######## design 1 ########
Fig. 1: design 1, met3 routing
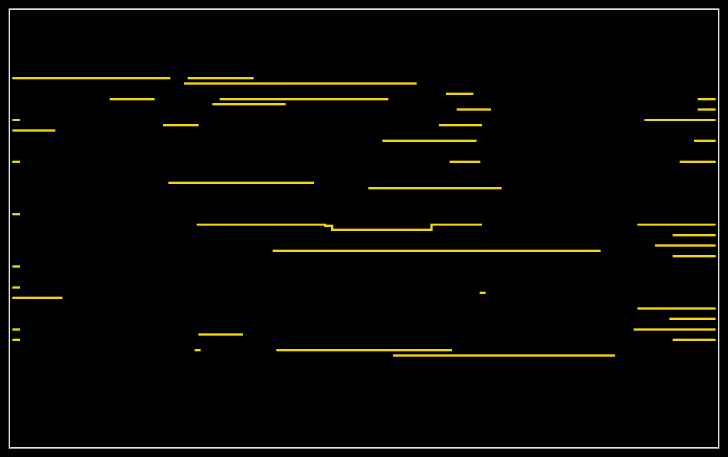

## src/rtl/div_pkg.sv

```systemverilog
// Shared definitions for the shift-and-subtract divider: state encoding,
// default operand widths and the quotient reported for a zero divisor.
package div_pkg;

  typedef enum logic [0:0] {
    IDLE = 1'b0,
    CALC = 1'b1
  } state_t;

  localparam int DEF_N = 8;
  localparam int DEF_D = 8;

  // Wide enough for any practical N; the top level slices it to width.
  localparam logic [63:0] ZERO_DIV_QUOTIENT = {64{1'b1}};

endpackage

```

## src/rtl/restoring_div_step.sv

```systemverilog
// One restoring-division iteration: shift the next dividend bit into the
// partial remainder and subtract the divisor if it fits.
module restoring_div_step #(
  parameter int D = 8
) (
  input  logic [D:0]   rem_in,
  input  logic         in_bit,
  input  logic [D-1:0] divisor,
  output logic [D:0]   rem_out,
  output logic         q_bit
);

  logic [D:0] shifted;
  logic [D:0] trial;
  // The partial remainder stays below the divisor, so its top bit is always 0.
  logic       unused_rem_msb;

  assign unused_rem_msb = rem_in[D];

  // Trial subtraction; a clear MSB means the divisor fits.
  always_comb begin
    shifted = {rem_in[D-1:0], in_bit};
    trial   = shifted - {1'b0, divisor};
    if (trial[D] == 1'b0) begin
      q_bit   = 1'b1;
      rem_out = trial;
    end else begin
      q_bit   = 1'b0;
      rem_out = shifted;
    end
  end

endmodule

```

## src/rtl/shift_and_subtract_binary_divider.sv

```systemverilog
// Sequential unsigned restoring divider: one quotient bit per clock behind a
// start/busy/done handshake, with results held until the next accepted start.
module shift_and_subtract_binary_divider
  import div_pkg::*;
#(
  parameter int N = DEF_N,
  parameter int D = DEF_D
) (
  input  logic         clk,
  input  logic         rst,
  input  logic         start,
  input  logic [N-1:0] dividend,
  input  logic [D-1:0] divisor,
  output logic         busy,
  output logic         done,
  output logic [N-1:0] quotient,
  output logic [D-1:0] remainder,
  output logic         div_by_zero
);

  localparam int            CW         = (N > 1) ? $clog2(N) : 1;
  localparam logic [CW-1:0] COUNT_LOAD = CW'(N - 1);
  localparam logic [N-1:0]  ZERO_Q     = ZERO_DIV_QUOTIENT[N-1:0];

  state_t        state;
  logic [N-1:0]  qsh;
  logic [D:0]    rem;
  logic [CW-1:0] count;
  logic [D-1:0]  divisor_r;

  logic [D:0]    rem_next;
  logic          q_bit;
  logic [N-1:0]  qsh_next;

  restoring_div_step #(.D(D)) u_step (
    .rem_in  (rem),
    .in_bit  (qsh[N-1]),
    .divisor (divisor_r),
    .rem_out (rem_next),
    .q_bit   (q_bit)
  );

  // Dividend bits leave from the top while quotient bits enter at the bottom.
  assign qsh_next = {qsh[N-2:0], q_bit};

  // Control FSM, iteration datapath and registered result outputs.
  always_ff @(posedge clk or posedge rst) begin
    if (rst) begin
      state       <= IDLE;
      qsh         <= '0;
      rem         <= '0;
      count       <= '0;
      divisor_r   <= '0;
      busy        <= 1'b0;
      done        <= 1'b0;
      quotient    <= '0;
      remainder   <= '0;
      div_by_zero <= 1'b0;
    end else begin
      done <= 1'b0;
      case (state)
        IDLE: begin
          if (start) begin
            if (divisor == '0) begin
              done        <= 1'b1;
              quotient    <= ZERO_Q;
              remainder   <= '0;
              div_by_zero <= 1'b1;
            end else begin
              qsh         <= dividend;
              rem         <= '0;
              count       <= COUNT_LOAD;
              divisor_r   <= divisor;
              busy        <= 1'b1;
              div_by_zero <= 1'b0;
              state       <= CALC;
            end
          end else begin
            state <= IDLE;
          end
        end
        CALC: begin
          qsh   <= qsh_next;
          rem   <= rem_next;
          count <= count - CW'(1);
          if (count == '0) begin
            quotient  <= qsh_next;
            remainder <= rem_next[D-1:0];
            busy      <= 1'b0;
            done      <= 1'b1;
            state     <= IDLE;
          end else begin
            state <= CALC;
          end
        end
        default: begin
          state <= IDLE;
          busy  <= 1'b0;
        end
      endcase
    end
  end

endmodule

```

## config.mk

```make
export PLATFORM = sky130hd
export DESIGN_NAME = shift_and_subtract_binary_divider
export DESIGN_NICKNAME = d
export VERILOG_FILES = /design/src/rtl/div_pkg.sv /design/src/rtl/restoring_div_step.sv /design/src/rtl/shift_and_subtract_binary_divider.sv
export SDC_FILE = /design/constraint.sdc
export NUM_CORES = 1
export LEC_CHECK = 0
export ABC_CLOCK_PERIOD_IN_PS = 9250
export CORE_ASPECT_RATIO = 0.6
export CORE_MARGIN = 2
export CORE_UTILIZATION = 50
export CTS_CLUSTER_DIAMETER = 80
export CTS_CLUSTER_SIZE = 20
export DETAILED_ROUTE_END_ITERATION = 8
export GPL_TIMING_DRIVEN = 0
export PLACE_DENSITY = 0.76
export SETUP_SLACK_MARGIN = 0.02
export SYNTH_ARGS = -nofsm -noshare
export SYNTH_HDL_FRONTEND = slang
export SYNTH_SLANG_ARGS = --single-unit
```

## constraint.sdc

```tcl
create_clock -name clk -period 9.25 [get_ports clk]
set_clock_uncertainty 0.15 [all_clocks]
set_input_delay 1.85 -clock clk [delete_from_list [all_inputs] [get_ports clk]]
set_output_delay 1.85 -clock clk [all_outputs]
set_load 0.01 [all_outputs]
```

######## design 2 ########
[src/rtl/vga_compositor.sv]
// rtl/vga_compositor.sv - two-stage VGA layer compositor with optional collision flag (COMPOSITOR_COLLISION_EN)
module vga_compositor #(
    parameter int NUM_SPRITES = 2,
    parameter int SPRITE_W    = 128,
    parameter int SPRITE_H    = 128,
    parameter int ADDR_W      = 14,
    parameter int GROUND_V    = 394
) (
    input  logic                        clk,
    input  logic                        rst_l,
    input  logic                        bright,
    input  logic [9:0]                  hCount,
    input  logic [9:0]                  vCount,
    input  logic [10*NUM_SPRITES-1:0]   sprite_x,
    input  logic [10*NUM_SPRITES-1:0]   sprite_y,
    output logic [ADDR_W*NUM_SPRITES-1:0] sprite_addr,
    input  logic [12*NUM_SPRITES-1:0]   sprite_pixel,
    input  logic                        hud_valid,
    input  logic [11:0]                 hud_pixel,
    output logic [11:0]                 rgb,
    output logic                        collision
);

    localparam logic [10:0] SW11 = 11'(SPRITE_W);
    localparam logic [10:0] SH11 = 11'(SPRITE_H);
    localparam logic [31:0] SW32 = 32'(SPRITE_W);
    localparam logic [9:0]  GROUND = 10'(GROUND_V);

    logic [NUM_SPRITES-1:0] region;
    logic [NUM_SPRITES-1:0] region_q;
    logic [NUM_SPRITES-1:0] opaque;
    logic                   bright_q;
    logic [9:0]             h_q;
    logic [9:0]             v_q;
    logic [11:0]            background;
    logic [11:0]            rgb_next;
    logic [3:0]             sky_b;
    logic [3:0]             ground_g;

    // Region test and ROM address per sprite; 11-bit compares keep edge+size from wrapping
    always_comb begin
        logic [10:0] sx, sy;
        logic [9:0]  dx, dy;
        region      = '0;
        sprite_addr = '0;
        sx = '0;
        sy = '0;
        dx = '0;
        dy = '0;
        for (int i = 0; i < NUM_SPRITES; i++) begin
            sx = {1'b0, sprite_x[10*i +: 10]};
            sy = {1'b0, sprite_y[10*i +: 10]};
            dx = hCount - sprite_x[10*i +: 10];
            dy = vCount - sprite_y[10*i +: 10];
            region[i] = ({1'b0, hCount} >= sx) && ({1'b0, hCount} < sx + SW11) &&
                        ({1'b0, vCount} >= sy) && ({1'b0, vCount} < sy + SH11);
            if (region[i])
                sprite_addr[ADDR_W*i +: ADDR_W] = ADDR_W'((32'(dy) * SW32) + 32'(dx));
        end
    end

    // Stage 1: hold scan position and region bits while ROM and HUD data return
    always_ff @(posedge clk or negedge rst_l) begin
        if (!rst_l) begin
            bright_q <= 1'b0;
            h_q      <= '0;
            v_q      <= '0;
            region_q <= '0;
        end else begin
            bright_q <= bright;
            h_q      <= hCount;
            v_q      <= vCount;
            region_q <= region;
        end
    end

    // Opaque-in-region per sprite; 00C/00D/00F are the transparent keys
    always_comb begin
        logic [11:0] p;
        opaque = '0;
        p = '0;
        for (int i = 0; i < NUM_SPRITES; i++) begin
            p = sprite_pixel[12*i +: 12];
            opaque[i] = region_q[i] && (p != 12'h00C) && (p != 12'h00D) && (p != 12'h00F);
        end
    end

    // Background: blue sky gradient saturating at 15, green checker ground below
    always_comb begin
        sky_b      = (v_q[9:8] != 2'b00) ? 4'hF : v_q[7:4];
        ground_g   = (h_q[4] ^ v_q[3]) ? 4'd12 : 4'd8;
        background = (v_q < GROUND) ? {8'h00, sky_b} : {4'h0, ground_g, 4'h1};
    end

    // Layer priority: blanking, HUD, lowest-index opaque sprite, background
    always_comb begin
        rgb_next = background;
        for (int i = NUM_SPRITES - 1; i >= 0; i--) begin
            if (opaque[i])
                rgb_next = sprite_pixel[12*i +: 12];
        end
        if (hud_valid)
            rgb_next = hud_pixel;
        if (!bright_q)
            rgb_next = 12'h000;
    end

    // Stage 2: registered output colour
    always_ff @(posedge clk or negedge rst_l) begin
        if (!rst_l)
            rgb <= 12'h000;
        else
            rgb <= rgb_next;
    end

`ifdef COMPOSITOR_COLLISION_EN
    logic sticky;
    logic overlap;

    assign overlap = bright_q && ($countones(opaque) > 1);

    // Sticky overlap for the current frame, published to collision at the next frame start
    always_ff @(posedge clk or negedge rst_l) begin
        if (!rst_l) begin
            sticky    <= 1'b0;
            collision <= 1'b0;
        end else if (h_q == 10'd0 && v_q == 10'd0) begin
            collision <= sticky;
            sticky    <= overlap;
        end else begin
            sticky    <= sticky | overlap;
        end
    end
`else
    assign collision = 1'b0;
`endif

endmodule

[config.mk]
export PLATFORM = sky130hd
export DESIGN_NAME = vga_compositor
export DESIGN_NICKNAME = d
export VERILOG_FILES = /design/src/rtl/vga_compositor.sv
export SDC_FILE = /design/constraint.sdc
export NUM_CORES = 1
export LEC_CHECK = 0
export CAP_MARGIN = 40
export CORE_MARGIN = 8
export CORE_UTILIZATION = 42
export CTS_BUF_LIST = sky130_fd_sc_hd__clkbuf_8
export CTS_CLUSTER_SIZE = 28
export DETAILED_ROUTE_END_ITERATION = 8
export PLACE_DENSITY = 0.88
export SLEW_MARGIN = 20
export SYNTH_ARGS = -nofsm -noshare
export SYNTH_HDL_FRONTEND = slang
export SYNTH_SLANG_ARGS = --single-unit
[constraint.sdc]
create_clock -name clk -period 3.41 [get_ports clk]
set_clock_uncertainty 0.1 [all_clocks]
set_input_delay 0.5115 -clock clk [delete_from_list [all_inputs] [get_ports clk]]
set_output_delay 0.5115 -clock clk [all_outputs]
set_load 0.01 [all_outputs]
######## design 3 ########
$ cat config.mk
export PLATFORM = sky130hd
export DESIGN_NAME = change_capture
export DESIGN_NICKNAME = d
export VERILOG_FILES = /design/src/rtl/change_capture_pkg.sv /design/src/rtl/sync_fifo.sv /design/src/rtl/change_capture.sv
export SDC_FILE = /design/constraint.sdc
export NUM_CORES = 1
export LEC_CHECK = 0
export CORE_UTILIZATION = 49
export CTS_CLUSTER_DIAMETER = 150
export DETAILED_ROUTE_END_ITERATION = 10
export GPL_ROUTABILITY_DRIVEN = 1
export PLACE_DENSITY = 0.72
export SYNTH_ARGS = -nofsm -noshare
export SYNTH_HDL_FRONTEND = slang
export SYNTH_HIERARCHICAL = 1
export SYNTH_SLANG_ARGS = --single-unit
$ cat constraint.sdc
create_clock -name clk -period 1.9 [get_ports clk]
set_input_delay 0.38 -clock clk [delete_from_list [all_inputs] [get_ports clk]]
set_output_delay 0.38 -clock clk [all_outputs]
set_load 0.02 [all_outputs]
$ cat src/rtl/change_capture_pkg.sv
// Shared constants for the change-capture block.
// Data width and parameter defaults live here.
package change_capture_pkg;
  localparam int DATA_W = 8;
  localparam logic [DATA_W-1:0] TERM_DEF = 8'hFF;
  localparam int DEPTH_DEF = 4;
endpackage

$ cat src/rtl/sync_fifo.sv
// Single-clock FIFO with occupancy count.
// Empty reads return zero; pointers wrap at DEPTH.
module sync_fifo #(
  parameter int DEPTH = 4,
  parameter int WIDTH = 8
) (
  input  logic                   clk,
  input  logic                   rstn,
  input  logic                   push,
  input  logic                   pop,
  input  logic [WIDTH-1:0]       din,
  output logic [WIDTH-1:0]       dout,
  output logic [$clog2(DEPTH):0] fill,
  output logic                   full,
  output logic                   empty
);
  localparam int AW = $clog2(DEPTH);

  logic [WIDTH-1:0] mem_q [DEPTH];
  logic [AW-1:0]    wptr_q, wptr_d;
  logic [AW-1:0]    rptr_q, rptr_d;
  logic [AW:0]      fill_q, fill_d;
  logic             do_push, do_pop;

  assign empty   = (fill_q == '0);
  assign full    = (fill_q == (AW+1)'(DEPTH));
  assign do_pop  = pop && !empty;
  // A full FIFO still takes a push when a pop frees the head slot.
  assign do_push = push && (!full || do_pop);
  assign fill    = fill_q;
  assign dout    = empty ? '0 : mem_q[rptr_q];

  always_comb begin
    wptr_d = wptr_q;
    rptr_d = rptr_q;
    fill_d = fill_q;
    if (do_push) wptr_d = wptr_q + 1'b1;
    if (do_pop)  rptr_d = rptr_q + 1'b1;
    if (do_push && !do_pop) fill_d = fill_q + 1'b1;
    if (do_pop && !do_push) fill_d = fill_q - 1'b1;
  end

  always_ff @(posedge clk) begin
    if (!rstn) begin
      wptr_q <= '0;
      rptr_q <= '0;
      fill_q <= '0;
    end else begin
      wptr_q <= wptr_d;
      rptr_q <= rptr_d;
      fill_q <= fill_d;
    end
  end

  always_ff @(posedge clk) begin
    if (rstn && do_push) mem_q[wptr_q] <= din;
  end
endmodule

$ cat src/rtl/change_capture.sv
// Captures samples whose bit 0 toggles into a FIFO
// until the terminal value is seen.
module change_capture
  import change_capture_pkg::*;
#(
  parameter int                DEPTH = DEPTH_DEF,
  parameter logic [DATA_W-1:0] TERM  = TERM_DEF
) (
  input  logic                   clk,
  input  logic                   rstn,
  input  logic [DATA_W-1:0]      in_data,
  output logic                   out_valid,
  input  logic                   out_ready,
  output logic [DATA_W-1:0]      out_data,
  output logic [$clog2(DEPTH):0] fill,
  output logic                   overflow,
  output logic                   done
);
  logic [DATA_W-1:0] d1_q, d1_d;
  logic [DATA_W-1:0] d2_q, d2_d;
  logic              ovf_q, ovf_d;
  logic              done_q, done_d;
  logic              change, push;
  logic              f_full, f_empty;

  assign change = d1_q[0] ^ d2_q[0];
  assign push   = change && !done_q;

  always_comb begin
    d1_d   = in_data;
    d2_d   = d1_q;
    ovf_d  = ovf_q;
    done_d = done_q;
    // Full with no pop: the sample is lost.
    if (push && f_full && !out_ready) ovf_d = 1'b1;
    if (d1_q == TERM) done_d = 1'b1;
  end

  always_ff @(posedge clk) begin
    if (!rstn) begin
      d1_q   <= '0;
      d2_q   <= '0;
      ovf_q  <= 1'b0;
      done_q <= 1'b0;
    end else begin
      d1_q   <= d1_d;
      d2_q   <= d2_d;
      ovf_q  <= ovf_d;
      done_q <= done_d;
    end
  end

  sync_fifo #(
    .DEPTH (DEPTH),
    .WIDTH (DATA_W)
  ) u_fifo (
    .clk   (clk),
    .rstn  (rstn),
    .push  (push),
    .pop   (out_ready),
    .din   (d1_q),
    .dout  (out_data),
    .fill  (fill),
    .full  (f_full),
    .empty (f_empty)
  );

  assign out_valid = !f_empty;
  assign overflow  = ovf_q;
  assign done      = done_q;
endmodule

######## design 4 ########
File: src/rtl/bat_amateur_pkg.sv
// Shared types and constants for the bat_amateur boot loader.
// Holds the loader state encoding, bus direction codes and default bus widths.
package bat_amateur_pkg;

    localparam int unsigned DEFAULT_ADDRESS_WIDTH = 16;
    localparam int unsigned DEFAULT_DATA_WIDTH    = 16;

    localparam logic RAM_RW_WRITE = 1'b1;
    localparam logic RAM_RW_READ  = 1'b0;

    typedef enum logic [2:0] {
        StIdle,
        StWait,
        StSetup,
        StStrobe,
        StRelease,
        StRun
    } loader_state_e;

endpackage

File: src/rtl/bat_amateur_hold_timer.sv
// Down-counter that keeps the core held for a fixed number of cycles after the last write.
// tc_o pulses in the final enabled cycle so the owner can leave its release state.
module bat_amateur_hold_timer #(
    parameter int unsigned Cycles = 4
) (
    input  logic clk_i,
    input  logic rst_ni,
    input  logic load_i,
    input  logic en_i,
    output logic tc_o
);

    logic [7:0] count_q, count_d;

    always_comb begin
        count_d = count_q;
        if (load_i) begin
            count_d = 8'(Cycles);
        end else if (en_i && count_q != 8'd0) begin
            count_d = count_q - 8'd1;
        end
    end

    always_ff @(posedge clk_i or negedge rst_ni) begin
        if (!rst_ni) begin
            count_q <= 8'd0;
        end else begin
            count_q <= count_d;
        end
    end

    assign tc_o = en_i && (count_q == 8'd1);

endmodule

File: src/rtl/bat_amateur_loader.sv
// Boot loader: holds the bat_amateur core, streams program words into external RAM,
// then releases the core. The bus is driven only while CPU_HOLD is high.
module bat_amateur_loader
    import bat_amateur_pkg::*;
#(
    parameter int unsigned ADDRESS_WIDTH  = DEFAULT_ADDRESS_WIDTH,
    parameter int unsigned DATA_WIDTH     = DEFAULT_DATA_WIDTH,
    parameter int unsigned LOAD_BASE      = 0,
    parameter int unsigned RELEASE_CYCLES = 4
) (
    input  logic                     CLK,
    input  logic                     RST,
    input  logic                     START,
    input  logic [DATA_WIDTH-1:0]    IN_DATA,
    input  logic                     IN_VALID,
    input  logic                     IN_LAST,
    output logic                     IN_READY,
    output logic [DATA_WIDTH-1:0]    BUS_OUT,
    output logic [ADDRESS_WIDTH-1:0] ADDRESS_OUT,
    output logic                     BUS_OE,
    output logic                     RAM_EN,
    output logic                     RAM_RW,
    output logic                     CPU_HOLD,
    output logic                     BUSY,
    output logic                     DONE,
    output logic                     ERROR,
    output logic [ADDRESS_WIDTH:0]   WORD_COUNT
);

    loader_state_e state_q, state_d;

    logic [ADDRESS_WIDTH-1:0] ptr_q;
    logic [DATA_WIDTH-1:0]    data_q;
    logic                     last_q;
    logic [ADDRESS_WIDTH:0]   count_q;
    logic                     done_q;
    logic                     error_q;

    logic timer_load;
    logic timer_en;
    logic timer_tc;
    logic start_load;
    logic ptr_at_top;

    assign start_load = START && (state_q == StIdle || state_q == StRun);
    assign ptr_at_top = (ptr_q == {ADDRESS_WIDTH{1'b1}});
    assign timer_en   = (state_q == StRelease);

    always_comb begin
        state_d    = state_q;
        timer_load = 1'b0;
        unique case (state_q)
            StIdle, StRun: begin
                if (START) state_d = StWait;
            end
            StWait: begin
                if (IN_VALID) state_d = StSetup;
            end
            StSetup: begin
                state_d = StStrobe;
            end
            StStrobe: begin
                // A write to the top address ends the load even without LAST: the image is truncated.
                if (last_q || ptr_at_top) begin
                    state_d    = StRelease;
                    timer_load = 1'b1;
                end else begin
                    state_d = StWait;
                end
            end
            StRelease: begin
                if (timer_tc) state_d = StRun;
            end
            default: begin
                state_d = StIdle;
            end
        endcase
    end

    always_ff @(posedge CLK or negedge RST) begin
        if (!RST) begin
            state_q <= StIdle;
            ptr_q   <= '0;
            data_q  <= '0;
            last_q  <= 1'b0;
            count_q <= '0;
            done_q  <= 1'b0;
            error_q <= 1'b0;
        end else begin
            state_q <= state_d;
            if (start_load) begin
                ptr_q   <= ADDRESS_WIDTH'(LOAD_BASE);
                count_q <= '0;
                done_q  <= 1'b0;
                error_q <= 1'b0;
            end
            if (state_q == StWait && IN_VALID) begin
                data_q <= IN_DATA;
                last_q <= IN_LAST;
            end
            if (state_q == StStrobe) begin
                ptr_q   <= ptr_q + ADDRESS_WIDTH'(1);
                count_q <= count_q + (ADDRESS_WIDTH + 1)'(1);
                if (!last_q && ptr_at_top) error_q <= 1'b1;
            end
            if (state_q == StRelease && timer_tc) begin
                done_q <= 1'b1;
            end
        end
    end

    bat_amateur_hold_timer #(
        .Cycles(RELEASE_CYCLES)
    ) u_hold_timer (
        .clk_i (CLK),
        .rst_ni(RST),
        .load_i(timer_load),
        .en_i  (timer_en),
        .tc_o  (timer_tc)
    );

    // Outputs decode straight from registered state, so reset reaches them without a clock.
    always_comb begin
        IN_READY    = (state_q == StWait);
        BUS_OE      = (state_q == StWait) || (state_q == StSetup) || (state_q == StStrobe);
        RAM_EN      = (state_q == StStrobe);
        RAM_RW      = BUS_OE ? RAM_RW_WRITE : RAM_RW_READ;
        CPU_HOLD    = (state_q != StRun);
        BUSY        = (state_q == StWait) || (state_q == StSetup) ||
                      (state_q == StStrobe) || (state_q == StRelease);
        BUS_OUT     = data_q;
        ADDRESS_OUT = ptr_q;
        DONE        = done_q;
        ERROR       = error_q;
        WORD_COUNT  = count_q;
    end

endmodule

File: config.mk
export PLATFORM = sky130hd
export DESIGN_NAME = bat_amateur_loader
export DESIGN_NICKNAME = d
export VERILOG_FILES = /design/src/rtl/bat_amateur_pkg.sv /design/src/rtl/bat_amateur_hold_timer.sv /design/src/rtl/bat_amateur_loader.sv
export SDC_FILE = /design/constraint.sdc
export NUM_CORES = 1
export LEC_CHECK = 0
export CAP_MARGIN = 15
export CORE_MARGIN = 2
export CORE_UTILIZATION = 53
export DETAILED_ROUTE_END_ITERATION = 8
export GPL_ROUTABILITY_DRIVEN = 0
export HOLD_SLACK_MARGIN = 0.12
export PLACE_DENSITY_LB_ADDON = 0.08
export SLEW_MARGIN = 25
export SYNTH_ARGS = -nofsm -noshare
export SYNTH_HDL_FRONTEND = slang
export SYNTH_SLANG_ARGS = --single-unit
File: constraint.sdc
create_clock -name CLK -period 3.3 [get_ports CLK]
set_input_delay 0.495 -clock CLK [delete_from_list [all_inputs] [get_ports CLK]]
set_output_delay 0.495 -clock CLK [all_outputs]
set_load 0.05 [all_outputs]
######## design 5 ########
$ cat src/rtl/mux_sched_pkg.sv
// mux_sched_pkg: shared constants, FSM state type and channel-to-select encoding for the mux scheduler.
package mux_sched_pkg;
  localparam int NUM_CH = 6;
  localparam int SEL_W = 5;
  typedef enum logic [1:0] {IDLE, BURST, GAP} state_t;
  function automatic logic [SEL_W-1:0] ch_to_sel(input logic [2:0] ch);
    return ch == 3'd0 ? '0 : SEL_W'(1) << (ch - 3'd1);
  endfunction
endpackage

$ cat src/rtl/mux_channel_scheduler_rr_pick.sv
// rr_pick: combinational round-robin search for the first requester after last, wrapping.
module rr_pick
  import mux_sched_pkg::*;
(
  input  logic [NUM_CH-1:0] req,
  input  logic [2:0]        last,
  output logic              found,
  output logic [2:0]        idx
);
  logic [2:0] c;
  always_comb begin
    found = |req;
    idx = '0;
    c = '0;
    // scan farthest-first so the nearest requester after last wins
    for (int i = NUM_CH; i >= 1; i--) begin
      c = 3'((int'(last) + i) % NUM_CH);
      if (req[c]) idx = c;
    end
  end
endmodule

$ cat src/rtl/mux_channel_scheduler.sv
// mux_channel_scheduler: round-robin burst scheduler driving the select of a 6-to-1 priority mux.
module mux_channel_scheduler
  import mux_sched_pkg::*;
#(
  parameter int BURST_LEN = 4,
  parameter int CNT_W = 8
) (
  input  logic              clk,
  input  logic              rst_n,
  input  logic              enable,
  input  logic [NUM_CH-1:0] req,
  output logic [SEL_W-1:0]  sel,
  output logic [NUM_CH-1:0] grant,
  output logic              valid,
  output logic              burst_done
);
  localparam logic [CNT_W-1:0] LEN = CNT_W'(BURST_LEN);
  state_t state, state_n;
  logic [CNT_W-1:0] cnt, cnt_n;
  logic [2:0] last, last_n, cur, cur_n, idx;
  logic [SEL_W-1:0] sel_n;
  logic [NUM_CH-1:0] grant_n;
  logic valid_n, done_n, found;
  rr_pick u_pick (.req(req), .last(last), .found(found), .idx(idx));
  always_ff @(posedge clk or negedge rst_n) begin
    if (!rst_n) begin
      state <= IDLE;
      cnt <= '0;
      last <= 3'd5;
      cur <= '0;
      sel <= '0;
      grant <= '0;
      valid <= 1'b0;
      burst_done <= 1'b0;
    end else begin
      state <= state_n;
      cnt <= cnt_n;
      last <= last_n;
      cur <= cur_n;
      sel <= sel_n;
      grant <= grant_n;
      valid <= valid_n;
      burst_done <= done_n;
    end
  end
  always_comb begin
    state_n = state;
    cnt_n = cnt;
    last_n = last;
    cur_n = cur;
    sel_n = sel;
    grant_n = grant;
    valid_n = valid;
    done_n = 1'b0;
    case (state)
      IDLE: if (enable && found) begin
        state_n = BURST;
        cur_n = idx;
        sel_n = ch_to_sel(idx);
        grant_n = NUM_CH'(1) << idx;
        valid_n = 1'b1;
        cnt_n = CNT_W'(1);
        done_n = LEN == CNT_W'(1);
      end
      BURST: if (cnt == LEN || !(|(req & grant))) begin
        // a request drop ends the burst early; its done pulse lands one cycle late
        state_n = GAP;
        valid_n = 1'b0;
        grant_n = '0;
        last_n = cur;
        done_n = cnt != LEN;
      end else begin
        cnt_n = cnt + CNT_W'(1);
        done_n = cnt_n == LEN;
      end
      default: state_n = IDLE;
    endcase
  end
endmodule

$ cat config.mk
export PLATFORM = sky130hd
export DESIGN_NAME = mux_channel_scheduler
export DESIGN_NICKNAME = d
export VERILOG_FILES = /design/src/rtl/mux_sched_pkg.sv /design/src/rtl/mux_channel_scheduler_rr_pick.sv /design/src/rtl/mux_channel_scheduler.sv
export SDC_FILE = /design/constraint.sdc
export NUM_CORES = 1
export LEC_CHECK = 0
export ABC_AREA = 0
export CAP_MARGIN = 25
export CORE_MARGIN = 2
export CORE_UTILIZATION = 25
export CTS_CLUSTER_DIAMETER = 30
export DETAILED_ROUTE_END_ITERATION = 8
export GPL_ROUTABILITY_DRIVEN = 1
export GPL_TIMING_DRIVEN = 0
export PLACE_DENSITY_LB_ADDON = 0.25
export SLEW_MARGIN = 20
export SYNTH_ARGS = -nofsm -noshare
export SYNTH_HDL_FRONTEND = slang
export SYNTH_SLANG_ARGS = --single-unit
$ cat constraint.sdc
create_clock -name clk -period 6.35 [get_ports clk]
set_clock_uncertainty 0.2 [all_clocks]
set_input_delay 1.27 -clock clk [delete_from_list [all_inputs] [get_ports clk]]
set_output_delay 1.27 -clock clk [all_outputs]
set_load 0.005 [all_outputs]
Fig. 2: design 4, met3 routing
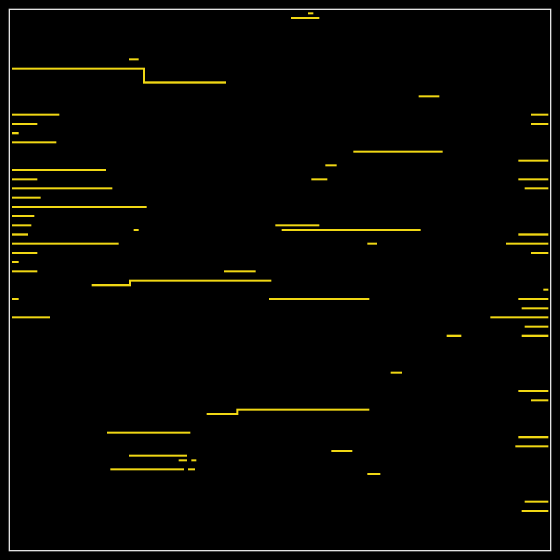
- wire length on this layer: 378 um
- share of all routed wire: 5.4%

==> results.ini, design 4 <==
[critical_path]
crit_slowest_cell=clkdlybuf4s50_1
r2r_start=state_q[2]$_DFFE_PN0P_
crit_path_max_fanout=14
critPathKind=reg -> out
reg2regPathDepth=5
endpoint=IN_READY
cp.arrival_ns=2.17

[finish]
n_clock_buffer=9
clk_share=0.0487
final_cell_mix=76 x clkdlybuf4s50_1, 63 x dfrtp_1, 34 x nand2_1
n_antenna_cell=0

[detailed_routing]
drc=0
initialDrtViolationCount=106

[clock_tree]
cts_setup_buffers=0
cts_resized=0

[die]
die-area_um2=6360

[power]
p_per_area_nw_per_um2=890

[final_timing]
fmax_mhz=375
hold_violations=0
drv_slew=0
grt_setup_unrepaired=no

[synthesis]
synth_nets=317
synth_top_area_share=0.519
top_cell=dfrtp_1
yosys.area.top_type=dfrtp_1
synth_area_um2=3040

[global_route]
grt_pass1_wl_um=11500

[outcome]
status=finished clean

==> design 4: power by group <==
group / switching [mW] / internal (mW) / leakage [nW]
Clock: 0.320 / 0.349 / 0.0992
Sequential: 0.203 / 0.962 / 0.827
Combinational: 1.15 / 0.635 / 0.774
Total: 1.67 / 1.95 / 1.70
==> design 4: state kept, by name, summed over array words and instances (netlist names) <==
register,count
BUS_OUT,16
WORD_COUNT,17
DONE,1
state_q,3
ERROR,1
last_q,1
ADDRESS_OUT,16
u_hold_timer.count_q,8
==> design 4: per-stage QoR <==
step           power, mW  hold slack (ns)  cell area [um2]  std cells
2_1_floorplan       2.40            0.199             3040        292
3_3_place_gp        2.92            0.464             3860        431
3_5_place_dp        2.95            0.469             3860        431
4_1_cts             3.64            0.121             4060        447
5_1_grt             3.80            0.164             4060        447
6_report            3.61            0.119             4060        447
==> design 4: per-layer routing <==
metal  wire [um]  track usage
met3         378       0.0486
met5           0            0
met2        3510        0.378
met4         150        0.119
met1        2960        0.302
==> design 4: logic make-up after synthesis <==
kind of cell	share of synthesized area
fa+ha+maj	0.0165
flops	0.519
buf+inv	0.0272
simple gates	0.200
xor+xnor	0.0202
mux	0.103
compound gates	0.115
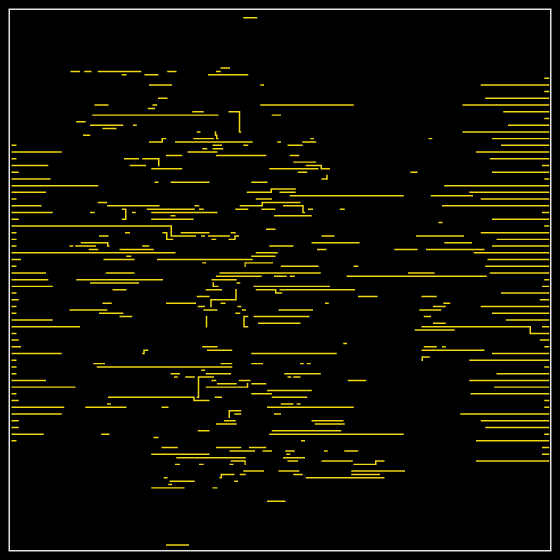
Fig. 3. Met3 routing (design 2).
- nets with wire on the layer: 257
- share of all routed wire: 9.8%
- wire length on this layer: 1920 um
- longest straight run: 32.9 um

==> results.ini, design 2 <==
[finish]
n_antenna_cell=2
final_cell_area_um2=7000
final_cells=857
utilization=0.815

[placement]
dp.cells=811
place_ws_ns=-1.13

[critical_path]
crit_path_max_incr_delay_ns=0.34
path_delay_family=AND-OR/OR-AND gates
required_ns=2.80
reg2regPathDepth=6

[outcome]
status=complete, but fails checks
violations=setup timing

[flow_run]
cap_violations=0

[power]
ir_drop_v=0.000143
p_total_mw=1.90

[detailed_routing]
routed_wl_um=19700
wl_per_cell_um=23.0
post_drt_via_cell_ratio=6.12

[final_timing]
finalSetupViolCount=27
slew_headroom=0.550
setup_slack_ns=-0.367

[synthesis]
synth_cells=465
async_reset_ff_frac=1.00
mux_share=0
ys_cells=465

[die]
taps=108
core_area_um2=8590

[clock_tree]
cts_resized=316

-- design 2: flip-flops by register name, indices dropped and copies added, names as in the netlist --
name and flops:
bright_q 1, h_q 1, region_q 2, rgb 12
v_q 9
-- design 2: power by group --
part	switching (mW)	internal [mW]
Combinational	0.672	0.708
Clock	0.104	0.0858
Sequential	0.0137	0.315
Total	0.790	1.11
-- design 2: synth_stat cells, types with 3 or more instances --
library cell  count
a211oi_1          7
a21o_1           12
a21oi_1          39
a221oi_1          4
a31o_1            3
a31o_2            3
a31oi_1           3
clkbuf_1          5
dfrtp_1          25
fa_1              6
ha_1             62
inv_1            72
nand2_1          27
nand2b_1          3
nand3_1          11
nand4_1           9
nor2_1           41
nor2b_1           7
nor3_1           11
nor3b_1           3
o211a_1           6
o211ai_1          8
o21a_1            3
o21ai_0          22
o31ai_1           3
xnor2_1          24
xor2_1           11
-- design 2: routing by layer --
metal,global-route usage,vias to the layer above,share of wire
li1,-,2212,-
met1,0.265,2426,0.33
met2,0.523,444,0.48
met3,0.0621,164,0.097
met4,0.167,0,0.090
met5,0,-,0
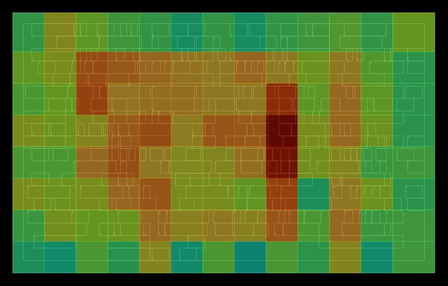
Fig. 4. Routing congestion (design 1).
GR Util met1: 0.360
Layout Utilization: 0.637

Notes on Fig. 1 above:
- wire length on this layer: 396 um
- longest straight run: 42.3 um
M3 GR Usage: 0.0497
total wire length: 5350 um
via count: 1834

==> results.ini, design 1 <==
[outcome]
status=finished clean

[final_timing]
hold_ws_ns=0.360
tns_ns=0

[clock_tree]
clk_path_buf_depth=2

[critical_path]
critPathLaunchType=input pin
path_delay_family=buffers and inverters
critPathKind=in -> reg
required_ns=9.27
cp.arrival_ns=4.01

[finish]
layout.nonclk_buf_frac=0.151
n_all_buffers=48

[die]
rows=19
ioPinCount=38

[placement]
dp.cells=324

[synthesis]
seq_area_frac_synth=0.506
xor_share=0.0189
adder_share=0.0625
async_reset_ff_frac=1.00

[global_route]
top_usage_layer=met1

[hold_path]
whs_endpoint=remainder[5]$_DFFE_PP0P_

[flow_run]
warnings=27

-- design 1: power groups by stage --
stage | clock network [mW] | registers [mW] | logic, mW
6_report | 0.126 | 0.376 | 0.759
5_1_grt | 0.137 | 0.385 | 0.836
4_1_cts | 0.129 | 0.375 | 0.760
3_5_place_dp | 0 | 0.378 | 0.751
3_3_place_gp | 0 | 0.373 | 0.729
2_1_floorplan | 0 | 0.378 | 0.524
-- design 1: cells in the final DEF, fill, tap and decap left out, drive strengths merged, types with 2 or more instances in the layout --
cell and instances:
a211oi 2, a21o 5, a21oi 11, a22o 12, a22oi 2, buf 2
clkbuf 14, clkdlybuf4s50 37, clkinv 3, dfrtp 47, ha 10, inv 15
mux2 7, mux2i 11, nand2 22, nand3 2, nor2 20, nor3 10
nor4 2, o21ai 16, xnor2 3, xor2 2
-- design 1: sequential cells by signal, summed over array words and instances, names as in the netlist --
signal,cells
count,3
div_by_zero,1
quotient,8
done,1
rem,8
busy,1
remainder,8
qsh,8
divisor_r,8
state,1
-- design 1: cells by family after synthesis --
family,after synthesis
compound gates,55
xor+xnor,5
fa+ha+maj,11
buf+inv,25
flops,47
mux,18
simple gates,62
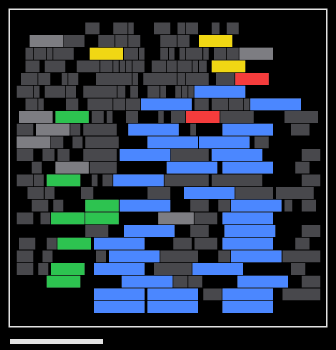
Fig. 5. Register map, names as in the netlist (design 3).
Bar = 20 um. Other sequential cells in the stronger gray, the rest of the logic in the fainter gray.
- u_fifo/mem_q: blue (flops 32)
- u_fifo/fill: yellow (flops 3)
- u_fifo/rptr_q: red (flops 2)
- d1_q: green (flops 8)
seq pwr: 1.27 mW
Layout Utilization: 0.681
Seq/total area: 0.489

==> results.ini, design 3 <==
[final_timing]
tns_ns=-0.362
finalSetupViolCount=8
worst_slew_pin_slew_ns=0.326
setup_slack_ns=-0.0582
drv_slew=0
slew_headroom=0.782

[outcome]
violations=setup timing
status=complete, but fails checks

[global_route]
gr-usage-all-layers=0.185

[critical_path]
reg2reg_slack_ns=0.04
cp.arrival_ns=1.58
endpoint=out_data[1]

[die]
die_h_um=67.9
core_area_um2=4090

[clock_tree]
cts_setup_buffers=4
cts_root_buf=clkbuf_8

[synthesis]
synth_area_um2=2130
ff_type=edfxtp_1
common_cells=32 x edfxtp_1, 20 x dfxtp_1, 12 x and2_1
area_leaders=edfxtp_1 45%, dfxtp_1 19%, mux4_2 7.4%

[detailed_routing]
dr.pass1.iters=4

design 3: state kept, by name, indices dropped and copies added, names as in the netlist, named ones only:
name           count
u_fifo/fill        3
u_fifo/mem_q      32
u_fifo/rptr_q      2
done               1
d1_q               8
d2_q               1
overflow           1
u_fifo/wptr_q      2
design 3: layout make-up:
class	instances	area, um2	area share
multi-input combinational	78	713	0.256
tap	50	62.6	0.0225
clock buffer	6	82.6	0.0297
timing repair buffer	46	487	0.175
inverter	10	37.5	0.0135
clock inverter	2	38.8	0.0139
sequential	52	1360	0.489
design 3: layer usage:
layer	vias to the layer above	track usage	routed length [um]
met4	0	0.0807	63
met2	44	0.309	1860
met5	-	0	0
li1	613	-	-
met3	8	0.0550	226
met1	618	0.222	1580
design 3: power groups by stage:
| stage | combinational [mW] | sequential (mW) | clock, mW |
|---|---|---|---|
| after floorplan | 0.261 | 1.30 | 0 |
| after global placement | 0.430 | 1.29 | 0 |
| after detailed placement | 0.448 | 1.30 | 0 |
| after CTS | 0.516 | 1.27 | 0.800 |
| after global routing | 0.557 | 1.28 | 0.839 |
| final | 0.515 | 1.27 | 0.782 |
Fig. 6: design 5, logic cells by family
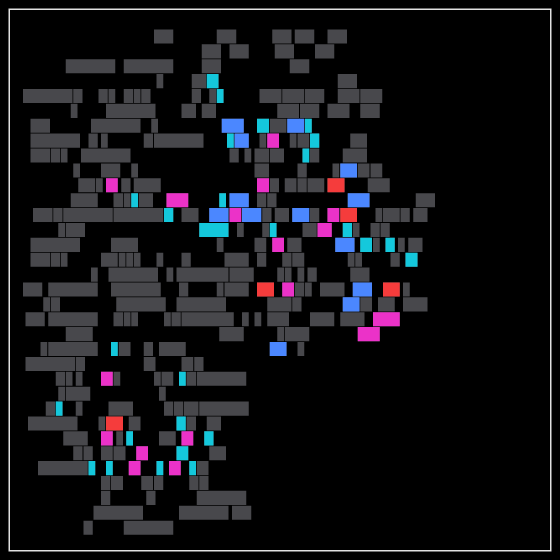
- AND-OR and OR-AND gates: blue (cells 13)
- XOR/XNOR gates: red (cells 5; most used xor2_1)
- AND and OR gates: magenta (cells 17; most used and3_1)
- NOR gates: cyan (cells 27; most used nor2_1)

==> results.ini, design 5 <==
[power]
p_int_mw=0.724
top_power_group=combinational logic
pwr-share-seq=0.210
switching_share=0.482

[hold_path]
whs_endpoint=cur[2]$_DFFE_PN0P_
hold_path.class=reg -> reg
min_path_cells=2

[detailed_routing]
dr.pass1.iters=4

[finish]
finalNetCount=316
final_cell_mix=30 x nand2_1, 27 x dfrtp_1, 25 x o21ai_0

[clock_tree]
cts_tree=built
cts_resized=0
path_clk_slew_ns=0.06

[final_timing]
hold_ws_ns=0.282

[outcome]
status=finished clean

[critical_path]
cp.arrival_ns=4.41
crit_buf_inv=4

[synthesis]
mux_share=0.0519

[placement]
dp.cells=395
place.gp.congestion=0.802

[global_route]
gr-usage-all-layers=0.115

==> design 5: cells by family (layout without fill, tap and decap cells) <==
family / count (synthesis) / in the layout
compound gates: 80 / 80
xor+xnor: 5 / 5
fa+ha+maj: 13 / 13
buf+inv: 27 / 56
flops: 29 / 29
mux: 11 / 11
simple gates: 101 / 101
==> design 5: through the flow <==
step                instance area [um2]  total power, mW
global placement                   2590             1.25
global route                       2660             1.54
CTS                                2660             1.40
floorplan                          2240            0.995
finish                             2660             1.40
detailed placement                 2580             1.25
==> design 5: metal layers <==
| metal | GRT usage | wire length, um | vias to the layer above | share of wire |
|---|---|---|---|---|
| met1 | 0.160 | 2670 | 975 | 0.48 |
| met4 | 0.0316 | 74 | 0 | 0.013 |
| met5 | 0 | 0 | - | 0 |
| met3 | 0.0163 | 206 | 10 | 0.037 |
| met2 | 0.186 | 2580 | 45 | 0.47 |
| li1 | - | - | 1026 | - |
==> design 5: registers in the layout, indices dropped and copies added (netlist names) <==
register	flops
burst_done	1
cnt	8
cur	3
grant	6
last	3
sel	5
state	2
valid	1

==> layout pictures side by side <==
M2 wires.
Bar = 20 um.
(a)
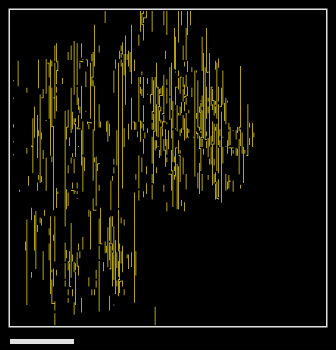
(b)
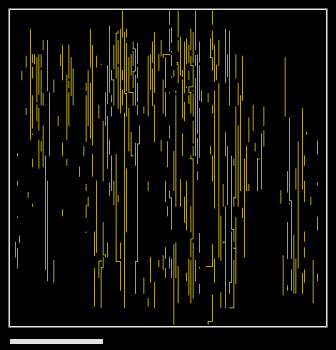
(c)
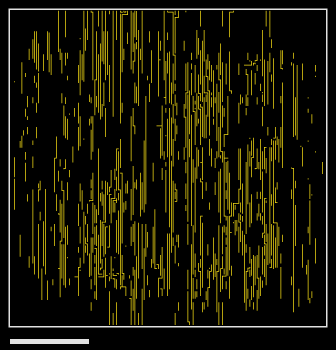
(d)
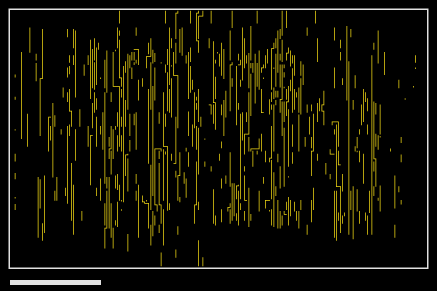
(e)
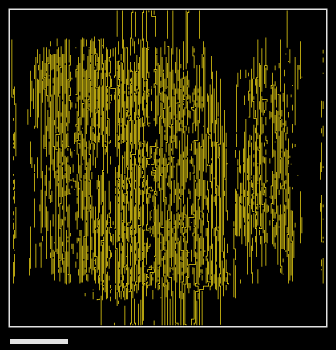
| picture | from |
|---|---|
| (b) | design 3 |
| (d) | design 1 |
| (c) | design 4 |
| (a) | design 5 |
| (e) | design 2 |
- largest die: (e)


######## design 6 ########
--- config.mk ---
export PLATFORM = sky130hd
export DESIGN_NAME = execute_stage
export DESIGN_NICKNAME = d
export VERILOG_FILES = /design/src/rtl/cpu_pkg.sv /design/src/rtl/alu64.sv /design/src/rtl/execute_stage.sv
export SDC_FILE = /design/constraint.sdc
export NUM_CORES = 1
export LEC_CHECK = 0
export ABC_AREA = 1
export CAP_MARGIN = 20
export CORE_MARGIN = 4
export CORE_UTILIZATION = 25
export CTS_CLUSTER_SIZE = 28
export DETAILED_ROUTE_END_ITERATION = 7
export PLACE_DENSITY = 0.54
export SLEW_MARGIN = 20
export SYNTH_ARGS = -nofsm -noshare
export SYNTH_HDL_FRONTEND = slang
export SYNTH_SLANG_ARGS = --single-unit
--- constraint.sdc ---
create_clock -name clk -period 4.2 [get_ports clk]
set_clock_uncertainty 0.15 [all_clocks]
set_input_delay 0.42 -clock clk [delete_from_list [all_inputs] [get_ports clk]]
set_output_delay 0.42 -clock clk [all_outputs]
set_load 0.01 [all_outputs]
--- src/rtl/cpu_pkg.sv ---
// rtl/cpu_pkg.sv - shared constants, flag type and forwarding helper for the LEGv8 pipeline
package cpu_pkg;

    localparam int XLEN = 64;

    localparam logic [2:0] ALU_PASSB = 3'b000;
    localparam logic [2:0] ALU_ADD   = 3'b010;
    localparam logic [2:0] ALU_SUB   = 3'b011;
    localparam logic [2:0] ALU_AND   = 3'b100;
    localparam logic [2:0] ALU_OR    = 3'b101;
    localparam logic [2:0] ALU_XOR   = 3'b110;

    localparam logic [1:0] FWD_NONE = 2'b00;
    localparam logic [1:0] FWD_WB   = 2'b01;
    localparam logic [1:0] FWD_MEM  = 2'b10;

    typedef struct packed {
        logic n;
        logic z;
        logic v;
        logic c;
    } flags_t;

    // Select 11 is never produced by the forwarding unit; treat it as no-forward.
    function automatic logic [XLEN-1:0] fwd_mux(
        input logic [1:0]      sel,
        input logic [XLEN-1:0] reg_val,
        input logic [XLEN-1:0] wb_val,
        input logic [XLEN-1:0] mem_val
    );
        logic [XLEN-1:0] r;
        case (sel)
            FWD_WB:  r = wb_val;
            FWD_MEM: r = mem_val;
            default: r = reg_val;
        endcase
        return r;
    endfunction

endpackage

--- src/rtl/alu64.sv ---
// rtl/alu64.sv - combinational 64-bit ALU with N/Z/V/C flag generation
module alu64
    import cpu_pkg::*;
(
    input  logic [XLEN-1:0] a,
    input  logic [XLEN-1:0] b,
    input  logic [2:0]      alu_op,
    output logic [XLEN-1:0] result,
    output logic            negative,
    output logic            zero,
    output logic            overflow,
    output logic            carry_out
);

    logic            is_sub;
    logic            is_arith;
    logic [XLEN-1:0] b_eff;
    logic [XLEN:0]   sum;

    // Subtraction reuses the adder as a + ~b + 1 so carry means "no borrow".
    always_comb begin
        is_sub   = (alu_op == ALU_SUB);
        is_arith = (alu_op == ALU_ADD) || is_sub;
        b_eff    = is_sub ? ~b : b;
        sum      = {1'b0, a} + {1'b0, b_eff} + {{XLEN{1'b0}}, is_sub};

        case (alu_op)
            ALU_PASSB:        result = b;
            ALU_ADD, ALU_SUB: result = sum[XLEN-1:0];
            ALU_AND:          result = a & b;
            ALU_OR:           result = a | b;
            ALU_XOR:          result = a ^ b;
            default:          result = '0;
        endcase

        negative  = result[XLEN-1];
        zero      = (result == '0);
        carry_out = is_arith & sum[XLEN];
        overflow  = is_arith & (a[XLEN-1] == b_eff[XLEN-1]) & (result[XLEN-1] != a[XLEN-1]);
    end

endmodule

--- src/rtl/execute_stage.sv ---
// rtl/execute_stage.sv - EX stage: operand forwarding, ALU, BL link mux and condition flag register
module execute_stage
    import cpu_pkg::*;
(
    input  logic            clk,
    input  logic            reset,
    input  logic [XLEN-1:0] ReadData1,
    input  logic [XLEN-1:0] ReadData2,
    input  logic [XLEN-1:0] PC,
    input  logic [XLEN-1:0] ALU_or_DT,
    input  logic [XLEN-1:0] alu_result_mem,
    input  logic [XLEN-1:0] alu_result_wb,
    input  logic [2:0]      ALUop,
    input  logic            ALUsrc,
    input  logic            update,
    input  logic            cbz_id,
    input  logic            BLsignal,
    input  logic [1:0]      forwardA,
    input  logic [1:0]      forwardB,
    input  logic [XLEN-1:0] BLT,
    output logic [XLEN-1:0] alu_result,
    output logic            negative,
    output logic            zero,
    output logic            overflow,
    output logic            carry_out
);

    logic [XLEN-1:0] op_a;
    logic [XLEN-1:0] fwd_b;
    logic [XLEN-1:0] op_b;
    logic [2:0]      op_sel;
    logic [XLEN-1:0] alu_out;
    flags_t          live_flags;
    flags_t          stored_flags;
    flags_t          out_flags;
    logic            unused_pc;

    // PC only rides along the pipeline; nothing in EX consumes it.
    assign unused_pc = ^PC;

    assign op_a   = fwd_mux(forwardA, ReadData1, alu_result_wb, alu_result_mem);
    assign fwd_b  = fwd_mux(forwardB, ReadData2, alu_result_wb, alu_result_mem);
    assign op_b   = ALUsrc ? ALU_or_DT : fwd_b;
    assign op_sel = cbz_id ? ALU_PASSB : ALUop;

    alu64 u_alu (
        .a         (op_a),
        .b         (op_b),
        .alu_op    (op_sel),
        .result    (alu_out),
        .negative  (live_flags.n),
        .zero      (live_flags.z),
        .overflow  (live_flags.v),
        .carry_out (live_flags.c)
    );

    // Flags always reflect the ALU, even when BL replaces the stage result.
    assign alu_result = BLsignal ? BLT : alu_out;

    always_ff @(posedge clk or negedge reset) begin
        if (!reset) begin
            stored_flags <= '0;
        end else if (update) begin
            stored_flags <= live_flags;
        end
    end

    // Bypass lets a B.cond in decode see flags from the ADDS/SUBS now in EX.
    assign out_flags = update ? live_flags : stored_flags;

    assign negative  = out_flags.n;
    assign zero      = out_flags.z;
    assign overflow  = out_flags.v;
    assign carry_out = out_flags.c;

endmodule

######## design 7 ########
[src/rtl/alu_seq_pkg.sv]
// Shared opcode encodings, FSM state type and latency/legality helpers for the ALU sequencer.
`timescale 1ns/1ps
package alu_seq_pkg;

  localparam logic [3:0] OP_AND = 4'b0000;
  localparam logic [3:0] OP_OR  = 4'b0001;
  localparam logic [3:0] OP_XOR = 4'b0010;
  localparam logic [3:0] OP_NOT = 4'b0011;
  localparam logic [3:0] OP_SHL = 4'b0100;
  localparam logic [3:0] OP_SHR = 4'b0101;
  localparam logic [3:0] OP_ADD = 4'b0110;
  localparam logic [3:0] OP_SUB = 4'b0111;
  localparam logic [3:0] OP_MUL = 4'b1000;
  localparam logic [3:0] OP_DIV = 4'b1001;
  localparam logic [3:0] OP_REM = 4'b1010;

  // Wait counter width; MUL_CYCLES/DIV_CYCLES must fit in it.
  localparam int SEQ_CNT_W = 16;

  typedef enum logic [1:0] {IDLE, ISSUE, WAIT, DONE} state_t;

  function automatic logic op_legal(input logic [3:0] op);
    return (op <= OP_REM);
  endfunction

  function automatic logic [SEQ_CNT_W-1:0] op_latency(
    input logic [3:0]           op,
    input logic [SEQ_CNT_W-1:0] mul_n,
    input logic [SEQ_CNT_W-1:0] div_n
  );
    if (op == OP_MUL)
      return mul_n;
    else if (op == OP_DIV || op == OP_REM)
      return div_n;
    else
      return SEQ_CNT_W'(1);
  endfunction

endpackage

[src/rtl/alu_wait_timer.sv]
// Loadable down-counter; done is high while the count sits at 1 (last wait cycle).
`timescale 1ns/1ps
module alu_wait_timer
  import alu_seq_pkg::*;
#(
  parameter int CNT_W = SEQ_CNT_W
) (
  input  logic             clk,
  input  logic             rst,
  input  logic             load,
  input  logic             en,
  input  logic [CNT_W-1:0] load_val,
  output logic             done
);

  logic [CNT_W-1:0] count;

  always_ff @(posedge clk or posedge rst) begin
    if (rst)
      count <= '0;
    else if (load)
      count <= load_val;
    else if (en && count != '0)
      count <= count - CNT_W'(1);
  end

  assign done = (count == CNT_W'(1));

endmodule

[src/rtl/alu_op_sequencer.sv]
// Front-end controller for the 16-bit ALU: one request in flight, fixed per-opcode wait, registered response.
// Optional busy-cycle counter output enabled by defining ALU_SEQ_BUSY_CNT_EN.
`timescale 1ns/1ps
module alu_op_sequencer
  import alu_seq_pkg::*;
#(
  parameter int WIDTH      = 16,
  parameter int MUL_CYCLES = 17,
  parameter int DIV_CYCLES = 17
) (
  input  logic             clk,
  input  logic             rst,
  input  logic             req_valid,
  output logic             req_ready,
  input  logic [WIDTH-1:0] req_a,
  input  logic [WIDTH-1:0] req_b,
  input  logic [3:0]       req_op,
  output logic [WIDTH-1:0] alu_a,
  output logic [WIDTH-1:0] alu_b,
  output logic [3:0]       alu_select,
  output logic             alu_start,
  input  logic [WIDTH-1:0] alu_result,
  output logic             rsp_valid,
  input  logic             rsp_ready,
  output logic [WIDTH-1:0] rsp_result,
  output logic [3:0]       rsp_op,
  output logic             rsp_err
`ifdef ALU_SEQ_BUSY_CNT_EN
  ,
  output logic [31:0]      busy_cycles
`endif
);

  localparam logic [SEQ_CNT_W-1:0] MUL_N = SEQ_CNT_W'(MUL_CYCLES);
  localparam logic [SEQ_CNT_W-1:0] DIV_N = SEQ_CNT_W'(DIV_CYCLES);

  state_t           state;
  logic [WIDTH-1:0] a_q;
  logic [WIDTH-1:0] b_q;
  logic [3:0]       op_q;
  logic             timer_done;

  // Operands stay on the ALU inputs from ISSUE until the next acceptance.
  assign alu_a      = a_q;
  assign alu_b      = b_q;
  assign alu_select = op_q;

  alu_wait_timer #(
    .CNT_W(SEQ_CNT_W)
  ) u_wait_timer (
    .clk     (clk),
    .rst     (rst),
    .load    (state == ISSUE),
    .en      (state == WAIT),
    .load_val(op_latency(op_q, MUL_N, DIV_N)),
    .done    (timer_done)
  );

  always_ff @(posedge clk or posedge rst) begin
    if (rst) begin
      state      <= IDLE;
      req_ready  <= 1'b1;
      alu_start  <= 1'b0;
      rsp_valid  <= 1'b0;
      rsp_result <= '0;
      rsp_op     <= '0;
      rsp_err    <= 1'b0;
      a_q        <= '0;
      b_q        <= '0;
      op_q       <= '0;
    end else begin
      alu_start <= 1'b0;
      case (state)
        IDLE: begin
          if (req_valid) begin
            a_q       <= req_a;
            b_q       <= req_b;
            op_q      <= req_op;
            req_ready <= 1'b0;
            // Illegal opcodes never kick the multiplier/divider.
            alu_start <= op_legal(req_op);
            state     <= ISSUE;
          end
        end
        ISSUE: begin
          if (op_legal(op_q)) begin
            state <= WAIT;
          end else begin
            rsp_valid  <= 1'b1;
            rsp_result <= '0;
            rsp_op     <= op_q;
            rsp_err    <= 1'b1;
            state      <= DONE;
          end
        end
        WAIT: begin
          if (timer_done) begin
            rsp_valid  <= 1'b1;
            rsp_result <= alu_result;
            rsp_op     <= op_q;
            rsp_err    <= 1'b0;
            state      <= DONE;
          end
        end
        DONE: begin
          if (rsp_ready) begin
            rsp_valid <= 1'b0;
            req_ready <= 1'b1;
            state     <= IDLE;
          end
        end
        default: begin
          state     <= IDLE;
          req_ready <= 1'b1;
          rsp_valid <= 1'b0;
        end
      endcase
    end
  end

`ifdef ALU_SEQ_BUSY_CNT_EN
  always_ff @(posedge clk or posedge rst) begin
    if (rst)
      busy_cycles <= '0;
    else if (state != IDLE && busy_cycles != 32'hFFFF_FFFF)
      busy_cycles <= busy_cycles + 32'd1;
  end
`endif

endmodule

[config.mk]
export PLATFORM = sky130hd
export DESIGN_NAME = alu_op_sequencer
export DESIGN_NICKNAME = d
export VERILOG_FILES = /design/src/rtl/alu_seq_pkg.sv /design/src/rtl/alu_wait_timer.sv /design/src/rtl/alu_op_sequencer.sv
export SDC_FILE = /design/constraint.sdc
export NUM_CORES = 1
export LEC_CHECK = 0
export CAP_MARGIN = 20
export CORE_AREA = 4 4 96 98
export CTS_CLUSTER_SIZE = 8
export DETAILED_ROUTE_END_ITERATION = 12
export DIE_AREA = 0 0 100 102
export GPL_TIMING_DRIVEN = 1
export PLACE_DENSITY_LB_ADDON = 0.05
export SYNTH_ARGS = -nofsm -noshare
export SYNTH_HDL_FRONTEND = slang
export SYNTH_HIERARCHICAL = 1
export SYNTH_SLANG_ARGS = --single-unit
[constraint.sdc]
create_clock -name clk -period 2.5 [get_ports clk]
set_clock_uncertainty 0.1 [all_clocks]
set_input_delay 0.5 -clock clk [delete_from_list [all_inputs] [get_ports clk]]
set_output_delay 0.5 -clock clk [all_outputs]
set_load 0.02 [all_outputs]
Fig. 7: design 7, met3 routing
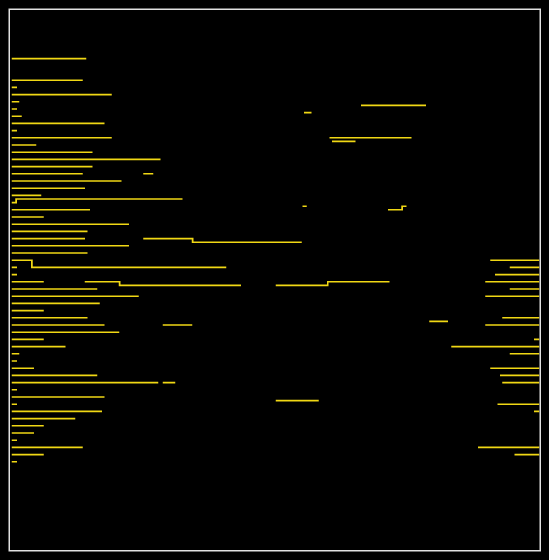
- nets with wire on the layer: 79
- wire length on this layer: 914 um
via count: 3112
M3 GR Usage: 0.0765
total wire length: 9270 um

Fig. 8: design 7, M2 wires
Bar = 20 um.
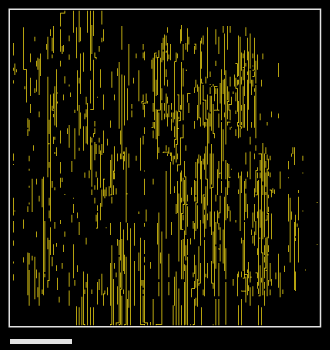
- longest straight run: 40.8 um
- share of all routed wire: 45%
- wire length on this layer: 4150 um
GR Util met2: 0.288

==> results.ini, design 7 <==
[outcome]
status=finished clean

[clock_tree]
cts_setup_buffers=0
cts_tree=built
postCtsHoldBufs=0

[global_route]
gr-total-overflow=0
gr-usage-met1=0.253
antenna_found_initial=0

[finish]
finalNetCount=538
utilization=0.643

[critical_path]
path_cells=inv_1 -> ha_1 -> nor3b_2 -> buf_4 -> and4_1 -> or4_1 -> a31oi_1
critPathLaunchType=flop
reg2reg_slack_ns=0.22
cp.arrival_ns=2.46

[die]
ioPinCount=116
die_w_um=100

[synthesis]
yosysUniqueCellTypes=55
ys_cells=340
top_logic_kind=simple AND/OR/NAND/NOR gates

[detailed_routing]
wl_met3_um=913
drc=0
dr.pass1.iters=4

[power]
p_per_area_nw_per_um2=1170
p_clk_mw=1.04
p_leak_nw=2.26

[design 7: stage by stage]
step | std cells | cell area, um2 | setup slack [ns] | hold slack (ns)
final | 589 | 5440 | 0.220 | 0.385
after global placement | 573 | 5210 | 0.138 | 0.386
after detailed placement | 573 | 5210 | 0.0800 | 0.395
after global routing | 589 | 5440 | 0.0624 | 0.423
after CTS | 589 | 5420 | 0.0572 | 0.395
after floorplan | 353 | 3870 | 0.292 | 0.314
[design 7: final cells by class]
type | count | area (um2) | area share
timing repair buffer | 130 | 1300 | 0.239
tap | 108 | 135 | 0.0248
clock buffer | 10 | 128 | 0.0235
inverter | 10 | 37.5 | 0.00690
clock inverter | 6 | 86.3 | 0.0159
sequential | 78 | 1950 | 0.359
multi-input combinational | 247 | 1800 | 0.331
[design 7: layout by cell type, fill, tap and decap left out, types with 10 or more instances in the layout]
cell,Yosys,final
nand2_1,21,21
conb_1,2,15
a21oi_1,15,15
nor2b_1,10,10
clkdlybuf4s50_1,0,115
a31oi_1,11,11
nor2_1,29,28
o21ai_0,13,13
dfrtp_1,77,77
buf_4,1,12
mux2_2,40,40
Fig. 9: design 6, logic cells by family
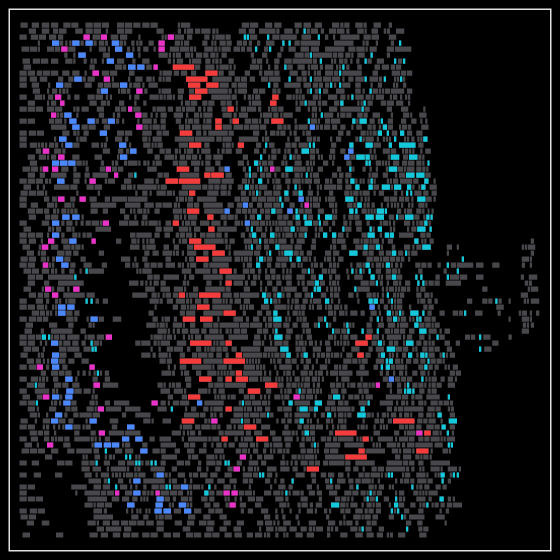
- AND-OR and OR-AND gates: blue (cells 83; most used a221o_1)
- XOR/XNOR gates: red (cells 67; most used xor2_2)
- NOR gates: cyan (cells 307; most used nor2_1)
- AND and OR gates: magenta (cells 55; most used and2_4)
most common cell after layout, fill and taps aside: buf_4
Final Non-Filler Cells: 4453
fraction of standard cell area in multi-input logic: 0.527

==> results.ini, design 6 <==
[finish]
num-fill-cells=5523
final_cell_area_um2=28500
largestRegisters=stored_flags x4

[final_timing]
fmax_mhz=203
slew_headroom=0.350
finalSetupViolCount=52
setup_slack_ns=-0.721

[synthesis]
async_reset_ff_frac=1.00
synth.avg_cell_area_um2=5.45
seq_area_frac_synth=0.00714
yosysUniqueCellTypes=48
ys_cells=2572
yosys_warnings=0

[die]
die_h_um=245

[critical_path]
r2r_start=stored_flags[2]$_DFF_PN0_
crit_top_cell=nand2_1

[global_route]
top_usage_layer=met2

[power]
p_leak_nw=13.3

[clock_tree]
clk-insertion-delay-late_ns=0.23
cts.sinks=4
cts_made_buffers=3

[outcome]
violations=setup timing
status=complete, but fails checks

[detailed_routing]
via_count=22139

[placement]
dp_hpwl_um=74000

design 6: power by group:
group / internal (mW) / switching (mW) / total [mW] / leakage [nW]
combinational: 3.23 / 3.40 / 6.63 / 13.2
sequential: 0.0413 / 0.000676 / 0.0420 / 0.0534
clock: 0.122 / 0.0280 / 0.150 / 0.0370
total: 3.39 / 3.43 / 6.82 / 13.3
design 6: final cells by class:
class                   count  share of cell area
repair buffers           1245               0.390
well taps                 748              0.0328
flip-flops and latches      4             0.00351
diodes                      4            0.000351
inverters                 325              0.0433
repair inverters            1            0.000307
clock buffers               3             0.00263
multi-input cells        2123               0.527
design 6: layer usage:
layer / vias to the layer above / wire [um]
met4: 2 / 1890
met1: 10290 / 39400
met2: 915 / 40400
met5: - / 13
li1: 10837 / -
met3: 95 / 6650
design 6: per-stage QoR:
stage	cells	hold slack, ns
after floorplan	2572	-0.0256
after global placement	4330	0.313
after detailed placement	4330	0.320
after CTS	4418	0.263
after global routing	4453	0.278
final	4453	0.260
design 6: kinds of logic after synthesis:
family / synth area share
flops: 0.00714
buf+inv: 0.128
fa+ha+maj: 0.175
compound gates: 0.252
simple gates: 0.396
xor+xnor: 0.0418

==> gallery <==
Routing congestion.
shot_01.png
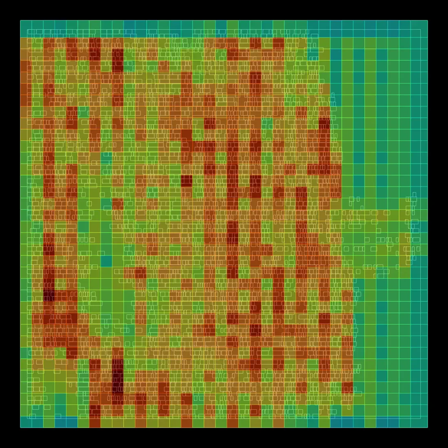
shot_02.png
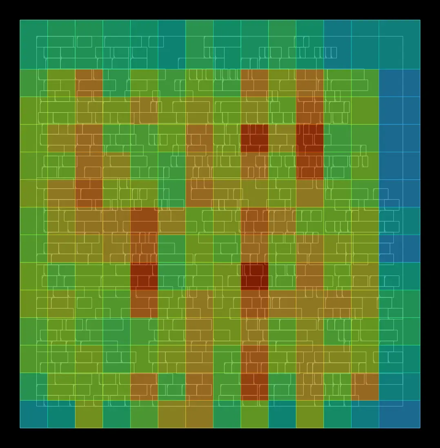
shot_02.png: design 7
shot_01.png: design 6
Of these, most wire per cell: shot_01.png
Of these, highest utilization: shot_02.png


######## design 8 ########
Fig. 10: design 8, met3 routing
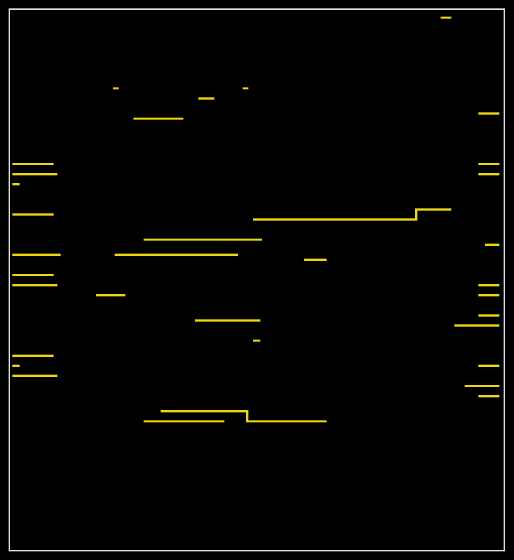

File: src/rtl/vga_sync_decoder.sv
// VGA sync receiver: recovers pixel position from HS/VS, checks the line and frame
// periods and the HS pulse width, and reports lock, timing errors and a frame count.
module vga_sync_decoder #(
    parameter int unsigned PIXEL_DISPLAY_BIT = 9,
    parameter int unsigned H_VIS  = 640,
    parameter int unsigned H_FP   = 16,
    parameter int unsigned H_SYNC = 96,
    parameter int unsigned H_BP   = 48,
    parameter int unsigned V_VIS  = 480,
    parameter int unsigned V_FP   = 10,
    parameter int unsigned V_SYNC = 2,
    parameter int unsigned V_BP   = 33
) (
    input  logic                       clock_25,
    input  logic                       reset,
    input  logic                       VGA_HS,
    input  logic                       VGA_VS,
    output logic [PIXEL_DISPLAY_BIT:0] X,
    output logic [PIXEL_DISPLAY_BIT:0] Y,
    output logic                       display_area,
    output logic                       frame_tik,
    output logic                       locked,
    output logic                       sync_error,
    output logic [7:0]                 frame_count
);
    localparam int unsigned CW      = PIXEL_DISPLAY_BIT + 1;
    localparam int unsigned H_TOTAL = H_VIS + H_FP + H_SYNC + H_BP;
    localparam int unsigned V_TOTAL = V_VIS + V_FP + V_SYNC + V_BP;

    localparam logic [CW-1:0] H_MAX       = CW'(H_TOTAL);
    localparam logic [CW-1:0] H_LAST      = CW'(H_TOTAL - 1);
    localparam logic [CW-1:0] H_SYNC_LAST = CW'(H_SYNC - 1);
    localparam logic [CW-1:0] H_VIS_LO    = CW'(H_SYNC + H_BP);
    localparam logic [CW-1:0] H_VIS_HI    = CW'(H_SYNC + H_BP + H_VIS - 1);
    localparam logic [CW-1:0] V_MAX       = CW'(V_TOTAL);
    localparam logic [CW-1:0] V_LAST      = CW'(V_TOTAL - 1);
    localparam logic [CW-1:0] V_VIS_LO    = CW'(V_SYNC + V_BP);
    localparam logic [CW-1:0] V_VIS_HI    = CW'(V_SYNC + V_BP + V_VIS - 1);

    typedef enum logic [1:0] {
        SEARCH  = 2'd0,
        LOCKING = 2'd1,
        LOCKED  = 2'd2
    } state_t;

    state_t        state;
    logic          hs_s;
    logic          vs_s;
    logic          line_seen;
    logic [CW-1:0] h_cnt;
    logic [CW-1:0] v_cnt;

    logic          hs_fall;
    logic          vs_fall;
    logic [CW-1:0] h_next;
    logic [CW-1:0] v_next;
    logic          hs_bad;
    logic          locking_err;
    logic          locked_err;
    logic          h_vis;
    logic          v_vis;

    // Edge detect against the registered copy, counter next values and error terms
    always_comb begin
        hs_fall = hs_s & ~VGA_HS;
        vs_fall = vs_s & ~VGA_VS;

        h_next = h_cnt;
        if (hs_fall) begin
            h_next = '0;
        end else if (h_cnt != H_MAX) begin
            h_next = h_cnt + CW'(1);
        end

        v_next = v_cnt;
        if (vs_fall) begin
            v_next = '0;
        end else if (hs_fall && (v_cnt != V_MAX)) begin
            v_next = v_cnt + CW'(1);
        end

        // The first HS fall after entering LOCKING has no reference and is not checked
        hs_bad      = (hs_fall && line_seen && (h_cnt != H_LAST)) || (h_cnt == H_MAX);
        locking_err = hs_bad || (vs_fall && !((v_cnt == V_LAST) && line_seen));
        locked_err  = (hs_fall && (h_cnt != H_LAST))
                   || (h_cnt == H_MAX)
                   || (vs_fall && (v_cnt != V_LAST))
                   || (v_cnt == V_MAX)
                   || (VGA_HS && (h_cnt < H_SYNC_LAST));
    end

    // Lock state machine, counters and registered status outputs
    always_ff @(posedge clock_25) begin
        if (reset) begin
            state       <= SEARCH;
            hs_s        <= 1'b1;
            vs_s        <= 1'b1;
            h_cnt       <= '0;
            v_cnt       <= '0;
            line_seen   <= 1'b0;
            locked      <= 1'b0;
            frame_tik   <= 1'b0;
            sync_error  <= 1'b0;
            frame_count <= 8'd0;
        end else begin
            hs_s       <= VGA_HS;
            vs_s       <= VGA_VS;
            h_cnt      <= h_next;
            v_cnt      <= v_next;
            frame_tik  <= 1'b0;
            sync_error <= 1'b0;
            case (state)
                SEARCH: begin
                    if (vs_fall) begin
                        state     <= LOCKING;
                        line_seen <= 1'b0;
                    end
                end
                LOCKING: begin
                    if (locking_err) begin
                        sync_error <= 1'b1;
                        state      <= SEARCH;
                    end else begin
                        if (hs_fall) begin
                            line_seen <= 1'b1;
                        end
                        if (vs_fall) begin
                            state  <= LOCKED;
                            locked <= 1'b1;
                        end
                    end
                end
                LOCKED: begin
                    if (locked_err) begin
                        sync_error <= 1'b1;
                        locked     <= 1'b0;
                        state      <= SEARCH;
                    end else if (vs_fall) begin
                        frame_tik   <= 1'b1;
                        frame_count <= frame_count + 8'd1;
                    end
                end
                default: begin
                    state  <= SEARCH;
                    locked <= 1'b0;
                end
            endcase
        end
    end

    // Position decode from registered counters; zero unless locked and visible
    assign h_vis        = (h_cnt >= H_VIS_LO) && (h_cnt <= H_VIS_HI);
    assign v_vis        = (v_cnt >= V_VIS_LO) && (v_cnt <= V_VIS_HI);
    assign display_area = locked && h_vis && v_vis;
    assign X            = display_area ? (h_cnt - H_VIS_LO) : '0;
    assign Y            = display_area ? (v_cnt - V_VIS_LO) : '0;

endmodule

File: config.mk
export PLATFORM = sky130hd
export DESIGN_NAME = vga_sync_decoder
export DESIGN_NICKNAME = d
export VERILOG_FILES = /design/src/rtl/vga_sync_decoder.sv
export SDC_FILE = /design/constraint.sdc
export NUM_CORES = 1
export LEC_CHECK = 0
export ABC_CLOCK_PERIOD_IN_PS = 3300
export CAP_MARGIN = 15
export CORE_ASPECT_RATIO = 1.1
export CORE_MARGIN = 2
export CORE_UTILIZATION = 54
export CTS_CLUSTER_SIZE = 28
export DETAILED_ROUTE_END_ITERATION = 8
export GPL_ROUTABILITY_DRIVEN = 0
export GPL_TIMING_DRIVEN = 1
export PLACE_DENSITY = 0.82
export RECOVER_POWER = 50
export SYNTH_ARGS = -nofsm -noshare
export SYNTH_HDL_FRONTEND = slang
export SYNTH_SLANG_ARGS = --single-unit
File: constraint.sdc
create_clock -name clock_25 -period 3.3 [get_ports clock_25]
set_input_delay 0.33 -clock clock_25 [delete_from_list [all_inputs] [get_ports clock_25]]
set_output_delay 0.33 -clock clock_25 [all_outputs]
set_load 0.01 [all_outputs]
######## design 9 ########
--- src/rtl/tone_pkg.sv ---
// rtl/tone_pkg.sv - tone codes, C-major frequency table and half-period helper
package tone_pkg;

    localparam logic [3:0] TONE_REST = 4'd0;
    localparam logic [3:0] TONE_C3   = 4'd1;
    localparam logic [3:0] TONE_D3   = 4'd2;
    localparam logic [3:0] TONE_E3   = 4'd3;
    localparam logic [3:0] TONE_F3   = 4'd4;
    localparam logic [3:0] TONE_G3   = 4'd5;
    localparam logic [3:0] TONE_A3   = 4'd6;
    localparam logic [3:0] TONE_B3   = 4'd7;
    localparam logic [3:0] TONE_C4   = 4'd8;
    localparam logic [3:0] TONE_D4   = 4'd9;
    localparam logic [3:0] TONE_E4   = 4'd10;
    localparam logic [3:0] TONE_F4   = 4'd11;
    localparam logic [3:0] TONE_G4   = 4'd12;
    localparam logic [3:0] TONE_A4   = 4'd13;
    localparam logic [3:0] TONE_B4   = 4'd14;
    localparam logic [3:0] TONE_C5   = 4'd15;

    localparam logic [0:0] ST_IDLE = 1'b0;
    localparam logic [0:0] ST_PLAY = 1'b1;

    // Note frequency in Hz; the rest code has no frequency.
    function automatic int unsigned tone_freq(input logic [3:0] tone);
        case (tone)
            TONE_C3: return 131;
            TONE_D3: return 147;
            TONE_E3: return 165;
            TONE_F3: return 175;
            TONE_G3: return 196;
            TONE_A3: return 220;
            TONE_B3: return 247;
            TONE_C4: return 262;
            TONE_D4: return 294;
            TONE_E4: return 330;
            TONE_F4: return 349;
            TONE_G4: return 392;
            TONE_A4: return 440;
            TONE_B4: return 494;
            TONE_C5: return 523;
            default: return 0;
        endcase
    endfunction

    // Clock cycles per half square-wave period; rest maps to 1 so callers never see zero.
    function automatic int unsigned half_period(input int unsigned clk_freq, input logic [3:0] tone);
        int unsigned f;
        f = tone_freq(tone);
        if (f == 0) begin
            return 1;
        end
        return clk_freq / (2 * f);
    endfunction

endpackage

--- src/rtl/tone_channel.sv ---
// rtl/tone_channel.sv - one tone channel: IDLE/PLAY FSM, period, tick and duration counters
module tone_channel
    import tone_pkg::*;
#(
    parameter int CLK_FREQ = 50000000,
    parameter int TICK_CYC = 50000,
    parameter int DUR_W    = 16
) (
    input  logic             clk,
    input  logic             rst,
    input  logic             note_valid,
    output logic             note_ready,
    input  logic [3:0]       note_tone,
    input  logic [DUR_W-1:0] note_dur,
    input  logic             note_abort,
    output logic             note_done,
    output logic             ch_out
);

    // The lowest note has the longest half period, so it sizes the period counter.
    localparam int HALF_MAX = int'(half_period(CLK_FREQ, TONE_C3));
    localparam int PER_W    = (HALF_MAX > 1) ? $clog2(HALF_MAX) : 1;
    localparam int TICK_W   = (TICK_CYC > 1) ? $clog2(TICK_CYC) : 1;
    localparam logic [TICK_W-1:0] TICK_LAST = TICK_W'(TICK_CYC - 1);

    logic [PER_W-1:0] half_last [16];

    for (genvar g = 0; g < 16; g++) begin : g_half
        assign half_last[g] = PER_W'(half_period(CLK_FREQ, 4'(g)) - 1);
    end

    logic [0:0]       state_q, state_d;
    logic [3:0]       tone_q, tone_d;
    logic [DUR_W-1:0] dur_q, dur_d;
    logic [PER_W-1:0] per_q, per_d;
    logic [TICK_W-1:0] tick_q, tick_d;
    logic             out_q, out_d;
    logic             done_q, done_d;
    logic             tick_end;
    logic             expire;

    assign tick_end = (tick_q == TICK_LAST);
    // Zero-length notes expire on the first PLAY edge; otherwise on the last cycle of the last tick.
    assign expire   = (dur_q == '0) || ((dur_q == DUR_W'(1)) && tick_end);

    // Next-state logic: accept in IDLE, count and toggle in PLAY, abort beats expiry.
    always_comb begin
        state_d = state_q;
        tone_d  = tone_q;
        dur_d   = dur_q;
        per_d   = per_q;
        tick_d  = tick_q;
        out_d   = out_q;
        done_d  = 1'b0;
        case (state_q)
            ST_IDLE: begin
                if (note_valid) begin
                    state_d = ST_PLAY;
                    tone_d  = note_tone;
                    dur_d   = note_dur;
                    per_d   = '0;
                    tick_d  = '0;
                    out_d   = 1'b0;
                end
            end
            default: begin
                if (note_abort || expire) begin
                    state_d = ST_IDLE;
                    done_d  = !note_abort;
                    per_d   = '0;
                    tick_d  = '0;
                    out_d   = 1'b0;
                end else begin
                    if (tick_end) begin
                        tick_d = '0;
                        dur_d  = dur_q - 1'b1;
                    end else begin
                        tick_d = tick_q + 1'b1;
                    end
                    if (tone_q != TONE_REST) begin
                        if (per_q == half_last[tone_q]) begin
                            per_d = '0;
                            out_d = !out_q;
                        end else begin
                            per_d = per_q + 1'b1;
                        end
                    end
                end
            end
        endcase
    end

    // State registers with synchronous reset that drops any note in flight silently.
    always_ff @(posedge clk) begin
        if (rst) begin
            state_q <= ST_IDLE;
            tone_q  <= '0;
            dur_q   <= '0;
            per_q   <= '0;
            tick_q  <= '0;
            out_q   <= 1'b0;
            done_q  <= 1'b0;
        end else begin
            state_q <= state_d;
            tone_q  <= tone_d;
            dur_q   <= dur_d;
            per_q   <= per_d;
            tick_q  <= tick_d;
            out_q   <= out_d;
            done_q  <= done_d;
        end
    end

    assign note_ready = (state_q == ST_IDLE) && !rst;
    assign note_done  = done_q;
    assign ch_out     = out_q;

endmodule

--- src/rtl/poly_tone_generator.sv ---
// rtl/poly_tone_generator.sv - NUM_CH tone channels plus registered mix count; TONE_ABORT_EN adds note_abort
module poly_tone_generator
    import tone_pkg::*;
#(
    parameter int CLK_FREQ = 50000000,
    parameter int NUM_CH   = 2,
    parameter int TICK_HZ  = 1000,
    parameter int DUR_W    = 16
) (
    input  logic                        clk,
    input  logic                        rst,
    input  logic [NUM_CH-1:0]           note_valid,
    output logic [NUM_CH-1:0]           note_ready,
    input  logic [4*NUM_CH-1:0]         note_tone,
    input  logic [DUR_W*NUM_CH-1:0]     note_dur,
    output logic [NUM_CH-1:0]           note_done,
    output logic [NUM_CH-1:0]           ch_out,
    output logic [$clog2(NUM_CH+1)-1:0] mix_out
`ifdef TONE_ABORT_EN
    ,
    input  logic [NUM_CH-1:0]           note_abort
`endif
);

    localparam int TICK_CYC = CLK_FREQ / TICK_HZ;
    localparam int MIX_W    = $clog2(NUM_CH + 1);

    logic [NUM_CH-1:0] abort_w;
    logic [MIX_W-1:0]  mix_q, mix_d;

`ifdef TONE_ABORT_EN
    assign abort_w = note_abort;
`else
    assign abort_w = '0;
`endif

    for (genvar i = 0; i < NUM_CH; i++) begin : g_ch
        tone_channel #(
            .CLK_FREQ (CLK_FREQ),
            .TICK_CYC (TICK_CYC),
            .DUR_W    (DUR_W)
        ) u_ch (
            .clk        (clk),
            .rst        (rst),
            .note_valid (note_valid[i]),
            .note_ready (note_ready[i]),
            .note_tone  (note_tone[4*i +: 4]),
            .note_dur   (note_dur[DUR_W*i +: DUR_W]),
            .note_abort (abort_w[i]),
            .note_done  (note_done[i]),
            .ch_out     (ch_out[i])
        );
    end

    // Count channels currently driving high.
    always_comb begin
        mix_d = '0;
        for (int i = 0; i < NUM_CH; i++) begin
            mix_d = mix_d + MIX_W'(ch_out[i]);
        end
    end

    // Mix register: one cycle behind the channel outputs.
    always_ff @(posedge clk) begin
        if (rst) begin
            mix_q <= '0;
        end else begin
            mix_q <= mix_d;
        end
    end

    assign mix_out = mix_q;

endmodule

--- config.mk ---
export PLATFORM = sky130hd
export DESIGN_NAME = poly_tone_generator
export DESIGN_NICKNAME = d
export VERILOG_FILES = /design/src/rtl/tone_pkg.sv /design/src/rtl/tone_channel.sv /design/src/rtl/poly_tone_generator.sv
export SDC_FILE = /design/constraint.sdc
export NUM_CORES = 1
export LEC_CHECK = 0
export CORE_MARGIN = 2
export CORE_UTILIZATION = 30
export DETAILED_ROUTE_END_ITERATION = 10
export PLACE_DENSITY = 0.47
export SYNTH_ARGS = -nofsm -noshare
export SYNTH_HDL_FRONTEND = slang
export SYNTH_HIERARCHICAL = 1
export SYNTH_SLANG_ARGS = --single-unit
export TNS_END_PERCENT = 5
--- constraint.sdc ---
create_clock -name clk -period 4.1 [get_ports clk]
set_clock_uncertainty 0.2 [all_clocks]
set_input_delay 1.025 -clock clk [delete_from_list [all_inputs] [get_ports clk]]
set_output_delay 1.025 -clock clk [all_outputs]
set_load 0.02 [all_outputs]
######## design 10 ########
--- src/rtl/seq_pkg.sv ---
// rtl/seq_pkg.sv - shared types and constants for the note sequencer
package seq_pkg;

    typedef enum logic [2:0] {
        S_IDLE,
        S_FETCH,
        S_PLAY,
        S_GAP,
        S_FIN
    } state_t;

    localparam int REST_BIT = 11;
    localparam int STR_MSB  = 10;
    localparam int STR_LSB  = 8;
    localparam int DUR_MSB  = 7;
    localparam int DUR_LSB  = 0;

    localparam logic [2:0] STR_A_HIGH = 3'd0;
    localparam logic [2:0] STR_E_HIGH = 3'd1;
    localparam logic [2:0] STR_B      = 3'd2;
    localparam logic [2:0] STR_G      = 3'd3;
    localparam logic [2:0] STR_D      = 3'd4;
    localparam logic [2:0] STR_A      = 3'd5;
    localparam logic [2:0] STR_E_LOW  = 3'd6;
    localparam logic [2:0] STR_B_LOW  = 3'd7;

    function automatic logic [7:0] string_onehot(input logic [2:0] idx);
        return 8'b1 << idx;
    endfunction

endpackage

--- src/rtl/tick_gen.sv ---
// rtl/tick_gen.sv - TICK_DIV prescaler with clear and enable, one-cycle tick pulse
module tick_gen #(
    parameter int TICK_DIV = 1_000_000
) (
    input  logic CLK,
    input  logic RST,
    input  logic clr,
    input  logic en,
    output logic tick
);

    localparam int CW = $clog2(TICK_DIV);
    localparam logic [CW-1:0] LAST = CW'(TICK_DIV - 1);

    logic [CW-1:0] cnt_q, cnt_d;

    always_comb begin
        cnt_d = cnt_q;
        if (clr) begin
            cnt_d = '0;
        end else if (en) begin
            cnt_d = (cnt_q == LAST) ? '0 : cnt_q + 1'b1;
        end
    end

    assign tick = en && !clr && (cnt_q == LAST);

    always_ff @(posedge CLK or posedge RST) begin
        if (RST) begin
            cnt_q <= '0;
        end else begin
            cnt_q <= cnt_d;
        end
    end

endmodule

--- src/rtl/note_sequencer.sv ---
// rtl/note_sequencer.sv - 16-entry melody sequencer gating string tones to audio_out
// Optional SEQ_LOOP_EN adds a loop input that restarts the table at the last GAP exit.
module note_sequencer
    import seq_pkg::*;
#(
    parameter int TICK_DIV  = 1_000_000,
    parameter int GAP_TICKS = 2,
    parameter int DEPTH     = 16
) (
    input  logic        CLK,
    input  logic        RST,
    input  logic        wr_en,
    input  logic [3:0]  wr_addr,
    input  logic [11:0] wr_data,
    input  logic [4:0]  len,
    input  logic        start,
    input  logic        stop,
    input  logic [7:0]  tones,
`ifdef SEQ_LOOP_EN
    input  logic        loop,
`endif
    output logic        busy,
    output logic [7:0]  note_sel,
    output logic        audio_out,
    output logic [3:0]  step_idx,
    output logic        done
);

    localparam logic [4:0] LEN_MAX  = 5'(DEPTH);
    localparam logic [7:0] GAP_LAST = 8'(GAP_TICKS - 1);

    logic [11:0] table_q [DEPTH];

    state_t      state_q, state_d;
    logic [3:0]  step_q, step_d;
    logic [4:0]  len_q, len_d;
    logic [7:0]  dur_q, dur_d;
    logic [7:0]  dcnt_q, dcnt_d;
    logic [7:0]  sel_q, sel_d;
    logic        busy_q, busy_d;
    logic        audio_q, audio_d;
    logic        done_q, done_d;

    logic        tick, tick_clr, tick_en;
    logic        is_last, exit_now, wrap;
    logic [11:0] entry;

`ifdef SEQ_LOOP_EN
    assign wrap = loop;
`else
    assign wrap = 1'b0;
`endif

    assign tick_clr = (state_q != S_PLAY) && (state_q != S_GAP);
    assign tick_en  = !tick_clr;

    tick_gen #(.TICK_DIV(TICK_DIV)) u_tick (
        .CLK  (CLK),
        .RST  (RST),
        .clr  (tick_clr),
        .en   (tick_en),
        .tick (tick)
    );

    assign entry   = table_q[step_q];
    assign is_last = ({1'b0, step_q} == (len_q - 5'd1));

    always_ff @(posedge CLK) begin
        if (wr_en && !busy_q) begin
            table_q[wr_addr] <= wr_data;
        end
    end

    always_comb begin
        state_d  = state_q;
        step_d   = step_q;
        len_d    = len_q;
        dur_d    = dur_q;
        dcnt_d   = dcnt_q;
        sel_d    = sel_q;
        busy_d   = busy_q;
        done_d   = 1'b0;
        audio_d  = |(sel_q & tones);
        exit_now = 1'b0;

        case (state_q)
            S_IDLE: begin
                if (start && !stop) begin
                    len_d   = (len > LEN_MAX) ? LEN_MAX : len;
                    step_d  = 4'd0;
                    busy_d  = 1'b1;
                    state_d = (len == 5'd0) ? S_FIN : S_FETCH;
                end
            end
            S_FETCH: begin
                dur_d  = entry[DUR_MSB:DUR_LSB];
                dcnt_d = 8'd0;
                if (entry[DUR_MSB:DUR_LSB] == 8'd0) begin
                    if (is_last) begin
                        state_d = S_FIN;
                    end else begin
                        step_d = step_q + 4'd1;
                    end
                end else begin
                    sel_d   = entry[REST_BIT] ? 8'd0 : string_onehot(entry[STR_MSB:STR_LSB]);
                    state_d = S_PLAY;
                end
            end
            S_PLAY: begin
                if (tick) begin
                    if (dcnt_q == dur_q - 8'd1) begin
                        sel_d  = 8'd0;
                        dcnt_d = 8'd0;
                        if (GAP_TICKS == 0) begin
                            exit_now = 1'b1;
                        end else begin
                            state_d = S_GAP;
                        end
                    end else begin
                        dcnt_d = dcnt_q + 8'd1;
                    end
                end
            end
            S_GAP: begin
                if (tick) begin
                    if (dcnt_q == GAP_LAST) begin
                        exit_now = 1'b1;
                    end else begin
                        dcnt_d = dcnt_q + 8'd1;
                    end
                end
            end
            S_FIN: begin
                done_d  = 1'b1;
                busy_d  = 1'b0;
                state_d = S_IDLE;
            end
            default: state_d = S_IDLE;
        endcase

        // Shared end-of-entry decision, reached from GAP or directly from PLAY when there is no gap
        if (exit_now) begin
            if (!is_last) begin
                step_d  = step_q + 4'd1;
                state_d = S_FETCH;
            end else if (wrap) begin
                step_d  = 4'd0;
                state_d = S_FETCH;
            end else begin
                state_d = S_FIN;
            end
        end

        if (stop && (state_q != S_IDLE)) begin
            state_d = S_IDLE;
            step_d  = 4'd0;
            sel_d   = 8'd0;
            busy_d  = 1'b0;
            audio_d = 1'b0;
            done_d  = 1'b0;
        end
    end

    always_ff @(posedge CLK or posedge RST) begin
        if (RST) begin
            state_q <= S_IDLE;
            step_q  <= 4'd0;
            len_q   <= 5'd0;
            dur_q   <= 8'd0;
            dcnt_q  <= 8'd0;
            sel_q   <= 8'd0;
            busy_q  <= 1'b0;
            audio_q <= 1'b0;
            done_q  <= 1'b0;
        end else begin
            state_q <= state_d;
            step_q  <= step_d;
            len_q   <= len_d;
            dur_q   <= dur_d;
            dcnt_q  <= dcnt_d;
            sel_q   <= sel_d;
            busy_q  <= busy_d;
            audio_q <= audio_d;
            done_q  <= done_d;
        end
    end

    assign busy      = busy_q;
    assign note_sel  = sel_q;
    assign audio_out = audio_q;
    assign step_idx  = step_q;
    assign done      = done_q;

endmodule

--- config.mk ---
export PLATFORM = sky130hd
export DESIGN_NAME = note_sequencer
export DESIGN_NICKNAME = d
export VERILOG_FILES = /design/src/rtl/seq_pkg.sv /design/src/rtl/tick_gen.sv /design/src/rtl/note_sequencer.sv
export SDC_FILE = /design/constraint.sdc
export NUM_CORES = 1
export LEC_CHECK = 0
export CAP_MARGIN = 20
export CORE_AREA = 2 2 180 182
export DETAILED_ROUTE_END_ITERATION = 6
export DIE_AREA = 0 0 182 184
export HOLD_SLACK_MARGIN = 0.08
export MAX_ROUTING_LAYER = met4
export PLACE_DENSITY = 0.55
export SETUP_SLACK_MARGIN = 0.05
export SYNTH_ARGS = -nofsm -noshare
export SYNTH_HDL_FRONTEND = slang
export SYNTH_SLANG_ARGS = --single-unit
--- constraint.sdc ---
create_clock -name CLK -period 3.5 [get_ports CLK]
set_input_delay 0.875 -clock CLK [delete_from_list [all_inputs] [get_ports CLK]]
set_output_delay 0.875 -clock CLK [all_outputs]
set_load 0.005 [all_outputs]
Fig. 11: design 9, logic cells by family
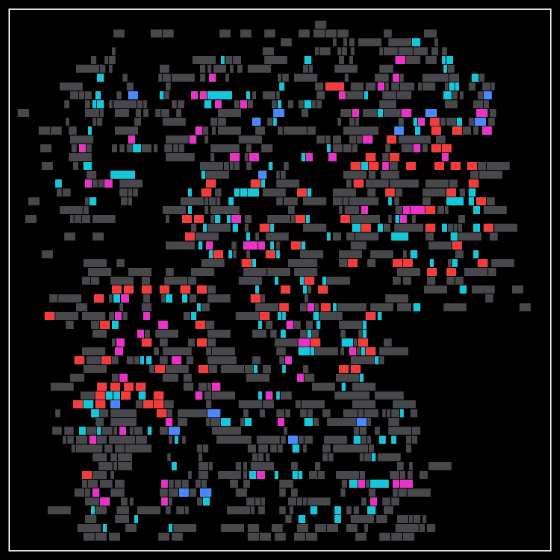
- XOR/XNOR gates: red (cells 87; most used xnor2_1)
- AND and OR gates: magenta (cells 67; most used or3_1)
- AND-OR and OR-AND gates: blue (cells 15; most used o211a_1)
- NOR gates: cyan (cells 149; most used nor2_1; where spread over the die)

==> results.ini, design 9 <==
[finish]
syn_to_final_growth_pct=17.2
finalNetCount=1056

[flow_run]
warnings=42

[global_route]
top_usage_layer=met2

[detailed_routing]
wl_per_cell_um=15.7

[final_timing]
grt_setup_unrepaired=no
hold_violations=0
worst_slew_pin_slew_ns=1.11
hold_ws_ns=0.270

[placement]
place.gp.congestion=0.832
portBuffers=51

[synthesis]
edf_count=0

[clock_tree]
cts_tree=built
clk_path_buf_depth=2
cts_max_level=4

[critical_path]
startpoint=g_ch[0].u_ch/tone_q[1]$_SDFFE_PP0P_
critPathKind=reg -> reg
r2r_start=g_ch[0].u_ch/tone_q[1]$_SDFFE_PP0P_

[die]
die_h_um=166
rows=59

[outcome]
status=finished clean

-- design 9: layout make-up --
type | count | area (um2)
fill | 2701 | 16700
multi-input combinational | 760 | 5190
sequential | 116 | 2320
timing repair buffer | 68 | 636
clock buffer | 22 | 464
tap | 335 | 419
clock inverter | 10 | 154
inverter | 24 | 90.1
-- design 9: where the power goes --
group | total (mW) | internal (mW) | switching, mW
Combinational | 0.664 | 0.285 | 0.379
Sequential | 1.24 | 1.17 | 0.0669
Clock | 1.59 | 1.05 | 0.542
-- design 9: flip-flops by register name, summed over array words and instances (netlist names) --
signal               cells
g_ch.u_ch/tone_q         8
g_ch.u_ch/note_done      2
g_ch.u_ch/state_q        2
mix_out                  2
g_ch.u_ch/ch_out         2
g_ch.u_ch/tick_q        32
g_ch.u_ch/dur_q         32
g_ch.u_ch/per_q         36
-- design 9: critical path, stage by stage, from the launching register on --
cell and delay, ns:
dfxtp_1 0.55, inv_1 0.19, ha_1 0.47, inv_1 0.10
mux4_2 0.48, xnor2_1 0.13, a2111oi_0 0.42, nand4_1 0.24
o21ai_2 0.18, buf_4 0.26, a211oi_1 0.11
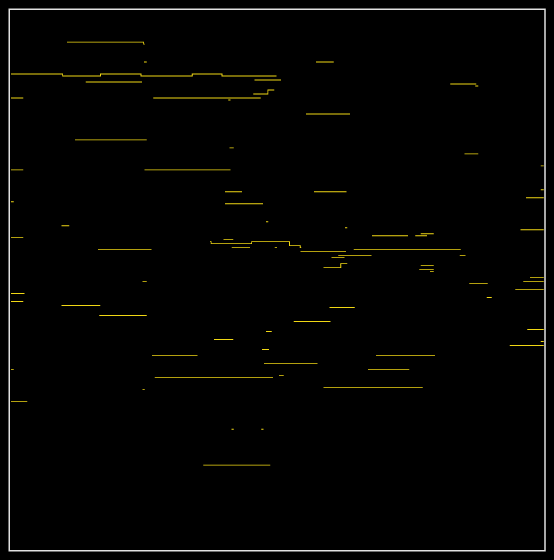
Fig. 12. Met3 routing (design 10).
- longest straight run: 40.0 um
- share of all routed wire: 3.3%
- nets with wire on the layer: 49
- main direction: horizontal
- wire length on this layer: 793 um
total wire length: 24400 um
M3 GR Usage: 0.0194
via count: 6416

Fig. 13: design 10, logic cells by family
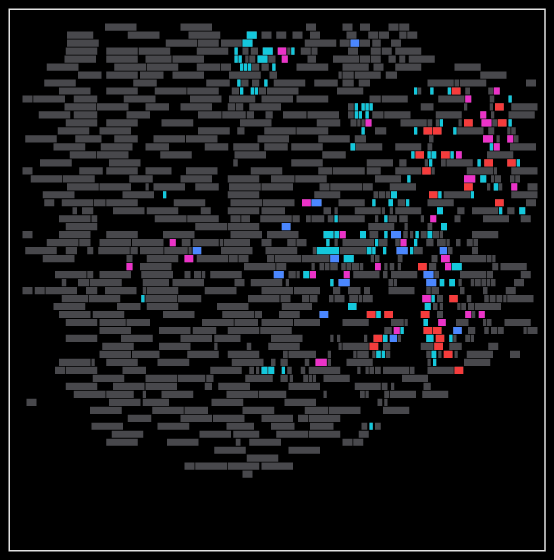
- AND-OR and OR-AND gates: blue (cells 15; most used a22o_1)
- AND and OR gates: magenta (cells 31)
- NOR gates: cyan (cells 96; most used nor2_1)
- XOR/XNOR gates: red (cells 27; most used xnor2_1)
fraction of standard cell area in multi-input logic: 0.269
Final Non-Filler Cells: 1222

==> results.ini, design 10 <==
[die]
core_area_um2=31400
taps=402
fp_util=0.347

[finish]
final_cell_area_um2=12800
final_layout_size_suffix_gt1_frac=0.168
num-fill-cells=2893
n_antenna_cell=0
n_all_buffers=77
clk_share=0.0653
final-comb-area_um2=3450

[power]
p_total_mw=7.30
pg_comb_mw=1.03
p_leak_nw=4.34
ir_drop_v=0.000423
p_int_mw=5.40

[outcome]
status=finished clean

[detailed_routing]
top_layer=met4

[critical_path]
cp.arrival_ns=3.55
crit_path_max_incr_delay_ns=0.61

[synthesis]
ys_cells=723
yosysChipArea_um2=10900
yosys.area.top_type=edfxtp_1

[final_timing]
worst_slew_pin_slew_ns=0.706

[placement]
dp_hpwl_um=16100

[global_route]
grtUsageMet2=0.238
gr-total-overflow=0

[clock_tree]
cts_root_buf=clkbuf_16

design 10: worst max-delay path: cells and delay by family, from the launching register on:
kind                   cells  cell delay (ns)
DFF                        1             0.61
and+or+nand+nor            3             1.09
muxes                      1             0.51
buffers and inverters      1             0.26
AOI/OAI and AO/OA          3             0.52
design 10: logic make-up (layout without fill, tap and decap cells):
family	Yosys count	count (layout)	synth area share
xor+xnor	27	27	0.0217
mux	71	71	0.120
fa+ha+maj	6	6	0.00690
compound gates	90	90	0.0567
buf+inv	43	140	0.0197
flops	251	251	0.666
simple gates	235	235	0.109
design 10: stage by stage:
| stage | setup slack [ns] | util |
|---|---|---|
| 6_report | 0.353 | 0.409 |
| 5_1_grt | 0.143 | 0.409 |
| 4_1_cts | 0.347 | 0.409 |
| 3_5_place_dp | 0.363 | 0.382 |
| 3_3_place_gp | 0.405 | 0.382 |
| 2_1_floorplan | 0.768 | - |
design 10: flip-flops by register name, indices dropped and copies added (netlist names):
name,cells
note_sel,8
dcnt_q,8
len_q,5
u_tick.cnt_q,20
dur_q,8
done,1
step_idx,4
busy,1
audio_out,1
state_q,3
table_q,192
Fig. 14: design 8, register map, names as in the netlist
Bar = 20 um. Other sequential cells in the stronger gray, the rest of the logic in the fainter gray.
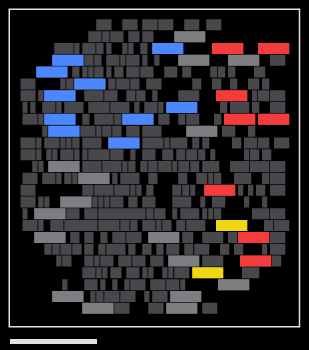
- h_cnt: blue (flops 10)
- state: yellow (flops 2)
- frame_count: red (flops 8)
- not colored: 16
Layout Utilization: 0.665
FF+latch area: 721 um2
seq pwr: 0.451 mW
Seq/total area: 0.257

## Picture notes: Fig. 10
- wire length on this layer: 197 um
- share of all routed wire: 4.0%
- longest straight run: 21.8 um
via count: 2078
M3 GR Usage: 0.0540
total wire length: 4990 um

==> results.ini, design 8 <==
[final_timing]
hold_ws_ns=0.519
period_used_share=0.932
slew_headroom=0.495

[die]
taps=54

[finish]
final_cell_mix=43 x nor2_1, 36 x dfxtp_1, 23 x clkdlybuf4s50_1
layout.nonclk_buf_frac=0.138
n_clock_buffer=7

[clock_tree]
cts_resized=0
cts_tree=built

[critical_path]
path_cells=ha_1 -> o41ai_1 -> a21oi_1 -> a31o_2 -> nand4_1 -> buf_4 -> buf_4 -> nor2_1 -> clkdlybuf4s50_1
reg2regPathDepth=5
crit_buf_inv=3

[outcome]
status=finished clean

[hold_path]
hold_path.class=reg -> reg

[placement]
portBuffers=35
dp_hpwl_um=3620
dp.cells=361

[power]
p_int_mw=0.741
switching_share=0.224

[synthesis]
async_reset_ff_frac=0

design 8: synthesized netlist by cell type (2+ instances only):
| cell type | n |
|---|---|
| a211oi_1 | 4 |
| a21oi_1 | 15 |
| a31o_2 | 2 |
| a31oi_1 | 2 |
| and2_1 | 2 |
| and3_1 | 5 |
| buf_2 | 5 |
| buf_4 | 3 |
| clkbuf_1 | 6 |
| dfxtp_1 | 36 |
| ha_1 | 15 |
| inv_1 | 20 |
| mux2_1 | 2 |
| mux2i_1 | 2 |
| nand2_1 | 14 |
| nand2b_1 | 5 |
| nand3_1 | 11 |
| nand4_1 | 10 |
| nor2_1 | 43 |
| nor2b_1 | 5 |
| nor3_1 | 9 |
| nor4_1 | 4 |
| nor4_2 | 2 |
| o211a_1 | 2 |
| o21ai_0 | 5 |
| o311ai_0 | 3 |
| o31ai_1 | 2 |
| o41ai_1 | 2 |
| or2_2 | 3 |
| or3_1 | 2 |
| or4_1 | 2 |
| xnor2_1 | 15 |
| xor2_1 | 9 |
design 8: layer usage:
metal	global-route usage	vias to the layer above	part of all wire
met2	0.376	43	0.48
met4	0.0862	0	0.021
met5	0	-	0
li1	-	1057	-
met3	0.0540	9	0.039
met1	0.280	969	0.46

######## design 11 ########
Fig. 15: design 11, register map, names as in the netlist
Bar = 20 um. Other sequential cells in the stronger gray, the rest of the logic in the fainter gray.
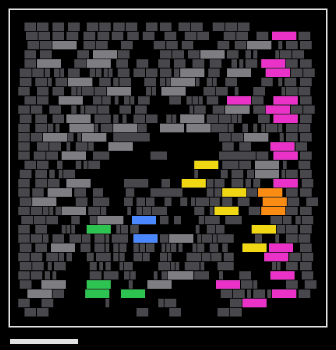

[config.mk]
export PLATFORM = sky130hd
export DESIGN_NAME = sram_port_arbiter
export DESIGN_NICKNAME = d
export VERILOG_FILES = /design/src/rtl/sram_port_arbiter_pkg.sv /design/src/rtl/sram_port_arbiter_rr_pick.sv /design/src/rtl/sram_port_arbiter.sv
export SDC_FILE = /design/constraint.sdc
export NUM_CORES = 1
export LEC_CHECK = 0
export CAP_MARGIN = 20
export CORE_MARGIN = 2
export CORE_UTILIZATION = 37
export DETAILED_ROUTE_END_ITERATION = 8
export PLACE_DENSITY = 0.81
export SLEW_MARGIN = 20
export SYNTH_ARGS = -nofsm -noshare
export SYNTH_HDL_FRONTEND = slang
export SYNTH_SLANG_ARGS = --single-unit
export TNS_END_PERCENT = 100
[constraint.sdc]
create_clock -name clk -period 2.9 [get_ports clk]
set_input_delay 0.435 -clock clk [delete_from_list [all_inputs] [get_ports clk]]
set_output_delay 0.435 -clock clk [all_outputs]
set_load 0.01 [all_outputs]
[src/rtl/sram_port_arbiter_pkg.sv]
// Shared types and constants for the feature-map SRAM port arbiter.
package sram_port_arbiter_pkg;

  localparam int ID_W = 4;  // wide enough for up to 16 requesters
  typedef logic [ID_W-1:0] req_id_t;

  localparam req_id_t ID_LOAD = 4'd0;
  localparam req_id_t ID_SAVE = 4'd1;
  localparam req_id_t ID_HOST = 4'd2;

  typedef enum logic {
    UNLOCKED = 1'b0,
    LOCKED   = 1'b1
  } arb_state_e;

  localparam logic SRAM_DIS = 1'b0;
  localparam logic SRAM_EN  = 1'b1;
  localparam logic SRAM_RD  = 1'b0;
  localparam logic SRAM_WR  = 1'b1;

  typedef struct packed {
    logic    valid;
    req_id_t id;
  } rd_tag_t;

  function automatic req_id_t rr_next(input req_id_t last, input int off, input int n);
    return req_id_t'((int'(last) + off) % n);
  endfunction

endpackage

[src/rtl/sram_port_arbiter_rr_pick.sv]
// Combinational round-robin picker: first eligible requester after `last`.
module rr_pick
  import sram_port_arbiter_pkg::*;
#(
  parameter int N = 3
) (
  input  logic [N-1:0] req,
  input  req_id_t      last,
  input  logic [N-1:0] mask,
  output logic [N-1:0] win
);

  logic [N-1:0] elig;
  assign elig = req & mask;

  // NOTE: every always_comb output gets a default first so no latch is inferred.
  always_comb begin
    win = '0;
    // Farthest candidate first, so the nearest eligible one after `last` overwrites.
    for (int off = N; off >= 1; off--) begin
      for (int i = 0; i < N; i++) begin
        if (elig[i] && rr_next(last, off, N) == req_id_t'(i)) begin
          win    = '0;
          win[i] = 1'b1;
        end
      end
    end
  end

endmodule

[src/rtl/sram_port_arbiter.sv]
// Round-robin arbiter sharing one feature-map SRAM port, with read-return tagging
// and an owner lock for atomic read-modify-write.
module sram_port_arbiter
  import sram_port_arbiter_pkg::*;
#(
  parameter int N_REQ    = 3,
  parameter int AW       = 16,
  parameter int DW       = 16,
  parameter int RD_LAT   = 2,
  parameter int LOCK_TMO = 15
) (
  input  logic                clk,
  input  logic                rst,
  input  logic [N_REQ-1:0]    req,
  input  logic [N_REQ-1:0]    we,
  input  logic [N_REQ-1:0]    lock,
  input  logic [N_REQ*AW-1:0] addr,
  input  logic [N_REQ*DW-1:0] wdata,
  output logic [N_REQ-1:0]    gnt,
  output logic [N_REQ-1:0]    rvalid,
  output logic [DW-1:0]       rdata,
  output logic                sram_en,
  output logic                sram_we,
  output logic [AW-1:0]       sram_addr,
  output logic [DW-1:0]       sram_din,
  input  logic [DW-1:0]       sram_dout,
  output logic                idle,
  output logic                lock_err
);

  localparam logic [N_REQ-1:0] ONE      = N_REQ'(1);
  localparam logic [3:0]       TMO_LAST = 4'(LOCK_TMO - 1);

  arb_state_e       state;
  req_id_t          last, owner, win_id;
  logic [3:0]       tmo_cnt;
  logic [N_REQ-1:0] mask;
  rd_tag_t          pipe [RD_LAT];
  logic [RD_LAT-1:0] pipe_valid;
  logic             xfer, sel_we, sel_lock;
  logic [AW-1:0]    sel_addr;
  logic [DW-1:0]    sel_din;

  assign mask = (state == LOCKED) ? (ONE << owner) : '1;

  rr_pick #(.N(N_REQ)) u_pick (
    .req  (req),
    .last (last),
    .mask (mask),
    .win  (gnt)
  );

  assign xfer = |gnt;

  always_comb begin
    win_id   = '0;
    sel_we   = 1'b0;
    sel_lock = 1'b0;
    sel_addr = '0;
    sel_din  = '0;
    for (int i = 0; i < N_REQ; i++) begin
      if (gnt[i]) begin
        win_id   = req_id_t'(i);
        sel_we   = we[i];
        sel_lock = lock[i];
        sel_addr = addr[i*AW +: AW];
        sel_din  = wdata[i*DW +: DW];
      end
    end
  end

  always_comb begin
    pipe_valid = '0;
    for (int k = 0; k < RD_LAT; k++) pipe_valid[k] = pipe[k].valid;
  end

  assign idle = ~|req & ~|pipe_valid & ~sram_en;

  // NOTE: sequential state uses non-blocking assignments so every register samples pre-edge values.
  always_ff @(posedge clk) begin
    if (rst) begin
      state     <= UNLOCKED;
      owner     <= '0;
      last      <= req_id_t'(N_REQ - 1);
      tmo_cnt   <= '0;
      lock_err  <= 1'b0;
      sram_en   <= SRAM_DIS;
      sram_we   <= SRAM_RD;
      sram_addr <= '0;
      sram_din  <= '0;
      rvalid    <= '0;
      rdata     <= '0;
      // NOTE: the tag pipe is control state, so it is reset; this drops reads in flight.
      for (int k = 0; k < RD_LAT; k++) pipe[k] <= '0;
    end else begin
      sram_en <= xfer ? SRAM_EN : SRAM_DIS;
      sram_we <= (xfer && sel_we) ? SRAM_WR : SRAM_RD;
      if (xfer) begin
        sram_addr <= sel_addr;
        sram_din  <= sel_din;
      end

      pipe[0] <= '{valid: xfer & ~sel_we, id: win_id};
      for (int k = 1; k < RD_LAT; k++) pipe[k] <= pipe[k-1];
      rvalid <= pipe[RD_LAT-1].valid ? (ONE << pipe[RD_LAT-1].id) : '0;
      if (pipe[RD_LAT-1].valid) rdata <= sram_dout;

      case (state)
        UNLOCKED: begin
          if (xfer) begin
            last <= win_id;
            if (sel_lock) begin
              state   <= LOCKED;
              owner   <= win_id;
              tmo_cnt <= '0;
            end
          end
        end
        LOCKED: begin
          // An owner transfer beats a coincident timeout.
          if (xfer) begin
            last    <= win_id;
            tmo_cnt <= '0;
            if (!sel_lock) state <= UNLOCKED;
          end else if (tmo_cnt == TMO_LAST) begin
            state    <= UNLOCKED;
            lock_err <= 1'b1;
            last     <= owner;
            tmo_cnt  <= '0;
          end else begin
            tmo_cnt <= tmo_cnt + 4'd1;
          end
        end
        default: state <= UNLOCKED;
      endcase
    end
  end

endmodule

######## design 12 ########
### config.mk
export PLATFORM = sky130hd
export DESIGN_NAME = jts16_pal_ctrl
export DESIGN_NICKNAME = d
export VERILOG_FILES = /design/src/rtl/jts16_pal_ctrl.sv
export SDC_FILE = /design/constraint.sdc
export NUM_CORES = 1
export LEC_CHECK = 0
export CORE_ASPECT_RATIO = 1.4
export CORE_MARGIN = 4
export CORE_UTILIZATION = 43
export DETAILED_ROUTE_END_ITERATION = 7
export GPL_TIMING_DRIVEN = 1
export MAX_ROUTING_LAYER = met4
export PLACE_DENSITY = 0.86
export SETUP_SLACK_MARGIN = 0.5
export SLEW_MARGIN = 30
export SYNTH_ARGS = -nofsm -noshare
export SYNTH_HDL_FRONTEND = slang
export SYNTH_SLANG_ARGS = --single-unit
### constraint.sdc
create_clock -name clk -period 2.81 [get_ports clk]
set_input_delay 0.4215 -clock clk [delete_from_list [all_inputs] [get_ports clk]]
set_output_delay 0.4215 -clock clk [all_outputs]
set_load 0.03 [all_outputs]
### src/rtl/jts16_pal_ctrl.sv
`default_nettype none
// ============================================================================
// Module      : jts16_pal_ctrl
// Description : Palette RAM port controller. Owns the single read/write port
//               of the 2048x16 palette RAM on the CPU side of the colour mixer.
//               Sequences CPU reads and writes with a wait/ack handshake and,
//               when built with JTS16_PAL_CLR_EN, runs a background sweep that
//               writes CLR_VAL to every palette entry (boot clear / blackout).
//               The CPU always wins the port; the sweep pauses between words
//               and resumes at the next unwritten address.
// Config      : `define JTS16_PAL_CLR_EN to build the sweep engine. Without
//               it, clr_req_i is ignored and clr_busy_o is tied low.
// Ports       : clk, rst        clock, asynchronous active-high reset
//               pal_cs_i        CPU request (level, held until cpu_ok_o)
//               cpu_rnw_i       1=read 0=write
//               cpu_addr_i      CPU word address
//               cpu_dout_i      CPU write data
//               dsn_i           byte strobes, active low {UDS,LDS}
//               cpu_din_o       read data, valid while cpu_ok_o on reads
//               cpu_ok_o        access complete, held until pal_cs_i falls
//               clr_req_i       sweep start (rising edge)
//               clr_busy_o      sweep in progress
//               ram_addr_o      RAM port address
//               ram_din_o       RAM port write data
//               ram_we_o        RAM byte write enables {hi,lo}
//               ram_q_i         RAM read data, one clock after ram_addr_o
// Revision    : 1.0  initial release
// ============================================================================
module jts16_pal_ctrl #(
    parameter logic [15:0] CLR_VAL = 16'h0000,
    parameter int          AW      = 11
) (
    input  logic          clk,
    input  logic          rst,
    input  logic          pal_cs_i,
    input  logic          cpu_rnw_i,
    input  logic [AW-1:0] cpu_addr_i,
    input  logic [15:0]   cpu_dout_i,
    input  logic [1:0]    dsn_i,
    output logic [15:0]   cpu_din_o,
    output logic          cpu_ok_o,
    input  logic          clr_req_i,
    output logic          clr_busy_o,
    output logic [AW-1:0] ram_addr_o,
    output logic [15:0]   ram_din_o,
    output logic [1:0]    ram_we_o,
    input  logic [15:0]   ram_q_i
);

    typedef enum logic [1:0] {
        ST_IDLE    = 2'd0,
        ST_CPU_RD  = 2'd1,
        ST_CPU_ACK = 2'd2
`ifdef JTS16_PAL_CLR_EN
        ,ST_CLR    = 2'd3
`endif
    } state_t;

    state_t        state_q, state_d;
    logic          cpu_ok_q, cpu_ok_d;
    logic [15:0]   cpu_din_q, cpu_din_d;
    logic [AW-1:0] ram_addr_q, ram_addr_d;
    logic [15:0]   ram_din_q, ram_din_d;
    logic [1:0]    ram_we_q, ram_we_d;
    logic          rnw_q, rnw_d;

`ifdef JTS16_PAL_CLR_EN
    localparam logic [AW-1:0] c_ptr_last = {AW{1'b1}};
    localparam logic [AW-1:0] c_ptr_one  = {{(AW-1){1'b0}}, 1'b1};

    logic [AW-1:0] ptr_q, ptr_d;
    logic          busy_q, busy_d;
    logic          clr_req_q;
    logic          w_clr_rise;

    assign w_clr_rise = clr_req_i & ~clr_req_q;
`else
    // Sweep inputs have no function in this build.
    logic w_clr_unused;
    assign w_clr_unused = ^{clr_req_i, CLR_VAL};
`endif

    // ------------------------------------------------------------------
    // Next-state and output logic
    // ------------------------------------------------------------------
    always_comb begin
        state_d    = state_q;
        cpu_ok_d   = cpu_ok_q;
        cpu_din_d  = cpu_din_q;
        ram_addr_d = ram_addr_q;
        ram_din_d  = ram_din_q;
        ram_we_d   = 2'b00;     // write strobes are single-cycle pulses
        rnw_d      = rnw_q;
`ifdef JTS16_PAL_CLR_EN
        ptr_d      = ptr_q;
        busy_d     = busy_q;
`endif
        case (state_q)
            ST_IDLE: begin
                if (pal_cs_i && !cpu_ok_q) begin
                    ram_addr_d = cpu_addr_i;
                    ram_din_d  = cpu_dout_i;
                    rnw_d      = cpu_rnw_i;
                    if (cpu_rnw_i) begin
                        state_d = ST_CPU_RD;
                    end else begin
                        // dsn=11 still completes, just with no strobe
                        ram_we_d = ~dsn_i;
                        state_d  = ST_CPU_ACK;
                    end
                end
`ifdef JTS16_PAL_CLR_EN
                else if (busy_q) begin
                    state_d = ST_CLR;
                end
`endif
            end
            ST_CPU_RD: begin
                // Address is on the port; RAM data arrives one clock later.
                state_d = ST_CPU_ACK;
            end
            ST_CPU_ACK: begin
                if (!pal_cs_i) begin
                    cpu_ok_d = 1'b0;
                    state_d  = ST_IDLE;
                end else begin
                    cpu_ok_d = 1'b1;
                    // First ACK cycle of a read: ram_q now holds the word
                    // addressed from IDLE, so capture it alongside cpu_ok.
                    if (rnw_q && !cpu_ok_q) begin
                        cpu_din_d = ram_q_i;
                    end
                end
            end
`ifdef JTS16_PAL_CLR_EN
            ST_CLR: begin
                if (pal_cs_i) begin
                    // Yield between words; ptr already points at the next
                    // unwritten entry, so resuming neither skips nor repeats.
                    state_d = ST_IDLE;
                end else begin
                    ram_addr_d = ptr_q;
                    ram_din_d  = CLR_VAL;
                    ram_we_d   = 2'b11;
                    if (ptr_q == c_ptr_last) begin
                        ptr_d   = '0;
                        busy_d  = 1'b0;
                        state_d = ST_IDLE;
                    end else begin
                        ptr_d = ptr_q + c_ptr_one;
                    end
                end
            end
`endif
            default: begin
                state_d = ST_IDLE;
            end
        endcase
`ifdef JTS16_PAL_CLR_EN
        // A new request always restarts from entry 0, even mid-sweep.
        if (w_clr_rise) begin
            busy_d = 1'b1;
            ptr_d  = '0;
        end
`endif
    end

    // ------------------------------------------------------------------
    // State registers
    // ------------------------------------------------------------------
    always_ff @(posedge clk or posedge rst) begin
        if (rst) begin
            state_q    <= ST_IDLE;
            cpu_ok_q   <= 1'b0;
            cpu_din_q  <= 16'h0000;
            ram_addr_q <= '0;
            ram_din_q  <= 16'h0000;
            ram_we_q   <= 2'b00;
            rnw_q      <= 1'b0;
        end else begin
            state_q    <= state_d;
            cpu_ok_q   <= cpu_ok_d;
            cpu_din_q  <= cpu_din_d;
            ram_addr_q <= ram_addr_d;
            ram_din_q  <= ram_din_d;
            ram_we_q   <= ram_we_d;
            rnw_q      <= rnw_d;
        end
    end

`ifdef JTS16_PAL_CLR_EN
    always_ff @(posedge clk or posedge rst) begin
        if (rst) begin
            ptr_q     <= '0;
            busy_q    <= 1'b0;
            clr_req_q <= 1'b0;
        end else begin
            ptr_q     <= ptr_d;
            busy_q    <= busy_d;
            clr_req_q <= clr_req_i;
        end
    end

    assign clr_busy_o = busy_q;
`else
    assign clr_busy_o = 1'b0;
`endif

    assign cpu_din_o  = cpu_din_q;
    assign cpu_ok_o   = cpu_ok_q;
    assign ram_addr_o = ram_addr_q;
    assign ram_din_o  = ram_din_q;
    assign ram_we_o   = ram_we_q;

endmodule
`default_nettype wire


==> notes/layouts.md <==
Pictures saved along the way, in no particular order.

Logic cells by family.
image #1
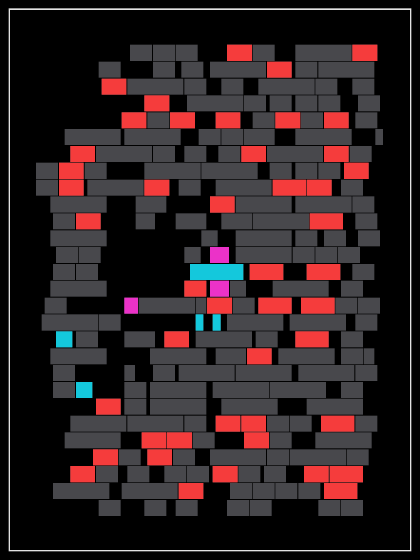
image #2
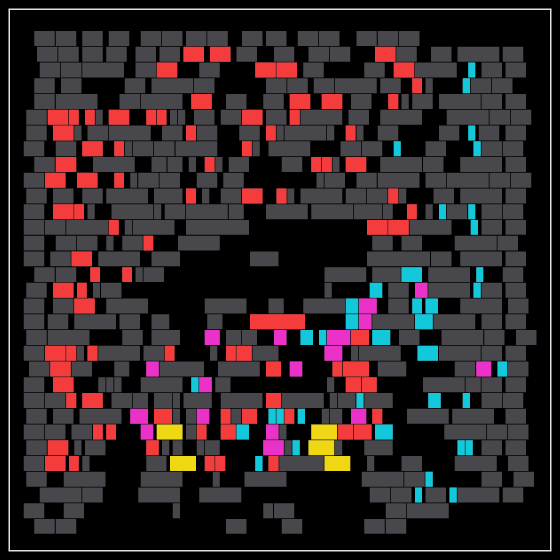
- most cells: image #2
design 12 -> image #1
design 11 -> image #2

Fig. 16: design 11, met3 routing
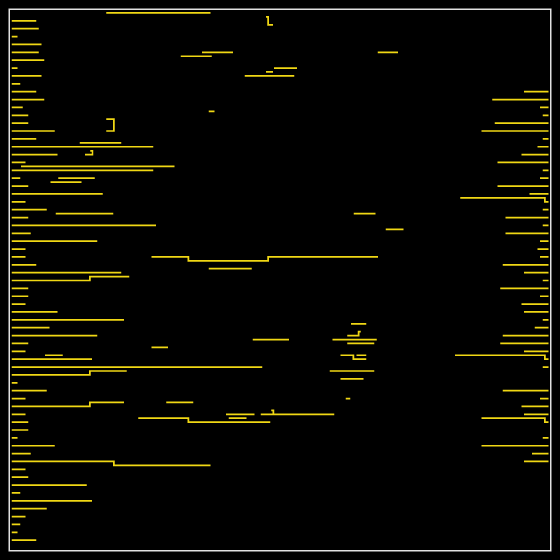
- main direction: horizontal
- longest straight run: 43.0 um
- nets with wire on the layer: 136
- share of all routed wire: 10%

Notes on Fig. 15 above:
- rdata: magenta (flops 16)
- rvalid: orange (flops 3)
- owner: blue (flops 2)
- pipe: yellow (flops 6)
- tmo_cnt: green (flops 4; where bottom left)
- not colored: 38
Seq/total area: 0.273
seq pwr: 1.40 mW

==> results.ini, design 11 <==
[synthesis]
ys_cells=317
seq_area_frac_synth=0.468
edf_count=0

[outcome]
status=finished clean

[global_route]
antenna_found_initial=0

[finish]
logic_gates=213
seq_cell_count=69
n_antenna_cell=0
num-fill-cells=631
final_cell_mix=178 x clkdlybuf4s50_1, 67 x dfxtp_1, 40 x nand2_1
n_all_buffers=191
layout.nonclk_buf_frac=0.373
inv_count=8

[detailed_routing]
via_count=3236
wl_met3_um=966
dr_wl_met2_um=4960

[power]
p_per_area_nw_per_um2=908
p_leak_nw=1.87

[clock_tree]
cts_setup_buffers=0
cts_made_buffers=9

[critical_path]
reg2regPathDepth=9
startpoint=last[0]$_SDFFE_PP0P_
cp.arrival_ns=2.36

[final_timing]
drv_slew=0
worst_slew_pin_slew_ns=0.617
hold_violations=0

[die]
die_w_um=93.3
die_h_um=93.3

-- design 11: kinds of logic after synthesis --
logic type | after synthesis | share of synthesized area
buffers and inverters | 35 | 0.0580
adders and majority gates | 5 | 0.0212
muxes | 17 | 0.0576
and+or+nand+nor | 101 | 0.171
AOI/OAI and AO/OA | 90 | 0.225
DFF | 69 | 0.468
-- design 11: what timing repair did --
action                                  in CTS  in global routing
resized                                      1                  3
gates cloned                                 0                  0
pin swaps                                    0                  0
endpoints found under the setup margin       1                  3
-- design 11: layer usage --
layer	up-vias	global-route usage
li1	1528	-
met1	1513	0.263
met2	184	0.377
met3	11	0.0766
met4	0	0.0650
met5	-	0
-- design 11: sequential cells by signal (all words and copies together), names as in the netlist --
register and flops:
rdata 16, sram_addr 16, sram_din 16, pipe 6, tmo_cnt 4, rvalid 3, last 2, owner 2
lock_err 1, sram_en 1, sram_we 1, state 1
-- design 11: where the power goes --
group	internal, mW	total, mW	leakage [nW]	switching (mW)
registers	1.24	1.40	0.566	0.162
clock network	0.506	0.869	0.112	0.363
logic	1.17	2.34	1.19	1.17
Fig. 17: design 12, routing congestion
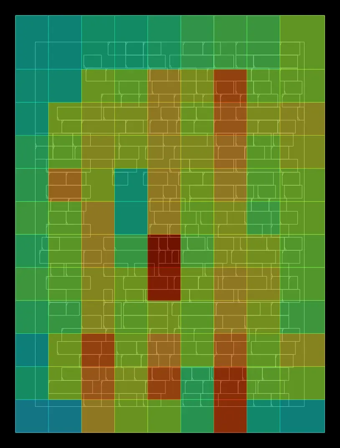
M3 GR Usage: 0.0323
gr busiest metal: met2
Layout Utilization: 0.702
GR Util met1: 0.179

==> results.ini, design 12 <==
[critical_path]
endpoint=cpu_ok_o
cp.arrival_ns=1.46

[global_route]
grt_pass1_wl_um=7070

[synthesis]
yosysUniqueCellTypes=17
synth.avg_cell_area_um2=17.2

[power]
power.share.clock=0.115
p_clk_mw=0.412
p_switching_mw=1.40
p_leak_nw=1.26

[placement]
place.gp.congestion=0.688

[detailed_routing]
via_count=1264

[final_timing]
drv_slew=0

[finish]
syn_to_final_growth_pct=55.9
final_cell_area_um2=3000

[clock_tree]
cts_root_buf=clkbuf_8
cts_made_buffers=5

[outcome]
status=finished clean

design 12: layer usage:
| metal | routed length, um | vias up | GRT usage |
|---|---|---|---|
| met5 | 0 | - | - |
| met4 | 68 | 0 | 0.0635 |
| met3 | 230 | 4 | 0.0323 |
| met2 | 2500 | 54 | 0.311 |
| met1 | 1600 | 624 | 0.179 |
| li1 | - | 582 | - |
design 12: cells by family after synthesis:
logic type | Yosys count | synth area share
AOI/OAI and AO/OA | 1 | 0.00260
buffers and inverters | 7 | 0.0338
DFF | 49 | 0.637
muxes | 46 | 0.288
other | 1 | 0.00195
and+or+nand+nor | 8 | 0.0364
design 12: per-stage QoR:
step                hold WS, ns  total power [mW]
floorplan                 0.473              2.38
global placement          0.480              3.15
detailed placement        0.494              3.22
CTS                       0.513              3.64
global route              0.529              3.77
finish                    0.509              3.59
design 12: state kept, by name (all words and copies together) (netlist names):
signal,cells
cpu_ok_o,1
ram_din_o,16
ram_we_o,2
rnw_q,1
ram_addr_o,11
state_q,2
cpu_din_o,16
design 12: cell type report:
type                       instances  area (um2)
tap                               60        75.1
timing repair buffer              97         963
sequential                        49        1230
clock buffer                       6        82.6
clock inverter                     2        13.8
multi-input combinational         56         633
fill                             320        1270
inverter                           1        5.00


==> gallery <==
Met3 routing.
picture 1
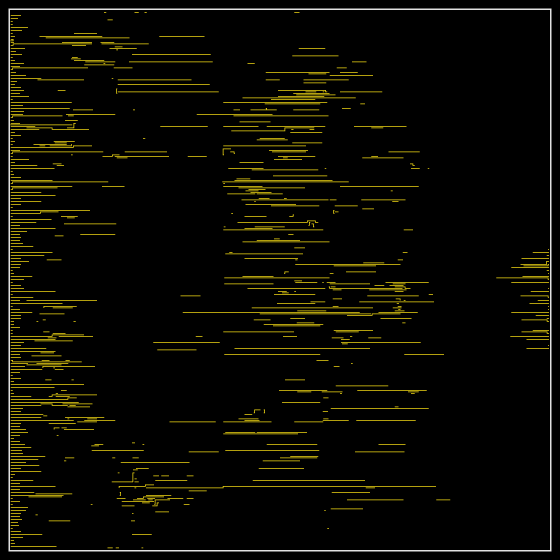
picture 2
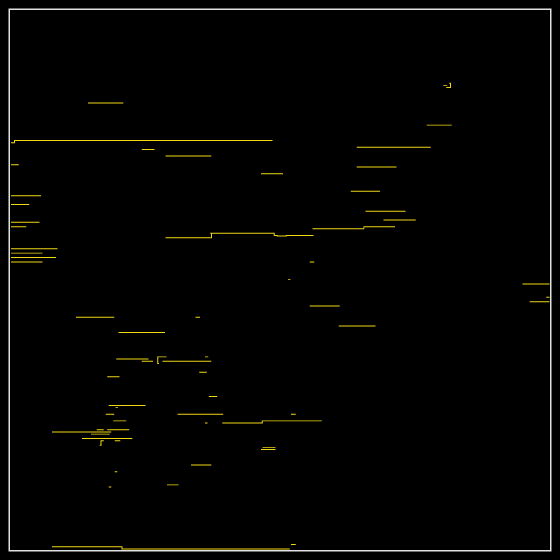
picture 3
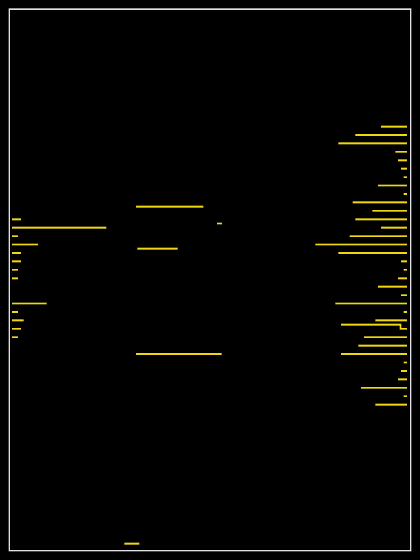
picture 4
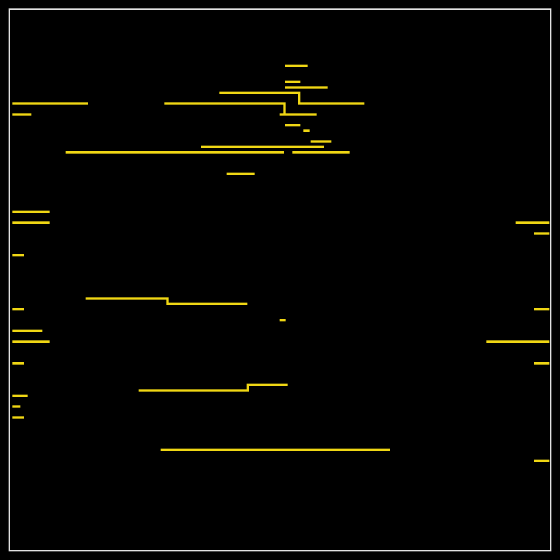
picture 5
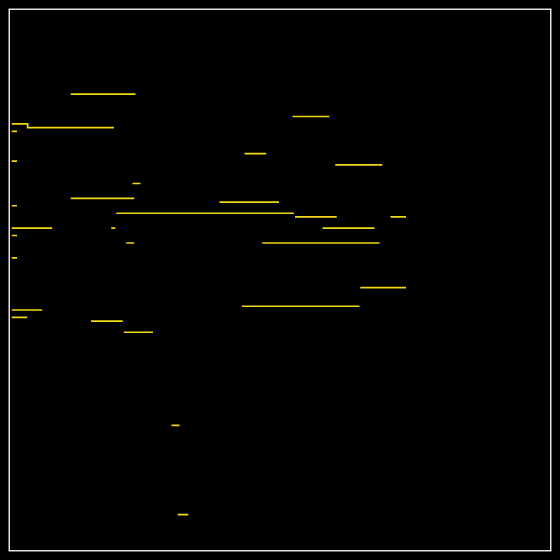
picture 3 -> design 12
picture 1 -> design 6
picture 5 -> design 5
picture 4 -> design 3
picture 2 -> design 9

Key to picture 3:
- main direction: horizontal
- nets with wire on the layer: 49
- share of all routed wire: 5.3%


## Gallery

Routing congestion.
panel A
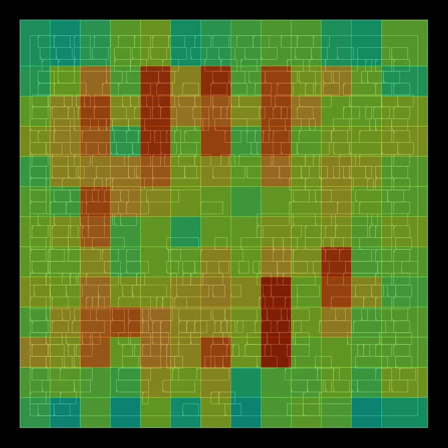
panel B
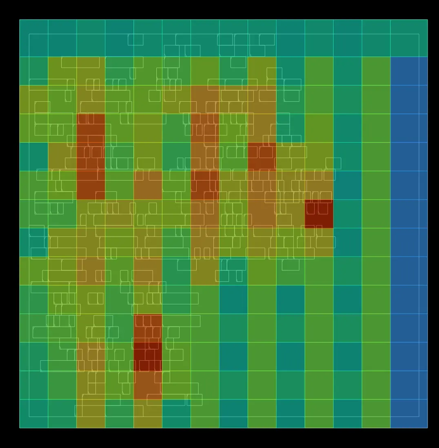
panel C
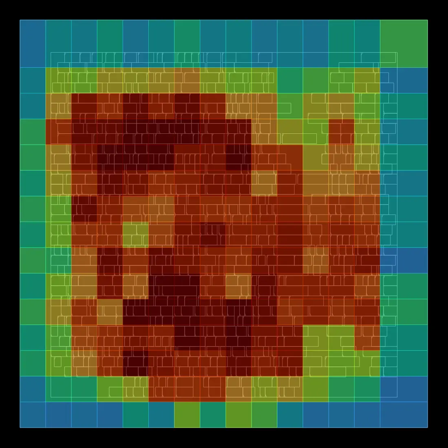
panel D
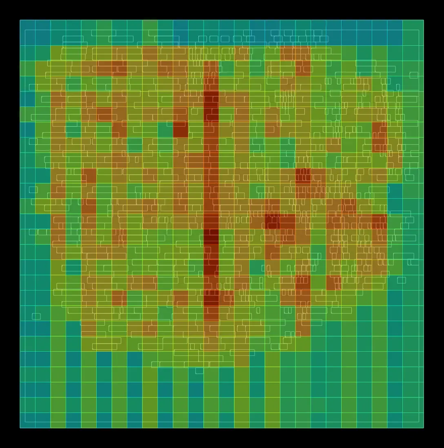
panel E
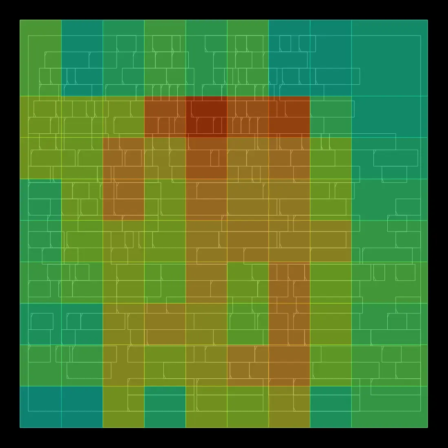
panel F
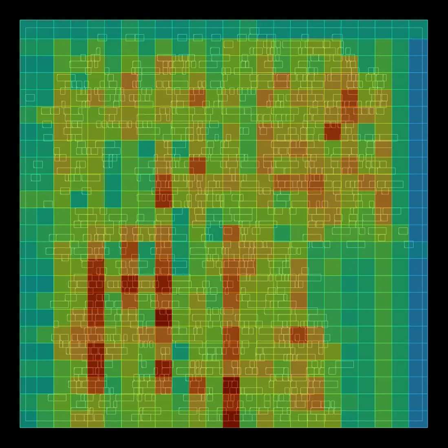
- highest utilization: panel C
- highest track usage: panel C
Panel A comes from design 11.
Panel F comes from design 9.
Panel D comes from design 10.
Panel B comes from design 5.
Panel E comes from design 3.
Panel C comes from design 2.

Power figures rest on the tool's default switching activity, not on a simulated workload.
